# idi_pkt_tracker

Fig. 1: idi_pkt_tracker, placement view
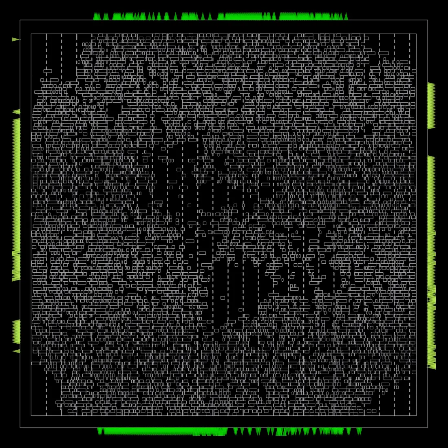

[src/rtl/idi_pkt_tracker.sv]
// Per-virtual-channel packet/frame tracker for the CSI-2 IDI bus.
// Measures long-packet payload bytes against the header word count,
// tracks FS/FE frame state and reports line/frame counts and sticky
// errors per VC. Purely observational: never stalls the bus.
module idi_pkt_tracker #(
  parameter int DATA_W      = 64,
  parameter int BYTE_EN_W   = $clog2(DATA_W / 8),
  parameter int N_VC        = 16,
  parameter int VC_W        = 4,
  parameter int LINE_CNT_W  = 16,
  parameter int FRAME_CNT_W = 16
) (
  input  logic                          clk_data,
  input  logic                          rst,
  input  logic                          header_en,
  input  logic                          data_en,
  input  logic [BYTE_EN_W-1:0]          byte_en,
  input  logic [5:0]                    data_type,
  input  logic [15:0]                   word_count,
  input  logic [VC_W-1:0]               virtual_channel,
  input  logic                          clr_err,
  output logic                          pkt_done,
  output logic                          pkt_len_err,
  output logic [VC_W-1:0]               pkt_vc,
  output logic [15:0]                   pkt_byte_cnt,
  output logic [N_VC-1:0]               frame_active,
  output logic [N_VC-1:0]               len_err_sticky,
  output logic [N_VC-1:0]               frame_err_sticky,
  output logic [N_VC*LINE_CNT_W-1:0]    line_cnt_flat,
  output logic [N_VC*FRAME_CNT_W-1:0]   frame_cnt_flat
);

  typedef enum logic {IDLE = 1'b0, PAYLOAD = 1'b1} state_t;

  state_t          state_reg, state_next;
  logic [VC_W-1:0] vc_reg, vc_next;
  logic [15:0]     wc_reg, wc_next;
  logic [15:0]     byte_cnt_reg, byte_cnt_next;
  logic            beat_reg, beat_next;
  logic [16:0]     byte_sum;

  logic hdr_long, hdr_fs, hdr_fe;
  logic close, len_mis;

  logic            pkt_done_reg, pkt_len_err_reg;
  logic [VC_W-1:0] pkt_vc_reg;
  logic [15:0]     pkt_byte_cnt_reg;

  // Header decode and close detection (abort on header, or end of beats).
  always_comb begin
    hdr_long = header_en && (data_type >= 6'h10);
    hdr_fs   = header_en && (data_type == 6'h00);
    hdr_fe   = header_en && (data_type == 6'h01);
    close    = (state_reg == PAYLOAD) && (header_en || (!data_en && beat_reg));
    len_mis  = (byte_cnt_reg != wc_reg);
    byte_sum = {1'b0, byte_cnt_reg} + {{(17-BYTE_EN_W){1'b0}}, byte_en} + 17'd1;
  end

  // Packet FSM state register and latched packet context.
  always_ff @(posedge clk_data) begin
    if (rst) begin
      state_reg    <= IDLE;
      vc_reg       <= '0;
      wc_reg       <= '0;
      byte_cnt_reg <= '0;
      beat_reg     <= 1'b0;
    end else begin
      state_reg    <= state_next;
      vc_reg       <= vc_next;
      wc_reg       <= wc_next;
      byte_cnt_reg <= byte_cnt_next;
      beat_reg     <= beat_next;
    end
  end

  // Next-state: any header restarts the FSM (long -> new packet, short -> IDLE),
  // so a header that aborts a packet is still taken in the same cycle.
  always_comb begin
    state_next    = state_reg;
    vc_next       = vc_reg;
    wc_next       = wc_reg;
    byte_cnt_next = byte_cnt_reg;
    beat_next     = beat_reg;
    if (header_en) begin
      if (hdr_long) begin
        state_next    = PAYLOAD;
        vc_next       = virtual_channel;
        wc_next       = word_count;
        byte_cnt_next = '0;
        beat_next     = 1'b0;
      end else begin
        state_next = IDLE;
      end
    end else if (state_reg == PAYLOAD) begin
      if (data_en) begin
        byte_cnt_next = byte_sum[16] ? 16'hFFFF : byte_sum[15:0];
        beat_next     = 1'b1;
      end else if (beat_reg) begin
        state_next = IDLE;
      end
    end
  end

  // Registered packet-close report; vc/count hold between closes.
  always_ff @(posedge clk_data) begin
    if (rst) begin
      pkt_done_reg     <= 1'b0;
      pkt_len_err_reg  <= 1'b0;
      pkt_vc_reg       <= '0;
      pkt_byte_cnt_reg <= '0;
    end else begin
      pkt_done_reg    <= close;
      pkt_len_err_reg <= close && len_mis;
      if (close) begin
        pkt_vc_reg       <= vc_reg;
        pkt_byte_cnt_reg <= byte_cnt_reg;
      end
    end
  end

  assign pkt_done     = pkt_done_reg;
  assign pkt_len_err  = pkt_len_err_reg;
  assign pkt_vc       = pkt_vc_reg;
  assign pkt_byte_cnt = pkt_byte_cnt_reg;

  genvar gi;
  generate
    for (gi = 0; gi < N_VC; gi++) begin : g_vc
      logic                   close_hit, hdr_hit;
      logic                   fa_reg, fa_next;
      logic                   lerr_reg, ferr_reg, lerr_set, ferr_set;
      logic [LINE_CNT_W-1:0]  run_reg, run_next, line_reg, line_next;
      logic [FRAME_CNT_W-1:0] fcnt_reg, fcnt_next;

      // Per-VC accounting: the closing packet is counted before a same-cycle
      // FS/FE so a line that ends on the FE header still lands in the frame.
      always_comb begin
        close_hit = close && (vc_reg == VC_W'(gi));
        hdr_hit   = header_en && (virtual_channel == VC_W'(gi));
        run_next  = run_reg;
        line_next = line_reg;
        fcnt_next = fcnt_reg;
        fa_next   = fa_reg;
        lerr_set  = close_hit && len_mis;
        ferr_set  = 1'b0;
        if (close_hit) begin
          if (fa_reg) run_next = (run_reg == '1) ? run_reg : run_reg + 1'b1;
          else        ferr_set = 1'b1;
        end
        if (hdr_hit && hdr_fs) begin
          if (fa_reg) ferr_set = 1'b1;
          fa_next  = 1'b1;
          run_next = '0;
        end else if (hdr_hit && hdr_fe) begin
          if (!fa_reg) begin
            ferr_set = 1'b1;
          end else begin
            line_next = run_next;
            fcnt_next = fcnt_reg + 1'b1;
            fa_next   = 1'b0;
          end
        end
      end

      // Per-VC state; a newly detected error beats a same-cycle clear.
      always_ff @(posedge clk_data) begin
        if (rst) begin
          fa_reg   <= 1'b0;
          run_reg  <= '0;
          line_reg <= '0;
          fcnt_reg <= '0;
          lerr_reg <= 1'b0;
          ferr_reg <= 1'b0;
        end else begin
          fa_reg   <= fa_next;
          run_reg  <= run_next;
          line_reg <= line_next;
          fcnt_reg <= fcnt_next;
          lerr_reg <= lerr_set | (lerr_reg & ~clr_err);
          ferr_reg <= ferr_set | (ferr_reg & ~clr_err);
        end
      end

      assign frame_active[gi]                              = fa_reg;
      assign len_err_sticky[gi]                            = lerr_reg;
      assign frame_err_sticky[gi]                          = ferr_reg;
      assign line_cnt_flat[gi*LINE_CNT_W +: LINE_CNT_W]    = line_reg;
      assign frame_cnt_flat[gi*FRAME_CNT_W +: FRAME_CNT_W] = fcnt_reg;
    end
  endgenerate

endmodule

[config.mk]
export PLATFORM = sky130hd
export DESIGN_NAME = idi_pkt_tracker
export DESIGN_NICKNAME = d
export VERILOG_FILES = /design/src/rtl/idi_pkt_tracker.sv
export SDC_FILE = /design/constraint.sdc
export NUM_CORES = 2
export LEC_CHECK = 0
export CAP_MARGIN = 20
export CELL_PAD_IN_SITES_DETAIL_PLACEMENT = 1
export CELL_PAD_IN_SITES_GLOBAL_PLACEMENT = 2
export CORE_MARGIN = 10
export CORE_UTILIZATION = 32
export CTS_CLUSTER_SIZE = 20
export DETAILED_ROUTE_END_ITERATION = 16
export PLACE_DENSITY = 0.78
export SKIP_LAST_GASP = 1
export SLEW_MARGIN = 20
export SYNTH_ARGS = -nofsm -noshare
export SYNTH_HDL_FRONTEND = slang
export SYNTH_SLANG_ARGS = --single-unit
[constraint.sdc]
create_clock -name clk_data -period 3.36 [get_ports clk_data]
set_input_delay 0.672 -clock clk_data [delete_from_list [all_inputs] [get_ports clk_data]]
set_output_delay 0.672 -clock clk_data [all_outputs]
set_load 0.05 [all_outputs]
# gerenciador_entrada

$ cat config.mk
export PLATFORM = sky130hd
export DESIGN_NAME = gerenciador_entrada
export DESIGN_NICKNAME = d
export VERILOG_FILES = /design/src/rtl/gerenciador_entrada.sv
export SDC_FILE = /design/constraint.sdc
export NUM_CORES = 1
export LEC_CHECK = 0
export ABC_AREA = 1
export CORE_MARGIN = 2
export CORE_UTILIZATION = 53
export DETAILED_ROUTE_END_ITERATION = 10
export PLACE_DENSITY_LB_ADDON = 0.25
export SETUP_SLACK_MARGIN = 0.15
export SKIP_CTS_REPAIR_TIMING = 1
export SLEW_MARGIN = 20
export SYNTH_ARGS = -nofsm -noshare
export SYNTH_HDL_FRONTEND = slang
export SYNTH_SLANG_ARGS = --single-unit
$ cat constraint.sdc
create_clock -name clk -period 2 [get_ports clk]
set_input_delay 0.3 -clock clk [delete_from_list [all_inputs] [get_ports clk]]
set_output_delay 0.3 -clock clk [all_outputs]
set_load 0.005 [all_outputs]
$ cat src/rtl/gerenciador_entrada.sv
// -----------------------------------------------------------------------------
// gerenciador_entrada
//
// Input manager for the processor.
// The user sets a value on the board switches and commits it with a
// push-button. Each accepted button press stores one switch value in a small
// first-word fall-through FIFO.
//
// The processor pops one word per input instruction. If it reads while the
// FIFO is empty, the block raises 'espera', and the processor holds its PC
// until data arrives.
//
// Configuration macro:
//   GERENCIADOR_ENTRADA_SINAL_EN
//     Defined   : stored entries are sign-extended to 32 bits on dado_out.
//     Undefined : stored entries are zero-extended (default).
//
// Ports:
//   clk       in   system clock (same clock as PC / register file)
//   reset     in   synchronous, active-high reset
//   sw        in   [DATA_W-1:0] raw switch levels, asynchronous
//   btn       in   raw commit button, active-high, asynchronous, bouncy
//   rd_en     in   pop request, high during an input instruction
//   dado_out  out  [31:0] FIFO head word (0 while empty)
//   vazio     out  FIFO empty
//   cheio     out  FIFO full
//   espera    out  stall request (rd_en & vazio)
//   overflow  out  sticky: a commit was dropped because the FIFO was full
//   nivel     out  [$clog2(DEPTH):0] current occupancy
//
// Handshake:
//   A pop happens on a rising edge where rd_en=1 and vazio=0. The consumer
//   captures dado_out on that same edge. When rd_en=1 and vazio=1, espera=1
//   and nothing is consumed. The consumer keeps rd_en high until espera
//   drops.
// -----------------------------------------------------------------------------
module gerenciador_entrada #(
  parameter int DATA_W          = 8,
  parameter int DEPTH           = 4,
  parameter int DEBOUNCE_CYCLES = 250000
) (
  input  logic                     clk,
  input  logic                     reset,
  input  logic [DATA_W-1:0]        sw,
  input  logic                     btn,
  input  logic                     rd_en,
  output logic [31:0]              dado_out,
  output logic                     vazio,
  output logic                     cheio,
  output logic                     espera,
  output logic                     overflow,
  output logic [$clog2(DEPTH):0]   nivel
);

  localparam int AW    = $clog2(DEPTH);
  localparam int CNT_W = $clog2(DEBOUNCE_CYCLES + 1);
  localparam logic [CNT_W-1:0] CNT_LAST = CNT_W'(DEBOUNCE_CYCLES - 1);
  localparam logic [AW:0]      NIVEL_MAX = (AW+1)'(DEPTH);

  // Two-flop synchronizers for the asynchronous board inputs
  logic              r_btn_m, r_btn_s;
  logic [DATA_W-1:0] r_sw_m,  r_sw_s;

  // Debounce state
  logic [CNT_W-1:0]  r_cnt;
  logic              r_btn_acc;

  // FIFO state
  logic [DATA_W-1:0] r_mem [DEPTH];
  logic [AW-1:0]     r_wr_ptr, r_rd_ptr;
  logic [AW:0]       r_nivel;
  logic              r_overflow;

  logic              w_flip;
  logic              w_push;
  logic              w_pop;
  logic              w_push_ok;
  logic              w_vazio;
  logic              w_cheio;
  logic [DATA_W-1:0] w_head;

  always_ff @(posedge clk) begin
    if (reset) begin
      r_btn_m <= 1'b0;
      r_btn_s <= 1'b0;
      r_sw_m  <= '0;
      r_sw_s  <= '0;
    end else begin
      r_btn_m <= btn;
      r_btn_s <= r_btn_m;
      r_sw_m  <= sw;
      r_sw_s  <= r_sw_m;
    end
  end

  // The accepted level flips on the edge where the counter would reach
  // DEBOUNCE_CYCLES. Only the rising flip commits a word, so one press
  // produces exactly one push.
  assign w_flip = (r_btn_s != r_btn_acc) && (r_cnt == CNT_LAST);
  assign w_push = w_flip && !r_btn_acc;

  always_ff @(posedge clk) begin
    if (reset) begin
      r_cnt     <= '0;
      r_btn_acc <= 1'b0;
    end else if (r_btn_s == r_btn_acc) begin
      r_cnt <= '0;
    end else if (w_flip) begin
      r_cnt     <= '0;
      r_btn_acc <= ~r_btn_acc;
    end else begin
      r_cnt <= r_cnt + 1'b1;
    end
  end

  assign w_vazio = (r_nivel == '0);
  assign w_cheio = (r_nivel == NIVEL_MAX);
  assign w_pop   = rd_en && !w_vazio;
  // A pop on the same edge frees the slot, so a push into a full FIFO
  // still fits.
  assign w_push_ok = w_push && (!w_cheio || w_pop);

  always_ff @(posedge clk) begin
    if (w_push_ok) begin
      r_mem[r_wr_ptr] <= r_sw_s;
    end
  end

  always_ff @(posedge clk) begin
    if (reset) begin
      r_wr_ptr   <= '0;
      r_rd_ptr   <= '0;
      r_nivel    <= '0;
      r_overflow <= 1'b0;
    end else begin
      if (w_push_ok) begin
        r_wr_ptr <= r_wr_ptr + 1'b1;
      end
      if (w_pop) begin
        r_rd_ptr <= r_rd_ptr + 1'b1;
      end
      case ({w_push_ok, w_pop})
        2'b10:   r_nivel <= r_nivel + 1'b1;
        2'b01:   r_nivel <= r_nivel - 1'b1;
        default: r_nivel <= r_nivel;
      endcase
      if (w_push && !w_push_ok) begin
        r_overflow <= 1'b1;
      end
    end
  end

  assign w_head = r_mem[r_rd_ptr];

  always_comb begin
    dado_out = '0;
    if (!w_vazio) begin
`ifdef GERENCIADOR_ENTRADA_SINAL_EN
      dado_out = {{(32-DATA_W){w_head[DATA_W-1]}}, w_head};
`else
      dado_out = {{(32-DATA_W){1'b0}}, w_head};
`endif
    end
  end

  assign vazio    = w_vazio;
  assign cheio    = w_cheio;
  assign espera   = rd_en && w_vazio;
  assign overflow = r_overflow;
  assign nivel    = r_nivel;

endmodule

Fig. 2: idi_pkt_tracker, clock network drawn from the DEF
The bar under the picture is 100 microns long.
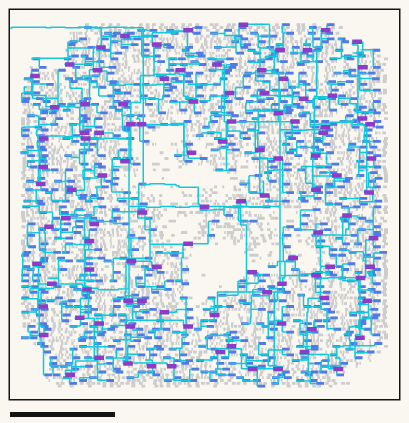
legend:
  cyan:
    item: clock wires
    length: 13400 microns
  blue:
    item: flip-flops
    count: 876
  purple:
    item: clock drivers
    count: 105
flops lie: all over the die
clock latency (worst-skew pair): 700 ps
P_clk: 11.7 mW
Clock Skews: 17.6 ps
Clk network pwr share: 51.3%

About Fig. 1:
Well Taps: 1625
Layout fillers: 14200
Core Area: 122000 sq um
final cell count without fillers: 7048
flop count: 876

==> impl_metrics.json, idi_pkt_tracker <==
{
  "crit_start": "g_vc[9].fa_reg$_SDFFE_PP0P_",
  "ys_cells": 4687,
  "lay_top_count": "dfxtp_1",
  "route.met2.wl_mm": 75.4,
  "crit_family": "buffers and inverters",
  "path_clk_slew_ps": 60,
  "grt_pass1_vias": 37700,
  "hold_path_startpoint": "rst",
  "endpoint_kind": "output port",
  "status": "complete, no violations",
  "m1WireLength_mm": 68.6,
  "p_per_area_nw_per_um2": 434,
  "grt_pass1_wl_mm": 240,
  "seq_power_mw": 10.4,
  "xor_share_pct": 7.26,
  "post-cts-setup-buffer-count": 0,
  "rsz0062_at_grt": "no",
  "clkbuf_count": 156,
  "swShare_pct": 23.1,
  "clock-sinks": 876,
  "drv_slew": 0,
  "timing.final.crit_period_ps": 3180,
  "async_flop_share_pct": 0,
  "die_area_sq_um": 138000,
  "critPathBufInv": 1
}
[idi_pkt_tracker: cell usage after synthesis, types with 46 or more instances]
master    instances
dfxtp_1         876
nor2_1          657
nand2_1         374
a21oi_1         258
clkbuf_1        237
nand4_1         207
xnor2_1         200
nand3_1         187
a211oi_1        186
o21ai_0         138
nor4_1          131
xor2_1          128
nor3_1          123
inv_1            92
or3_1            78
and4_1           73
and3_1           56
buf_4            48
and2_1           46
[idi_pkt_tracker: layer usage]
metal  vias up  GRT usage (%)
met5         -              0
met2       727           37.2
met3       188           6.19
met4        10           6.27
li1      18200              -
met1     18500           27.3
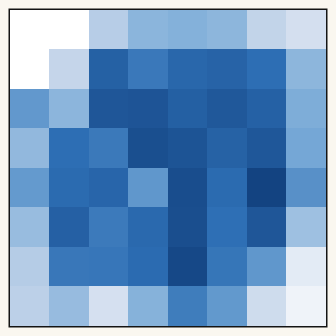
Fig. 3. Cell density map (gerenciador_entrada).
The die is cut into 8 by 8 equal tiles; white is low, dark blue is high, 0 to 100% covered.
emptiest ninth of the die: north-west
densest ninth of the die: center
fullest tile: 92%
tiles over 75% full: 39%
nearly empty tiles: 4.7%
fin util: 68.7%
Core Area: 6030 sq um
Init Core Util: 55.5%

==> impl_metrics.json, gerenciador_entrada <==
{
  "status": "finished, violations left",
  "violations": "setup timing",
  "grt_busiest_layer": "met2",
  "p_leak_nw": 1.73,
  "grt_usage_pct": 16.9,
  "cp.depth": 5,
  "critPathBufInv": 3,
  "top_area_share_pct": 28.7,
  "finalWorstSetupSlack_ps": -63.9,
  "crit_chain": "buf_6 > inv_4 > o21ai_0 > a21oi_2 > clkdlybuf4s50_1",
  "final_cell_mix": "73 x nor2_1, 39 x inv_1, 35 x dfxtp_1",
  "regArea_sq_um": 1920,
  "logic_area_sq_um": 1240,
  "cp_data_required_time_ps": 1700,
  "setup-violations-final": 3,
  "rows": 28,
  "async_flop_share_pct": 0,
  "clk_share_pct": 4.32,
  "fin_nets": 442,
  "power.switching_mw": 1.39,
  "buffer_area_share_pct": 12.0,
  "routabilityCongestion": 0.806,
  "comb_power_share_pct": 34.6,
  "period_used_pct": 103
}
-- gerenciador_entrada: cell families (layout without fill, tap and decap cells) --
group	count (synthesis)	count (layout)	synth area share (%)
AOI/OAI and AO/OA	52	52	8.41
adders and majority gates	6	6	2.47
DFF	79	79	56.8
other	1	24	0.112
buffers and inverters	81	118	11.9
and+or+nand+nor	147	147	19.5
xor gates and xnor gates	3	3	0.785
-- gerenciador_entrada: metrics by stage --
stage / util [%] / setup TNS (ps)
floorplan: - / 0
CTS: 64.1 / -2620
global placement: 61.1 / 0
detailed placement: 61.1 / 0
finish: 68.7 / -93.8
global route: 68.7 / -383

==> layout pictures side by side <==
I/O pins on the die edge.
Pins as bars across the die edge, other pins in gray.
(a)
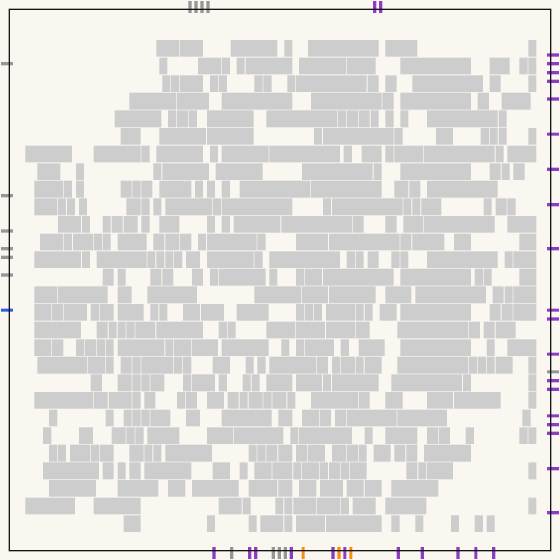
(b)
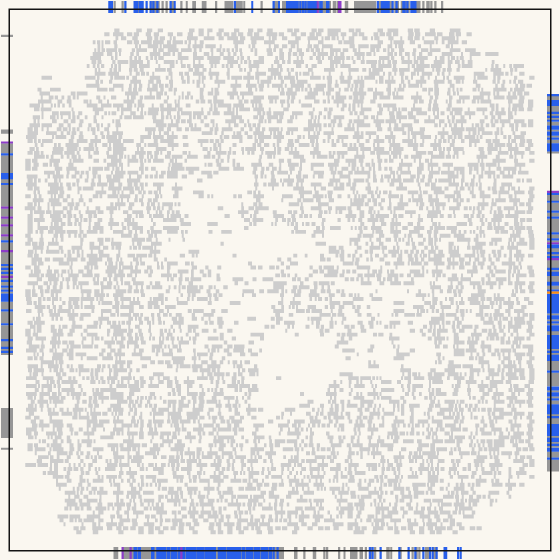
Of these, most pins: (b)
(a) -> gerenciador_entrada
(b) -> idi_pkt_tracker

Key to (a):
legend:
  orange:
    port: `nivel`
    pins: 3
    direction: output
    edge: south
  purple:
    port: `dado_out`
    pins: 32
    direction: output
    edge: 19 east, 11 south, 2 north
  blue:
    port: `btn`
    pins: 1
    direction: input
    edge: west


# dmem_arbiter_flat

Fig. 4: dmem_arbiter_flat, I/O pins on the die edge
Pins as bars across the die edge, other pins in gray.
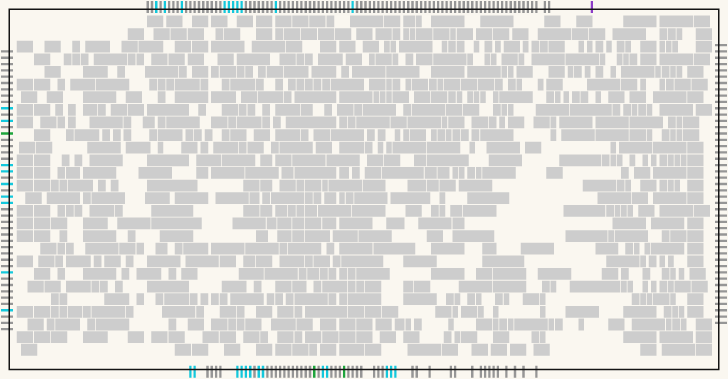

### config.mk
export PLATFORM = sky130hd
export DESIGN_NAME = dmem_arbiter_flat
export DESIGN_NICKNAME = d
export VERILOG_FILES = /design/src/rtl/dmem_arbiter_if.sv /design/src/rtl/dmem_arbiter.sv /design/src/flat_wrapper.sv
export SDC_FILE = /design/constraint.sdc
export NUM_CORES = 1
export LEC_CHECK = 0
export CAP_MARGIN = 20
export CORE_ASPECT_RATIO = 0.5
export CORE_UTILIZATION = 44
export CTS_CLUSTER_DIAMETER = 200
export DETAILED_ROUTE_END_ITERATION = 8
export PLACE_DENSITY = 0.95
export SLEW_MARGIN = 5
export SYNTH_ARGS = -nofsm -noshare
export SYNTH_HDL_FRONTEND = slang
export SYNTH_SLANG_ARGS = --single-unit
### constraint.sdc
create_clock -name clk -period 2.5 [get_ports clk]
set_input_delay 0.375 -clock clk [delete_from_list [all_inputs] [get_ports clk]]
set_output_delay 0.375 -clock clk [all_outputs]
set_load 0.005 [all_outputs]
### src/rtl/dmem_arbiter_if.sv
// ---------------------------------------------------------------------------
// dmem_arbiter_if
// Bundles the two requester ports (CPU "c_*", DMA/debug loader "d_*") and the
// data-memory control bus of the dmem_arbiter.
//
// Handshake: a requester raises req with we/addr/wd/funct3 stable and keeps
// them stable until it sees gnt (one-cycle pulse, command latched). done is a
// one-cycle pulse one cycle after gnt; for loads, rdata is valid while done=1
// and holds until that port's next load completes. A req still high after
// gnt counts as a fresh request once the arbiter is idle again.
//
// Memory side: MemRead/MemWrite/a/wd/Funct3 are driven by the arbiter; rd is
// the memory's combinational read data, valid in the MemRead=1 cycle.
//
// Modports:
//   slave  - arbiter view (requests and rd in; grants, completions and the
//            memory control bus out)
//   master - requesters/memory view (the mirror image)
// ---------------------------------------------------------------------------
interface dmem_arbiter_if #(
    parameter int DM_ADDRESS = 9,
    parameter int DATA_W     = 32
);
    // CPU port
    logic                  c_req;
    logic                  c_we;
    logic [DM_ADDRESS-1:0] c_addr;
    logic [DATA_W-1:0]     c_wd;
    logic [2:0]            c_funct3;
    logic                  c_gnt;
    logic                  c_done;
    logic [DATA_W-1:0]     c_rdata;

    // DMA/debug loader port
    logic                  d_req;
    logic                  d_we;
    logic [DM_ADDRESS-1:0] d_addr;
    logic [DATA_W-1:0]     d_wd;
    logic [2:0]            d_funct3;
    logic                  d_gnt;
    logic                  d_done;
    logic [DATA_W-1:0]     d_rdata;

    // Data memory bus
    logic                  MemRead;
    logic                  MemWrite;
    logic [DM_ADDRESS-1:0] a;
    logic [DATA_W-1:0]     wd;
    logic [2:0]            Funct3;
    logic [DATA_W-1:0]     rd;

    modport slave (
        input  c_req, c_we, c_addr, c_wd, c_funct3,
        output c_gnt, c_done, c_rdata,
        input  d_req, d_we, d_addr, d_wd, d_funct3,
        output d_gnt, d_done, d_rdata,
        output MemRead, MemWrite, a, wd, Funct3,
        input  rd
    );

    modport master (
        output c_req, c_we, c_addr, c_wd, c_funct3,
        input  c_gnt, c_done, c_rdata,
        output d_req, d_we, d_addr, d_wd, d_funct3,
        input  d_gnt, d_done, d_rdata,
        input  MemRead, MemWrite, a, wd, Funct3,
        output rd
    );
endinterface

### src/rtl/dmem_arbiter.sv
// ---------------------------------------------------------------------------
// dmem_arbiter
// Two-port arbiter in front of the data memory. Serialises CPU (port C) and
// DMA/debug (port D) accesses, drives the memory control bus for exactly one
// cycle per access and registers load data back to the winning port.
// Every access takes IDLE -> BUSY -> DONE (one access per 3 cycles at most).
//
// Ports:
//   clk         system clock, rising edge
//   reset       synchronous, active-high
//   bus         dmem_arbiter_if.slave: both requester ports + memory bus
//   dbg_state_o current FSM state (0=IDLE, 1=BUSY, 2=DONE) for observation
//
// Build option:
//   DMEM_ARB_FIXED_PRIO_EN - when defined the CPU always wins a tie and the
//   round-robin history register is removed (the DMA port can be starved).
//   When undefined, ties alternate, starting with the CPU after reset.
// ---------------------------------------------------------------------------
module dmem_arbiter #(
    parameter int DM_ADDRESS = 9,
    parameter int DATA_W     = 32
) (
    input  logic                  clk,
    input  logic                  reset,
    dmem_arbiter_if.slave         bus,
    output logic [1:0]            dbg_state_o
);

    typedef enum logic [1:0] {
        S_IDLE = 2'd0,
        S_BUSY = 2'd1,
        S_DONE = 2'd2
    } state_t;

    state_t                state_q;
    logic                  owner_q;      // 0 = CPU, 1 = DMA
    logic                  cmd_we_q;
    logic [DM_ADDRESS-1:0] cmd_addr_q;
    logic [DATA_W-1:0]     cmd_wd_q;
    logic [2:0]            cmd_f3_q;
    logic                  mem_read_q;
    logic                  mem_write_q;
    logic                  c_gnt_q;
    logic                  d_gnt_q;
    logic                  c_done_q;
    logic                  d_done_q;
    logic [DATA_W-1:0]     c_rdata_q;
    logic [DATA_W-1:0]     d_rdata_q;
`ifndef DMEM_ARB_FIXED_PRIO_EN
    logic                  last_q;       // last winner, 1 = DMA
`endif

    // Winner of the current IDLE cycle (1 = DMA) and its command.
    logic                  win_d;
    logic                  cmd_we_d;
    logic [DM_ADDRESS-1:0] cmd_addr_d;
    logic [DATA_W-1:0]     cmd_wd_d;
    logic [2:0]            cmd_f3_d;

    always_comb begin
`ifdef DMEM_ARB_FIXED_PRIO_EN
        win_d = ~bus.c_req;
`else
        // A tie goes to the port that did not win last time.
        if (bus.c_req && bus.d_req) begin
            win_d = ~last_q;
        end else begin
            win_d = ~bus.c_req;
        end
`endif
        cmd_we_d   = win_d ? bus.d_we     : bus.c_we;
        cmd_addr_d = win_d ? bus.d_addr   : bus.c_addr;
        cmd_wd_d   = win_d ? bus.d_wd     : bus.c_wd;
        cmd_f3_d   = win_d ? bus.d_funct3 : bus.c_funct3;
    end

    always_ff @(posedge clk) begin
        if (reset) begin
            state_q     <= S_IDLE;
            owner_q     <= 1'b0;
            cmd_we_q    <= 1'b0;
            cmd_addr_q  <= '0;
            cmd_wd_q    <= '0;
            cmd_f3_q    <= '0;
            mem_read_q  <= 1'b0;
            mem_write_q <= 1'b0;
            c_gnt_q     <= 1'b0;
            d_gnt_q     <= 1'b0;
            c_done_q    <= 1'b0;
            d_done_q    <= 1'b0;
            c_rdata_q   <= '0;
            d_rdata_q   <= '0;
`ifndef DMEM_ARB_FIXED_PRIO_EN
            last_q      <= 1'b1;
`endif
        end else begin
            // Pulses default low; each is raised for one cycle below.
            c_gnt_q     <= 1'b0;
            d_gnt_q     <= 1'b0;
            c_done_q    <= 1'b0;
            d_done_q    <= 1'b0;
            mem_read_q  <= 1'b0;
            mem_write_q <= 1'b0;
            case (state_q)
                S_IDLE: begin
                    if (bus.c_req || bus.d_req) begin
                        state_q     <= S_BUSY;
                        owner_q     <= win_d;
`ifndef DMEM_ARB_FIXED_PRIO_EN
                        last_q      <= win_d;
`endif
                        cmd_we_q    <= cmd_we_d;
                        cmd_addr_q  <= cmd_addr_d;
                        cmd_wd_q    <= cmd_wd_d;
                        cmd_f3_q    <= cmd_f3_d;
                        c_gnt_q     <= ~win_d;
                        d_gnt_q     <= win_d;
                        // Memory strobes come up together with the command
                        // so the BUSY cycle is the single memory cycle.
                        mem_read_q  <= ~cmd_we_d;
                        mem_write_q <= cmd_we_d;
                    end
                end
                S_BUSY: begin
                    state_q  <= S_DONE;
                    c_done_q <= ~owner_q;
                    d_done_q <= owner_q;
                    if (!cmd_we_q) begin
                        if (owner_q) begin
                            d_rdata_q <= bus.rd;
                        end else begin
                            c_rdata_q <= bus.rd;
                        end
                    end
                end
                S_DONE: begin
                    state_q <= S_IDLE;
                end
                default: begin
                    state_q <= S_IDLE;
                end
            endcase
        end
    end

    assign bus.c_gnt    = c_gnt_q;
    assign bus.d_gnt    = d_gnt_q;
    assign bus.c_done   = c_done_q;
    assign bus.d_done   = d_done_q;
    assign bus.c_rdata  = c_rdata_q;
    assign bus.d_rdata  = d_rdata_q;
    assign bus.MemRead  = mem_read_q;
    assign bus.MemWrite = mem_write_q;
    assign bus.a        = cmd_addr_q;
    assign bus.wd       = cmd_wd_q;
    assign bus.Funct3   = cmd_f3_q;
    assign dbg_state_o  = state_q;

endmodule
### src/flat_wrapper.sv
// flat-port wrapper written by rule: the top's interface ports become plain ports
module dmem_arbiter_flat 
#(
    parameter int DM_ADDRESS = 9,
    parameter int DATA_W     = 32
)
  (clk, reset, dbg_state_o, bus_c_req, bus_c_we, bus_c_addr, bus_c_wd, bus_c_funct3, bus_c_gnt, bus_c_done, bus_c_rdata, bus_d_req, bus_d_we, bus_d_addr, bus_d_wd, bus_d_funct3, bus_d_gnt, bus_d_done, bus_d_rdata, bus_MemRead, bus_MemWrite, bus_a, bus_wd, bus_Funct3, bus_rd);
  dmem_arbiter_if #(.DM_ADDRESS(DM_ADDRESS), .DATA_W(DATA_W)) bus_i ();
  input  logic clk;
  input  logic reset;
  output logic [1:0] dbg_state_o;
  input wire logic [$bits(bus_i.c_req)-1:0] bus_c_req;
  input wire logic [$bits(bus_i.c_we)-1:0] bus_c_we;
  input wire logic [$bits(bus_i.c_addr)-1:0] bus_c_addr;
  input wire logic [$bits(bus_i.c_wd)-1:0] bus_c_wd;
  input wire logic [$bits(bus_i.c_funct3)-1:0] bus_c_funct3;
  output wire logic [$bits(bus_i.c_gnt)-1:0] bus_c_gnt;
  output wire logic [$bits(bus_i.c_done)-1:0] bus_c_done;
  output wire logic [$bits(bus_i.c_rdata)-1:0] bus_c_rdata;
  input wire logic [$bits(bus_i.d_req)-1:0] bus_d_req;
  input wire logic [$bits(bus_i.d_we)-1:0] bus_d_we;
  input wire logic [$bits(bus_i.d_addr)-1:0] bus_d_addr;
  input wire logic [$bits(bus_i.d_wd)-1:0] bus_d_wd;
  input wire logic [$bits(bus_i.d_funct3)-1:0] bus_d_funct3;
  output wire logic [$bits(bus_i.d_gnt)-1:0] bus_d_gnt;
  output wire logic [$bits(bus_i.d_done)-1:0] bus_d_done;
  output wire logic [$bits(bus_i.d_rdata)-1:0] bus_d_rdata;
  output wire logic [$bits(bus_i.MemRead)-1:0] bus_MemRead;
  output wire logic [$bits(bus_i.MemWrite)-1:0] bus_MemWrite;
  output wire logic [$bits(bus_i.a)-1:0] bus_a;
  output wire logic [$bits(bus_i.wd)-1:0] bus_wd;
  output wire logic [$bits(bus_i.Funct3)-1:0] bus_Funct3;
  input wire logic [$bits(bus_i.rd)-1:0] bus_rd;
  assign bus_i.c_req = bus_c_req;
  assign bus_i.c_we = bus_c_we;
  assign bus_i.c_addr = bus_c_addr;
  assign bus_i.c_wd = bus_c_wd;
  assign bus_i.c_funct3 = bus_c_funct3;
  assign bus_c_gnt = bus_i.c_gnt;
  assign bus_c_done = bus_i.c_done;
  assign bus_c_rdata = bus_i.c_rdata;
  assign bus_i.d_req = bus_d_req;
  assign bus_i.d_we = bus_d_we;
  assign bus_i.d_addr = bus_d_addr;
  assign bus_i.d_wd = bus_d_wd;
  assign bus_i.d_funct3 = bus_d_funct3;
  assign bus_d_gnt = bus_i.d_gnt;
  assign bus_d_done = bus_i.d_done;
  assign bus_d_rdata = bus_i.d_rdata;
  assign bus_MemRead = bus_i.MemRead;
  assign bus_MemWrite = bus_i.MemWrite;
  assign bus_a = bus_i.a;
  assign bus_wd = bus_i.wd;
  assign bus_Funct3 = bus_i.Funct3;
  assign bus_i.rd = bus_rd;
  dmem_arbiter #(.DM_ADDRESS(DM_ADDRESS), .DATA_W(DATA_W)) u_core (.clk(clk), .reset(reset), .bus(bus_i), .dbg_state_o(dbg_state_o));
endmodule
# ext_stim_check_sequencer_flat

--- src/rtl/ext_stim_check_sequencer_if.sv ---
// Stimulus/response bundle between the sequencer and the harness.
// The master side drives foo and the status outputs, and samples bar and start.
interface ext_stim_check_sequencer_if #(
  parameter int DATA_W = 16
);
  logic              start;
  logic [DATA_W-1:0] foo;
  logic [DATA_W-1:0] bar;
  logic              busy;
  logic              done;
  logic              pass;
  logic [7:0]        err_count;
  logic [15:0]       vec_idx;

  modport master (
    input  start,
    input  bar,
    output foo,
    output busy,
    output done,
    output pass,
    output err_count,
    output vec_idx
  );

  modport slave (
    output start,
    output bar,
    input  foo,
    input  busy,
    input  done,
    input  pass,
    input  err_count,
    input  vec_idx
  );
endinterface

--- src/rtl/ext_stim_check_sequencer.sv ---
// Drives an incrementing vector run on foo and checks bar against
// foo delayed by LATENCY cycles, reporting a saturating error count.
module ext_stim_check_sequencer #(
  parameter int                DATA_W      = 16,
  parameter int                SEED_W      = 11,
  parameter logic [SEED_W-1:0] SEED        = 11'h4D2,
  parameter logic [DATA_W-1:0] STEP        = 1,
  parameter int                NUM_VECTORS = 4,
  parameter int                LATENCY     = 2
) (
  input  logic clock,
  input  logic reset,
  ext_stim_check_sequencer_if.master io
);

  typedef enum logic [1:0] {
    IDLE,
    DRIVE,
    DRAIN,
    DONE
  } state_e;

  localparam logic [DATA_W-1:0] SEED_X = DATA_W'(SEED);
  localparam logic [15:0] LAST_IDX = 16'(NUM_VECTORS - 1);
  localparam logic [4:0] DRAIN_LAST = 5'(LATENCY - 1);

  state_e state_q, state_d;
  logic [DATA_W-1:0] foo_q, foo_d;
  logic [15:0] vec_idx_q, vec_idx_d;
  logic [7:0] err_count_q, err_count_d;
  logic [4:0] drain_cnt_q, drain_cnt_d;
  logic busy_q, busy_d;
  logic done_q, done_d;
  logic pass_q, pass_d;
  logic mismatch;

  logic [LATENCY-1:0] exp_vld_q, exp_vld_d;
  logic [LATENCY-1:0][DATA_W-1:0] exp_val_q, exp_val_d;

  always_comb begin
    state_d     = state_q;
    foo_d       = foo_q;
    vec_idx_d   = vec_idx_q;
    err_count_d = err_count_q;
    drain_cnt_d = drain_cnt_q;
    pass_d      = pass_q;

    // Entry slot holds what foo carries this cycle.
    exp_vld_d    = '0;
    exp_val_d    = '0;
    exp_vld_d[0] = (state_q == DRIVE);
    exp_val_d[0] = foo_q;
    for (int i = 1; i < LATENCY; i++) begin
      exp_vld_d[i] = exp_vld_q[i-1];
      exp_val_d[i] = exp_val_q[i-1];
    end

    mismatch = exp_vld_q[LATENCY-1] &&
               (io.bar != exp_val_q[LATENCY-1]);
    if (mismatch && (err_count_q != 8'hFF)) begin
      err_count_d = err_count_q + 8'd1;
    end

    unique case (state_q)
      IDLE, DONE: begin
        if (io.start) begin
          state_d     = DRIVE;
          foo_d       = SEED_X;
          vec_idx_d   = '0;
          err_count_d = '0;
          pass_d      = 1'b0;
        end
      end
      DRIVE: begin
        if (vec_idx_q == LAST_IDX) begin
          state_d     = DRAIN;
          foo_d       = '0;
          drain_cnt_d = '0;
        end else begin
          foo_d     = foo_q + STEP;
          vec_idx_d = vec_idx_q + 16'd1;
        end
      end
      DRAIN: begin
        if (drain_cnt_q == DRAIN_LAST) begin
          // Last in-flight check lands this cycle; fold it into pass.
          state_d = DONE;
          pass_d  = (err_count_d == 8'd0);
        end else begin
          drain_cnt_d = drain_cnt_q + 5'd1;
        end
      end
      default: state_d = IDLE;
    endcase

    busy_d = (state_d == DRIVE) || (state_d == DRAIN);
    done_d = (state_d == DONE);
  end

  always_ff @(posedge clock) begin
    if (!reset) begin
      state_q     <= IDLE;
      foo_q       <= '0;
      vec_idx_q   <= '0;
      err_count_q <= '0;
      drain_cnt_q <= '0;
      busy_q      <= 1'b0;
      done_q      <= 1'b0;
      pass_q      <= 1'b0;
      exp_vld_q   <= '0;
      exp_val_q   <= '0;
    end else begin
      state_q     <= state_d;
      foo_q       <= foo_d;
      vec_idx_q   <= vec_idx_d;
      err_count_q <= err_count_d;
      drain_cnt_q <= drain_cnt_d;
      busy_q      <= busy_d;
      done_q      <= done_d;
      pass_q      <= pass_d;
      exp_vld_q   <= exp_vld_d;
      exp_val_q   <= exp_val_d;
    end
  end

  assign io.foo       = foo_q;
  assign io.vec_idx   = vec_idx_q;
  assign io.err_count = err_count_q;
  assign io.busy      = busy_q;
  assign io.done      = done_q;
  assign io.pass      = pass_q;

endmodule

--- src/flat_wrapper.sv ---
// flat-port wrapper written by rule: the top's interface ports become plain ports
module ext_stim_check_sequencer_flat 
#(
  parameter int                DATA_W      = 16,
  parameter int                SEED_W      = 11,
  parameter logic [SEED_W-1:0] SEED        = 11'h4D2,
  parameter logic [DATA_W-1:0] STEP        = 1,
  parameter int                NUM_VECTORS = 4,
  parameter int                LATENCY     = 2
)
  (clock, reset, io_start, io_bar, io_foo, io_busy, io_done, io_pass, io_err_count, io_vec_idx);
  ext_stim_check_sequencer_if #(.DATA_W(DATA_W)) io_i ();
  input  logic clock;
  input  logic reset;
  input wire logic [$bits(io_i.start)-1:0] io_start;
  input wire logic [$bits(io_i.bar)-1:0] io_bar;
  output wire logic [$bits(io_i.foo)-1:0] io_foo;
  output wire logic [$bits(io_i.busy)-1:0] io_busy;
  output wire logic [$bits(io_i.done)-1:0] io_done;
  output wire logic [$bits(io_i.pass)-1:0] io_pass;
  output wire logic [$bits(io_i.err_count)-1:0] io_err_count;
  output wire logic [$bits(io_i.vec_idx)-1:0] io_vec_idx;
  assign io_i.start = io_start;
  assign io_i.bar = io_bar;
  assign io_foo = io_i.foo;
  assign io_busy = io_i.busy;
  assign io_done = io_i.done;
  assign io_pass = io_i.pass;
  assign io_err_count = io_i.err_count;
  assign io_vec_idx = io_i.vec_idx;
  ext_stim_check_sequencer #(.DATA_W(DATA_W), .SEED_W(SEED_W), .SEED(SEED), .STEP(STEP), .NUM_VECTORS(NUM_VECTORS), .LATENCY(LATENCY)) u_core (.clock(clock), .reset(reset), .io(io_i));
endmodule
--- config.mk ---
export PLATFORM = sky130hd
export DESIGN_NAME = ext_stim_check_sequencer_flat
export DESIGN_NICKNAME = d
export VERILOG_FILES = /design/src/rtl/ext_stim_check_sequencer_if.sv /design/src/rtl/ext_stim_check_sequencer.sv /design/src/flat_wrapper.sv
export SDC_FILE = /design/constraint.sdc
export NUM_CORES = 1
export LEC_CHECK = 0
export CAP_MARGIN = 30
export CORE_AREA = 2 2 77 153
export DETAILED_ROUTE_END_ITERATION = 7
export DIE_AREA = 0 0 79 155
export GPL_TIMING_DRIVEN = 1
export SLEW_MARGIN = 10
export SYNTH_ARGS = -nofsm -noshare
export SYNTH_HDL_FRONTEND = slang
export SYNTH_SLANG_ARGS = --single-unit
--- constraint.sdc ---
create_clock -name clock -period 2.7 [get_ports clock]
set_input_delay 0.81 -clock clock [delete_from_list [all_inputs] [get_ports clock]]
set_output_delay 0.81 -clock clock [all_outputs]
set_load 0.005 [all_outputs]
# fsm_pulse_sched

--- src/rtl/fsm_pulse_sched_pkg.sv ---
// fsm_pulse_sched_pkg: shared state encoding, levels and default parameters
// Used by fsm_pulse_sched and rr_arbiter.
package fsm_pulse_sched_pkg;

    localparam int CNT_W = 4;

    localparam logic [2:0] S_IDLE    = 3'd0;
    localparam logic [2:0] S_FIRE    = 3'd1;
    localparam logic [2:0] S_WAIT_HI = 3'd2;
    localparam logic [2:0] S_WAIT_LO = 3'd3;
    localparam logic [2:0] S_DONE    = 3'd4;

    localparam logic HIGH = 1'b1;
    localparam logic LOW  = 1'b0;

    localparam int DEF_NUM_REQ          = 4;
    localparam int DEF_PULSES_PER_GRANT = 2;
    localparam int DEF_TIMEOUT          = 4;

endpackage

--- src/rtl/fsm_pulse_sched_rr_arbiter.sv ---
// rr_arbiter: round-robin one-hot pick with a registered rotating pointer
// Ports: clk, reset (sync, active-high), req_i (requests), adv_i (advance strobe),
//        cur_i (one-hot index being retired), pick_o (one-hot winner, combinational).
module rr_arbiter
    import fsm_pulse_sched_pkg::*;
#(
    parameter int NUM_REQ = DEF_NUM_REQ
) (
    input  logic               clk,
    input  logic               reset,
    input  logic [NUM_REQ-1:0] req_i,
    input  logic               adv_i,
    input  logic [NUM_REQ-1:0] cur_i,
    output logic [NUM_REQ-1:0] pick_o
);

    localparam int PW = $clog2(NUM_REQ);

    logic [PW-1:0]      ptr_q, ptr_d;
    logic [NUM_REQ-1:0] hi, lo;

    // Scanning downwards leaves the lowest set bit in lo and the lowest set bit
    // at or above the pointer in hi; hi wins, lo provides the wrap-around.
    always_comb begin
        hi    = '0;
        lo    = '0;
        ptr_d = ptr_q;
        for (int i = NUM_REQ - 1; i >= 0; i--) begin
            if (req_i[i]) begin
                lo    = '0;
                lo[i] = 1'b1;
                if (i >= int'(ptr_q)) begin
                    hi    = '0;
                    hi[i] = 1'b1;
                end
            end
            if (adv_i && cur_i[i]) ptr_d = (i == NUM_REQ - 1) ? '0 : PW'(i + 1);
        end
        pick_o = |hi ? hi : lo;
    end

    always_ff @(posedge clk) begin
        ptr_q <= reset ? '0 : ptr_d;
    end

endmodule

--- src/rtl/fsm_pulse_sched.sv ---
// fsm_pulse_sched: round-robin scheduler sharing one pulse FSM between requesters
// Ports: clk, reset (sync, active-high), req (level requests), fsm_data (returned pulse),
//        err_clr (clears sticky err), fsm_enable (to pulse FSM), gnt (one-hot grant),
//        done (1-cycle completion strobe), err (sticky error), busy (not idle).
module fsm_pulse_sched
    import fsm_pulse_sched_pkg::*;
#(
    parameter int NUM_REQ          = DEF_NUM_REQ,
    parameter int PULSES_PER_GRANT = DEF_PULSES_PER_GRANT,
    parameter int TIMEOUT          = DEF_TIMEOUT
) (
    input  logic               clk,
    input  logic               reset,
    input  logic [NUM_REQ-1:0] req,
    input  logic               fsm_data,
    input  logic               err_clr,
    output logic               fsm_enable,
    output logic [NUM_REQ-1:0] gnt,
    output logic [NUM_REQ-1:0] done,
    output logic               err,
    output logic               busy
);

    logic [2:0]         state_q, state_d;
    logic [NUM_REQ-1:0] gnt_q, gnt_d, pick;
    logic [CNT_W-1:0]   cnt_q, cnt_d, to_q, to_d;
    logic               err_q, err_d, err_set;

    rr_arbiter #(.NUM_REQ(NUM_REQ)) u_arb (
        .clk    (clk),
        .reset  (reset),
        .req_i  (req),
        .adv_i  (state_q == S_DONE),
        .cur_i  (gnt_q),
        .pick_o (pick)
    );

    always_comb begin
        state_d = state_q;
        gnt_d   = gnt_q;
        cnt_d   = cnt_q;
        to_d    = to_q;
        err_set = LOW;
        case (state_q)
            S_IDLE: begin
                if (|req) begin
                    gnt_d   = pick;
                    cnt_d   = CNT_W'(PULSES_PER_GRANT);
                    state_d = S_FIRE;
                end
            end
            S_FIRE: begin
                cnt_d   = cnt_q - 1'b1;
                to_d    = '0;
                state_d = S_WAIT_HI;
            end
            S_WAIT_HI: begin
                if (fsm_data) begin
                    state_d = S_WAIT_LO;
                end else begin
                    to_d = to_q + 1'b1;
                    if (to_d == CNT_W'(TIMEOUT)) begin
                        err_set = HIGH;
                        state_d = S_DONE;
                    end
                end
            end
            S_WAIT_LO: begin
                // Data still high here means the pulse was wider than one cycle.
                if (fsm_data) begin
                    err_set = HIGH;
                    state_d = S_DONE;
                end else begin
                    state_d = (cnt_q != '0) ? S_FIRE : S_DONE;
                end
            end
            S_DONE: begin
                gnt_d   = '0;
                state_d = S_IDLE;
            end
            default: state_d = S_IDLE;
        endcase
        // A new error outranks a simultaneous clear.
        err_d = err_set ? HIGH : (err_clr ? LOW : err_q);
    end

    always_ff @(posedge clk) begin
        if (reset) begin
            state_q <= S_IDLE;
            gnt_q   <= '0;
            cnt_q   <= '0;
            to_q    <= '0;
            err_q   <= LOW;
        end else begin
            state_q <= state_d;
            gnt_q   <= gnt_d;
            cnt_q   <= cnt_d;
            to_q    <= to_d;
            err_q   <= err_d;
        end
    end

    assign fsm_enable = (state_q == S_FIRE);
    assign gnt        = gnt_q;
    assign done       = (state_q == S_DONE) ? gnt_q : '0;
    assign err        = err_q;
    assign busy       = (state_q != S_IDLE);

endmodule

--- config.mk ---
export PLATFORM = sky130hd
export DESIGN_NAME = fsm_pulse_sched
export DESIGN_NICKNAME = d
export VERILOG_FILES = /design/src/rtl/fsm_pulse_sched_pkg.sv /design/src/rtl/fsm_pulse_sched_rr_arbiter.sv /design/src/rtl/fsm_pulse_sched.sv
export SDC_FILE = /design/constraint.sdc
export NUM_CORES = 1
export LEC_CHECK = 0
export CAP_MARGIN = 40
export CELL_PAD_IN_SITES_DETAIL_PLACEMENT = 0
export CELL_PAD_IN_SITES_GLOBAL_PLACEMENT = 1
export CORE_ASPECT_RATIO = 0.8
export CORE_MARGIN = 2
export CORE_UTILIZATION = 25
export DETAILED_ROUTE_END_ITERATION = 8
export GPL_ROUTABILITY_DRIVEN = 0
export HOLD_SLACK_MARGIN = 0.02
export MAX_ROUTING_LAYER = met4
export PLACE_DENSITY = 0.63
export SKIP_CTS_REPAIR_TIMING = 1
export SYNTH_ARGS = -nofsm -noshare
export SYNTH_HDL_FRONTEND = slang
export SYNTH_HIERARCHICAL = 1
export SYNTH_SLANG_ARGS = --single-unit
--- constraint.sdc ---
create_clock -name clk -period 2.4 [get_ports clk]
set_input_delay 0.48 -clock clk [delete_from_list [all_inputs] [get_ports clk]]
set_output_delay 0.48 -clock clk [all_outputs]
set_load 0.1 [all_outputs]
# cpu7_icu_fetch

--- config.mk ---
export PLATFORM = sky130hd
export DESIGN_NAME = cpu7_icu_fetch
export DESIGN_NICKNAME = d
export VERILOG_FILES = /design/src/rtl/cpu7_icu_fetch_pkg.sv /design/src/rtl/cpu7_icu_linebuf.sv /design/src/rtl/cpu7_icu_fetch.sv
export SDC_FILE = /design/constraint.sdc
export NUM_CORES = 1
export LEC_CHECK = 0
export CAP_MARGIN = 30
export CELL_PAD_IN_SITES_DETAIL_PLACEMENT = 2
export CELL_PAD_IN_SITES_GLOBAL_PLACEMENT = 2
export CORE_MARGIN = 3
export CORE_UTILIZATION = 27
export DETAILED_ROUTE_END_ITERATION = 10
export GPL_TIMING_DRIVEN = 0
export PLACE_DENSITY_LB_ADDON = 0.1
export SYNTH_ARGS = -nofsm -noshare
export SYNTH_HDL_FRONTEND = slang
export SYNTH_HIERARCHICAL = 1
export SYNTH_SLANG_ARGS = --single-unit
--- constraint.sdc ---
create_clock -name clock -period 2.4 [get_ports clock]
set_clock_uncertainty 0.2 [all_clocks]
set_input_delay 0.6 -clock clock [delete_from_list [all_inputs] [get_ports clock]]
set_output_delay 0.6 -clock clock [all_outputs]
set_load 0.05 [all_outputs]
--- src/rtl/cpu7_icu_fetch_pkg.sv ---
// Shared beat/block widths and fetch FSM state encoding for the ICU fetch path.
package cpu7_icu_fetch_pkg;

  localparam int BEAT_W  = 32;
  localparam int BLOCK_W = 64;

  typedef enum logic [2:0] {
    IDLE    = 3'd0,
    REQ_LO  = 3'd1,
    WAIT_LO = 3'd2,
    REQ_HI  = 3'd3,
    WAIT_HI = 3'd4,
    RESP    = 3'd5,
    DRAIN   = 3'd6
  } state_t;

  function automatic logic [31:0] block_base(input logic [31:0] addr);
    return {addr[31:3], 3'b000};
  endfunction

endpackage

--- src/rtl/cpu7_icu_linebuf.sv ---
// One-entry line buffer (tag, valid, 64-bit block) used when ICU_LINE_BUF_EN is defined.
module cpu7_icu_linebuf
  import cpu7_icu_fetch_pkg::*;
(
  input  logic               clock,
  input  logic               resetn,
  input  logic [28:0]        lookup_tag,
  input  logic               inval,
  input  logic               fill,
  input  logic [28:0]        fill_tag,
  input  logic [BLOCK_W-1:0] fill_data,
  output logic               hit,
  output logic [BLOCK_W-1:0] rd_data
);

  logic               valid;
  logic [28:0]        tag;
  logic [BLOCK_W-1:0] data;

  // Invalidate wins over a same-cycle fill so a barrier is never lost.
  always_ff @(posedge clock or negedge resetn) begin
    if (!resetn) begin
      valid <= 1'b0;
      tag   <= '0;
    end else if (inval) begin
      valid <= 1'b0;
    end else if (fill) begin
      valid <= 1'b1;
      tag   <= fill_tag;
    end
  end

  // NOTE: the payload is not reset; valid alone decides whether it is ever used.
  always_ff @(posedge clock) begin
    if (fill) data <= fill_data;
  end

  assign hit     = valid & (tag == lookup_tag) & ~inval;
  assign rd_data = data;

endmodule

--- src/rtl/cpu7_icu_fetch.sv ---
// ICU fetch: turns one IFU block request into two 32-bit memory beats (lo, hi).
// Optional one-entry line buffer enabled by defining ICU_LINE_BUF_EN.
module cpu7_icu_fetch
  import cpu7_icu_fetch_pkg::*;
(
  input  logic               clock,
  input  logic               resetn,
  input  logic               ifu_icu_req_ic1,
  input  logic [31:0]        ifu_icu_addr_ic1,
  output logic               icu_ifu_ack_ic1,
  input  logic               ifu_icu_cancel,
  output logic [BLOCK_W-1:0] icu_ifu_data_ic2,
  output logic               icu_ifu_data_valid_ic2,
  output logic               icu_mem_req,
  output logic [31:0]        icu_mem_addr,
  input  logic               mem_icu_gnt,
  input  logic [BEAT_W-1:0]  mem_icu_rdata,
  input  logic               mem_icu_rvalid,
  input  logic               exu_icu_ibar
);

  state_t             state, state_nxt;
  logic [31:0]        base;
  logic [BLOCK_W-1:0] blk;
  logic               drain_hi, drain_gnt;
  logic               ack, hit, mem_req, beat_hi;
  logic [BLOCK_W-1:0] buf_data;

  assign ack = ifu_icu_req_ic1 & (state == IDLE) & ~ifu_icu_cancel;

`ifdef ICU_LINE_BUF_EN
  logic fill;
  logic unused_addr_lo;

  // Only a block that actually reaches the IFU is worth remembering.
  assign fill           = (state == RESP) & ~ifu_icu_cancel;
  assign unused_addr_lo = ^ifu_icu_addr_ic1[2:0];

  cpu7_icu_linebuf u_linebuf (
    .clock      (clock),
    .resetn     (resetn),
    .lookup_tag (ifu_icu_addr_ic1[31:3]),
    .inval      (exu_icu_ibar),
    .fill       (fill),
    .fill_tag   (base[31:3]),
    .fill_data  (blk),
    .hit        (hit),
    .rd_data    (buf_data)
  );
`else
  logic unused_inputs;

  assign hit           = 1'b0;
  assign buf_data      = '0;
  assign unused_inputs = ^{ifu_icu_addr_ic1[2:0], exu_icu_ibar};
`endif

  // NOTE: every always_comb output gets a default first, so no path infers a latch.
  always_comb begin
    state_nxt = state;
    mem_req   = 1'b0;
    beat_hi   = 1'b0;
    case (state)
      IDLE: begin
        if (ack) state_nxt = hit ? RESP : REQ_LO;
      end
      REQ_LO: begin
        mem_req = 1'b1;
        if (ifu_icu_cancel)   state_nxt = DRAIN;
        else if (mem_icu_gnt) state_nxt = WAIT_LO;
      end
      WAIT_LO: begin
        // A cancel that coincides with rvalid has nothing left to drain.
        if (ifu_icu_cancel)      state_nxt = mem_icu_rvalid ? IDLE : DRAIN;
        else if (mem_icu_rvalid) state_nxt = REQ_HI;
      end
      REQ_HI: begin
        mem_req = 1'b1;
        beat_hi = 1'b1;
        if (ifu_icu_cancel)   state_nxt = DRAIN;
        else if (mem_icu_gnt) state_nxt = WAIT_HI;
      end
      WAIT_HI: begin
        if (ifu_icu_cancel)      state_nxt = mem_icu_rvalid ? IDLE : DRAIN;
        else if (mem_icu_rvalid) state_nxt = RESP;
      end
      RESP: begin
        state_nxt = IDLE;
      end
      DRAIN: begin
        // Finish the abandoned beat's handshake, then drop its data.
        mem_req = ~drain_gnt;
        beat_hi = drain_hi;
        if (drain_gnt && mem_icu_rvalid) state_nxt = IDLE;
      end
      default: state_nxt = IDLE;
    endcase
  end

  // NOTE: sequential state uses non-blocking assignments only.
  always_ff @(posedge clock or negedge resetn) begin
    if (!resetn) begin
      state     <= IDLE;
      base      <= '0;
      blk       <= '0;
      drain_hi  <= 1'b0;
      drain_gnt <= 1'b0;
    end else begin
      state <= state_nxt;
      if (ack) base <= block_base(ifu_icu_addr_ic1);
      if (ack && hit) blk <= buf_data;
      if (state == WAIT_LO && mem_icu_rvalid) blk[BEAT_W-1:0] <= mem_icu_rdata;
      if (state == WAIT_HI && mem_icu_rvalid) blk[BLOCK_W-1:BEAT_W] <= mem_icu_rdata;
      if (state_nxt == DRAIN && state != DRAIN) begin
        drain_hi  <= (state == REQ_HI) || (state == WAIT_HI);
        drain_gnt <= (state == WAIT_LO) || (state == WAIT_HI) || mem_icu_gnt;
      end else if (state == DRAIN && mem_req && mem_icu_gnt) begin
        drain_gnt <= 1'b1;
      end
    end
  end

  assign icu_ifu_ack_ic1        = ack;
  assign icu_mem_req            = mem_req;
  assign icu_mem_addr           = mem_req ? (base + (beat_hi ? 32'd4 : 32'd0)) : 32'd0;
  assign icu_ifu_data_ic2       = blk;
  assign icu_ifu_data_valid_ic2 = (state == RESP) & ~ifu_icu_cancel;

endmodule
Fig. 5: cpu7_icu_fetch, placement view
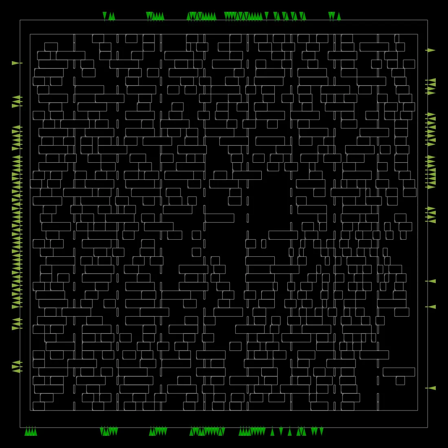
Core Area: 14800 sq um
Well Taps: 184
Seq/total area: 36.4%
fin util: 45.7%
final cell count without fillers: 675

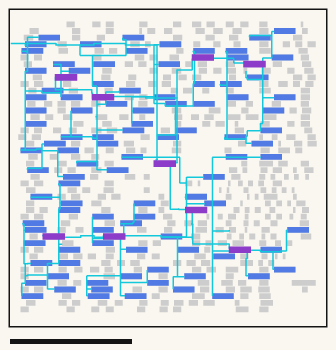
Fig. 6. Clock network drawn from the DEF (cpu7_icu_fetch).
The bar under the picture is 50 microns long.
legend:
  cyan:
    item: clock wires
    length: 1390 microns
  blue:
    item: flip-flops
    count: 98
  purple:
    item: clock drivers
    count: 9
routed clock nets: 10
flops lie: all over the die
clock latency (worst-skew pair): 340 ps
P_clk: 1.43 mW
Clk network pwr share: 12.9%

==> impl_metrics.json, cpu7_icu_fetch <==
{
  "reg2reg_from": "state[2]$_DFF_PN0_",
  "die_area_sq_um": 16800,
  "setup-violations-final": 31,
  "hold_viol": 0,
  "arrival_ps": 1810,
  "status": "finished, violations left",
  "drv_slew": 0,
  "grt_max_degree": 64,
  "slew_headroom_pct": 61.8,
  "violations": "setup timing",
  "cp_max_fo": 10,
  "endpoint_kind": "output port",
  "yosys_register_bits": 98,
  "io_buffer_count": 162,
  "crit_start": "state[0]$_DFF_PN0_",
  "netlist_instances": 297,
  "buffer_area_share_pct": 30.1,
  "cp.depth": 6,
  "reg2reg_slack_ps": 100,
  "syn_avg_cell_area_sq_um": 13.9,
  "p_comb_mw": 6.73,
  "buffers": 199,
  "finalWorstSetupSlack_ps": -205,
  "synth.logic.top_family": "multiplexers"
}
-- cpu7_icu_fetch: routing by layer --
layer	wire length (microns)	vias up
li1	-	1389
met1	4550	1583
met2	6760	105
met3	1200	20
met4	234	0
met5	0	-
-- cpu7_icu_fetch: what timing repair did --
| action | CTS | global route |
|---|---|---|
| endpoints found under the hold margin | 0 | 0 |
| cloned | 1 | 0 |
| resized | 289 | 34 |
| endpoints found under the setup margin | 64 | 70 |
| buffers inserted | 9 | 5 |
| pin swaps | 1 | 2 |
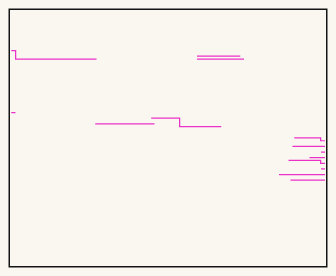
Fig. 7. The metal 3 layer (fsm_pulse_sched).
longest straight run: 19.3 microns
nets with wire on the layer: 13
share of all routed wire: 5.0%
wire length on this layer: 125 microns
M3 GR Usage: 4.19%
Detailed Route WL: 2.53 mm
DR vias: 1046

==> impl_metrics.json, fsm_pulse_sched <==
{
  "grt_overflow": 0,
  "power.switching_uw": 378,
  "htreeDepth": 1,
  "pwr.group.clock_uw": 250,
  "min_to": "cnt_q[3]$_SDFFE_PP0P_",
  "ys_cells": 129,
  "ys_area_sq_um": 1040,
  "reg2reg_slack_ps": 700,
  "path_clk_slew_ps": 70,
  "nNonClkInverters": 12,
  "clock-root-buffer": "clkbuf_8",
  "timing.final.crit_period_ps": 2280,
  "finalInstanceArea_sq_um": 1420,
  "status": "complete, no violations",
  "tool_warnings": 27,
  "synth-compound-area-share_pct": 28.1,
  "drv_slew": 0,
  "rr_worst_depth": 3,
  "ys_sh_simple_pct": 27.8,
  "crit_chain": "or3b_2 > inv_1 > and2_1 > buf_12",
  "swShare_pct": 38.7,
  "clk_share_pct": 3.87,
  "synth.distinct_cells": 40,
  "m1WireLength_mm": 1.27,
  "drive_above_1_share_pct": 18.3,
  "first_pass_iters": 4,
  "min_path_type": "reg2reg",
  "drc_errors": 0
}
==> fsm_pulse_sched: flip-flops by register name, summed over array words and instances, names as in the netlist <==
signal and cells:
state_q 3, cnt_q 4, u_arb/ptr_q 2, to_q 4
err 1, gnt 4
==> fsm_pulse_sched: stage by stage <==
stage	power (mW)	util, %	worst slack (ps)	instances	hold WS, ps
2_1_floorplan	0.611	-	60.4	129	435
3_3_place_gp	0.730	35.1	274	204	449
3_5_place_dp	0.734	35.1	228	204	460
4_1_cts	0.989	36.5	97.6	208	474
5_1_grt	1.03	36.5	9.65	208	504
6_report	0.978	36.5	124	208	470
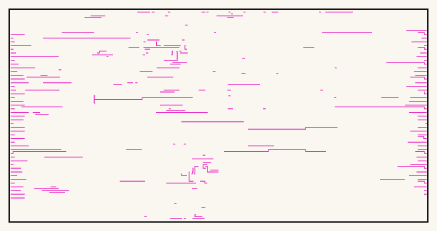
Fig. 8. The metal 3 layer (dmem_arbiter_flat).
share of all routed wire: 6.4%
wire length on this layer: 1030 microns
nets with wire on the layer: 162
longest straight run: 32.7 microns
M3 GR Usage: 5.48%
DR vias: 5317

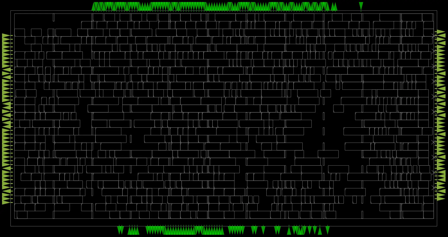
Fig. 9. Placement view (dmem_arbiter_flat).
Core Area: 11000 sq um
FP Rows: 27
Seq/total area: 29.4%
Well Taps: 145

About Fig. 4:
legend:
  purple:
    port: `clk`
    pins: 1
    direction: input
    edge: north
  cyan:
    port: `bus_wd`
    pins: 32
    direction: output
    edge: 13 south, 10 north, 9 west
  green:
    port: `bus_d_funct3`
    pins: 3
    direction: input
    edge: 2 south, 1 west
all pins by edge: 95 north, 57 south, 45 west, 45 east
Port Buf Inserts: 241
Die H: 77.3 microns
Die Wd: 153 microns

==> impl_metrics.json, dmem_arbiter_flat <==
{
  "seqPwrFrac_pct": 36.9,
  "drv_cap": 0,
  "antenna_left": 0,
  "area_leaders": "dfxtp_1 48%, a311oi_2 12%, a21oi_1 11%, nand2_1 9.7%, nand3_1 4.5%",
  "buffer_area_share_pct": 31.9,
  "lay_top_count": "clkdlybuf4s50_1",
  "antenna_found_initial": 0,
  "post_cts_resized": 0,
  "hpwl_mm": 10.8,
  "seq_cells": 119,
  "status": "finished, violations left",
  "drc_errors": 10,
  "nNonClkInverters": 1,
  "start_kind": "register",
  "slew_headroom_pct": 54.0,
  "met1_usage_pct": 30.4,
  "syn_avg_cell_area_sq_um": 8.61,
  "htreeDepth": 4,
  "buffers": 258,
  "pre_cts_slack_ps": 475,
  "rr_worst_depth": 4,
  "synth.most_common_cell": "nand2_1",
  "violations": "DRC",
  "setup-violations-final": 0,
  "dominant_cells": "buffers",
  "grt_max_degree": 49
}
dmem_arbiter_flat: power groups by stage:
stage	sequential (mW)	clock, mW	combinational (mW)
CTS	2.13	2.60	1.06
global placement	2.16	0	1.02
global route	2.15	2.69	1.14
floorplan	2.16	0	0.475
detailed placement	2.17	0	1.05
finish	2.13	2.58	1.07
dmem_arbiter_flat: cell families after synthesis:
family	share of synthesized area, %
AOI/OAI and AO/OA	29.0
and+or+nand+nor	16.8
DFF	47.8
buffers and inverters	6.33
dmem_arbiter_flat: worst min-delay path: stages, from the launching register on:
cell and delay, ps:
dfxtp_1 310, nand2_1 50, a21oi_1 50
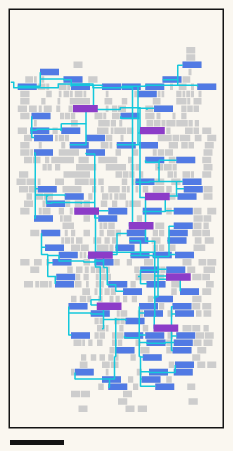
Fig. 10. Clock network drawn from the DEF (ext_stim_check_sequencer_flat).
The bar under the picture is 20 microns long.
legend:
  purple:
    item: clock drivers
    count: 9
  cyan:
    item: clock wires
    length: 1010 microns
  blue:
    item: flip-flops
    count: 84
flops lie: all over the die
routed clock nets: 10
clock latency (worst-skew pair): 330 ps
P_clk: 1.24 mW
Clk network pwr share: 45.4%
Clock Skews: 5.48 ps

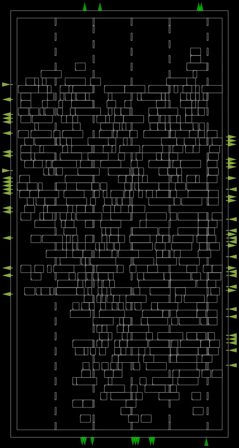
Fig. 11. Placement view (ext_stim_check_sequencer_flat).
Layout fillers: 1146
flop count: 84

==> impl_metrics.json, ext_stim_check_sequencer_flat <==
{
  "start_kind": "primary input",
  "p_int_mw": 2.09,
  "min_to": "u_core.exp_val_q[22]$_SDFF_PN0_",
  "swShare_pct": 23.3,
  "nMultiInputCombCells": 283,
  "fin_nets": 486,
  "synth-compound-area-share_pct": 11.2,
  "netlist_instances": 400,
  "antenna_left": 0,
  "drt_iter0_drc": 123,
  "seq_share_pct": 34.6,
  "rsz0062_at_grt": "no",
  "post_drt_wl_per_cell_microns": 12.8,
  "syn_area_sq_um": 3830,
  "clk_path_buf_depth": 2,
  "ys.flop_type": "dfxtp_1",
  "finalWorstSetupSlack_ps": 159,
  "synth_seq_share_pct": 43.9,
  "nNonClkInverters": 6,
  "drv_slew": 0,
  "first_pass_iters": 4,
  "status": "complete, no violations",
  "xor_share_pct": 10.1,
  "htreeDepth": 3
}
-- ext_stim_check_sequencer_flat: cells in the final DEF, fill, tap and decap left out, types with 3 or more instances in the layout --
master            n
o31ai_1           5
and4_1            3
o21ai_0          16
nor2_1           37
or3_1             4
inv_6             3
inv_1             5
and2_1           42
nand3_1          15
xor2_1           36
ha_1              8
o21ai_1           5
and3_1           10
dfxtp_1          84
nor2b_1           3
nor3_1            4
nand2_1          21
buf_4            14
clkdlybuf4s50_1  61
nand4_1          12
xnor2_1           8
clkbuf_16         9
nor4_1            3
a21oi_1          12
o21a_1            3

## Gallery

Cell density map.
image #1
The die is cut into 8 by 6 equal tiles; white is low, dark blue is high, 0 to 100% covered.
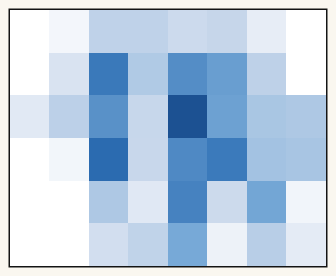
image #2
The die is cut into 13 by 13 equal tiles; white is low, dark blue is high, 0 to 100% covered.
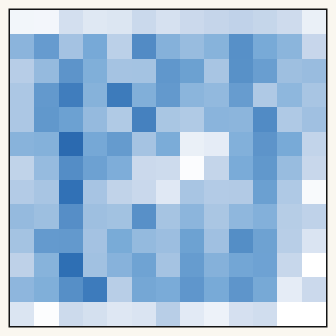
image #3
The die is cut into 8 by 16 equal tiles; white is low, dark blue is high, 0 to 100% covered.
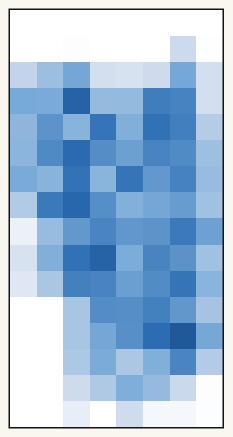
image #4
The die is cut into 15 by 8 equal tiles; white is low, dark blue is high, 0 to 100% covered.
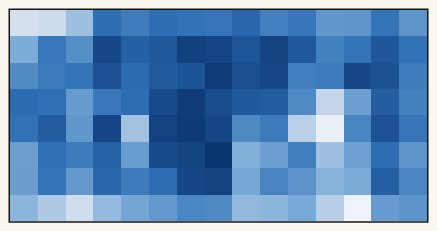
- highest utilization: image #4
- lowest utilization: image #1
Image #4 is dmem_arbiter_flat.
Image #2 is cpu7_icu_fetch.
Image #3 is ext_stim_check_sequencer_flat.
Image #1 is fsm_pulse_sched.

Key to image #3:
nearly empty tiles: 22%
mean over tiles: 38%
tiles over 75% full: 4.7%
densest ninth of the die: center
emptiest ninth of the die: south-west



## Gallery

The metal 3 layer.
shot_01.png
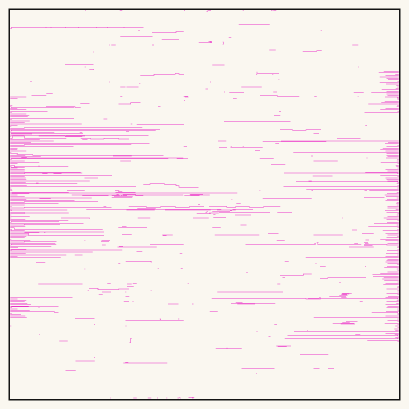
shot_02.png
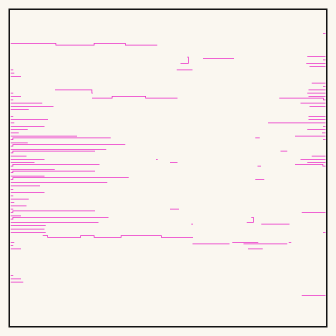
shot_03.png
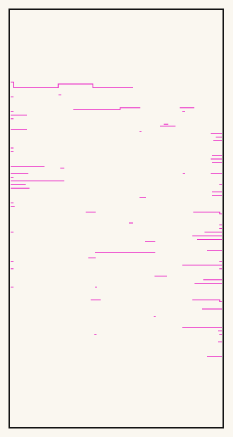
shot_04.png
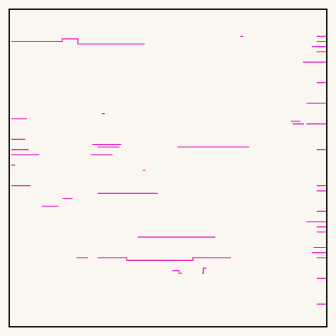
shot_02.png -> cpu7_icu_fetch
shot_04.png -> gerenciador_entrada
shot_01.png -> idi_pkt_tracker
shot_03.png -> ext_stim_check_sequencer_flat

Key to shot_01.png:
share of all routed wire: 7.0%
wire length on this layer: 11200 microns
main direction: horizontal


==> gallery <==
I/O pins on the die edge.
Pins as bars across the die edge, other pins in gray.
Plate I
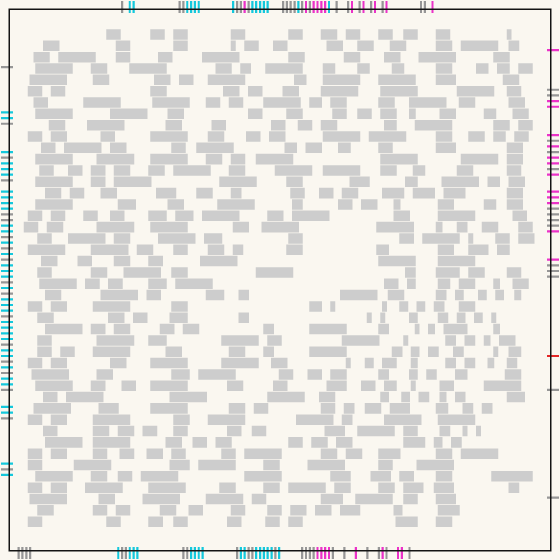
Plate II
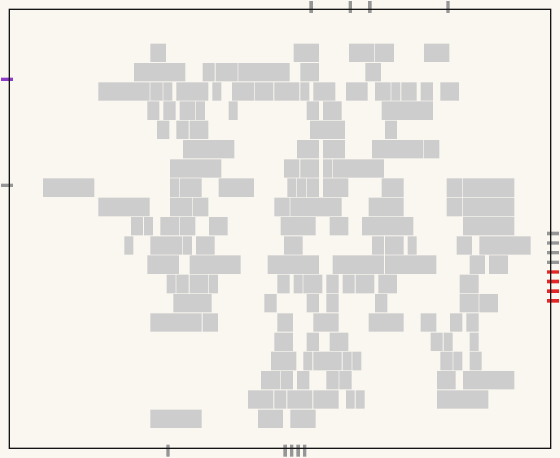
Plate III
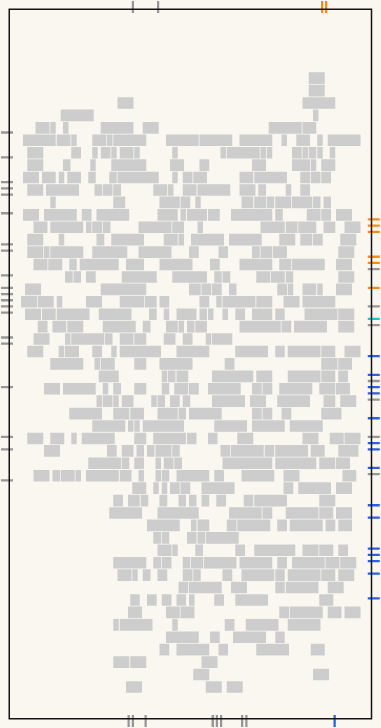
Of these, fewest pins: Plate II
Of these, most pins: Plate I
- Plate III = ext_stim_check_sequencer_flat
- Plate I = cpu7_icu_fetch
- Plate II = fsm_pulse_sched

Key to Plate I:
legend:
  red:
    port: `mem_icu_rvalid`
    pins: 1
    direction: input
    edge: east
  cyan:
    port: `icu_ifu_data_ic2`
    pins: 64
    direction: output
    edge: 34 west, 16 south, 14 north
  magenta:
    port: `icu_mem_addr`
    pins: 32
    direction: output
    edge: 13 east, 11 north, 8 south

Power and IR drop assume default switching activity.
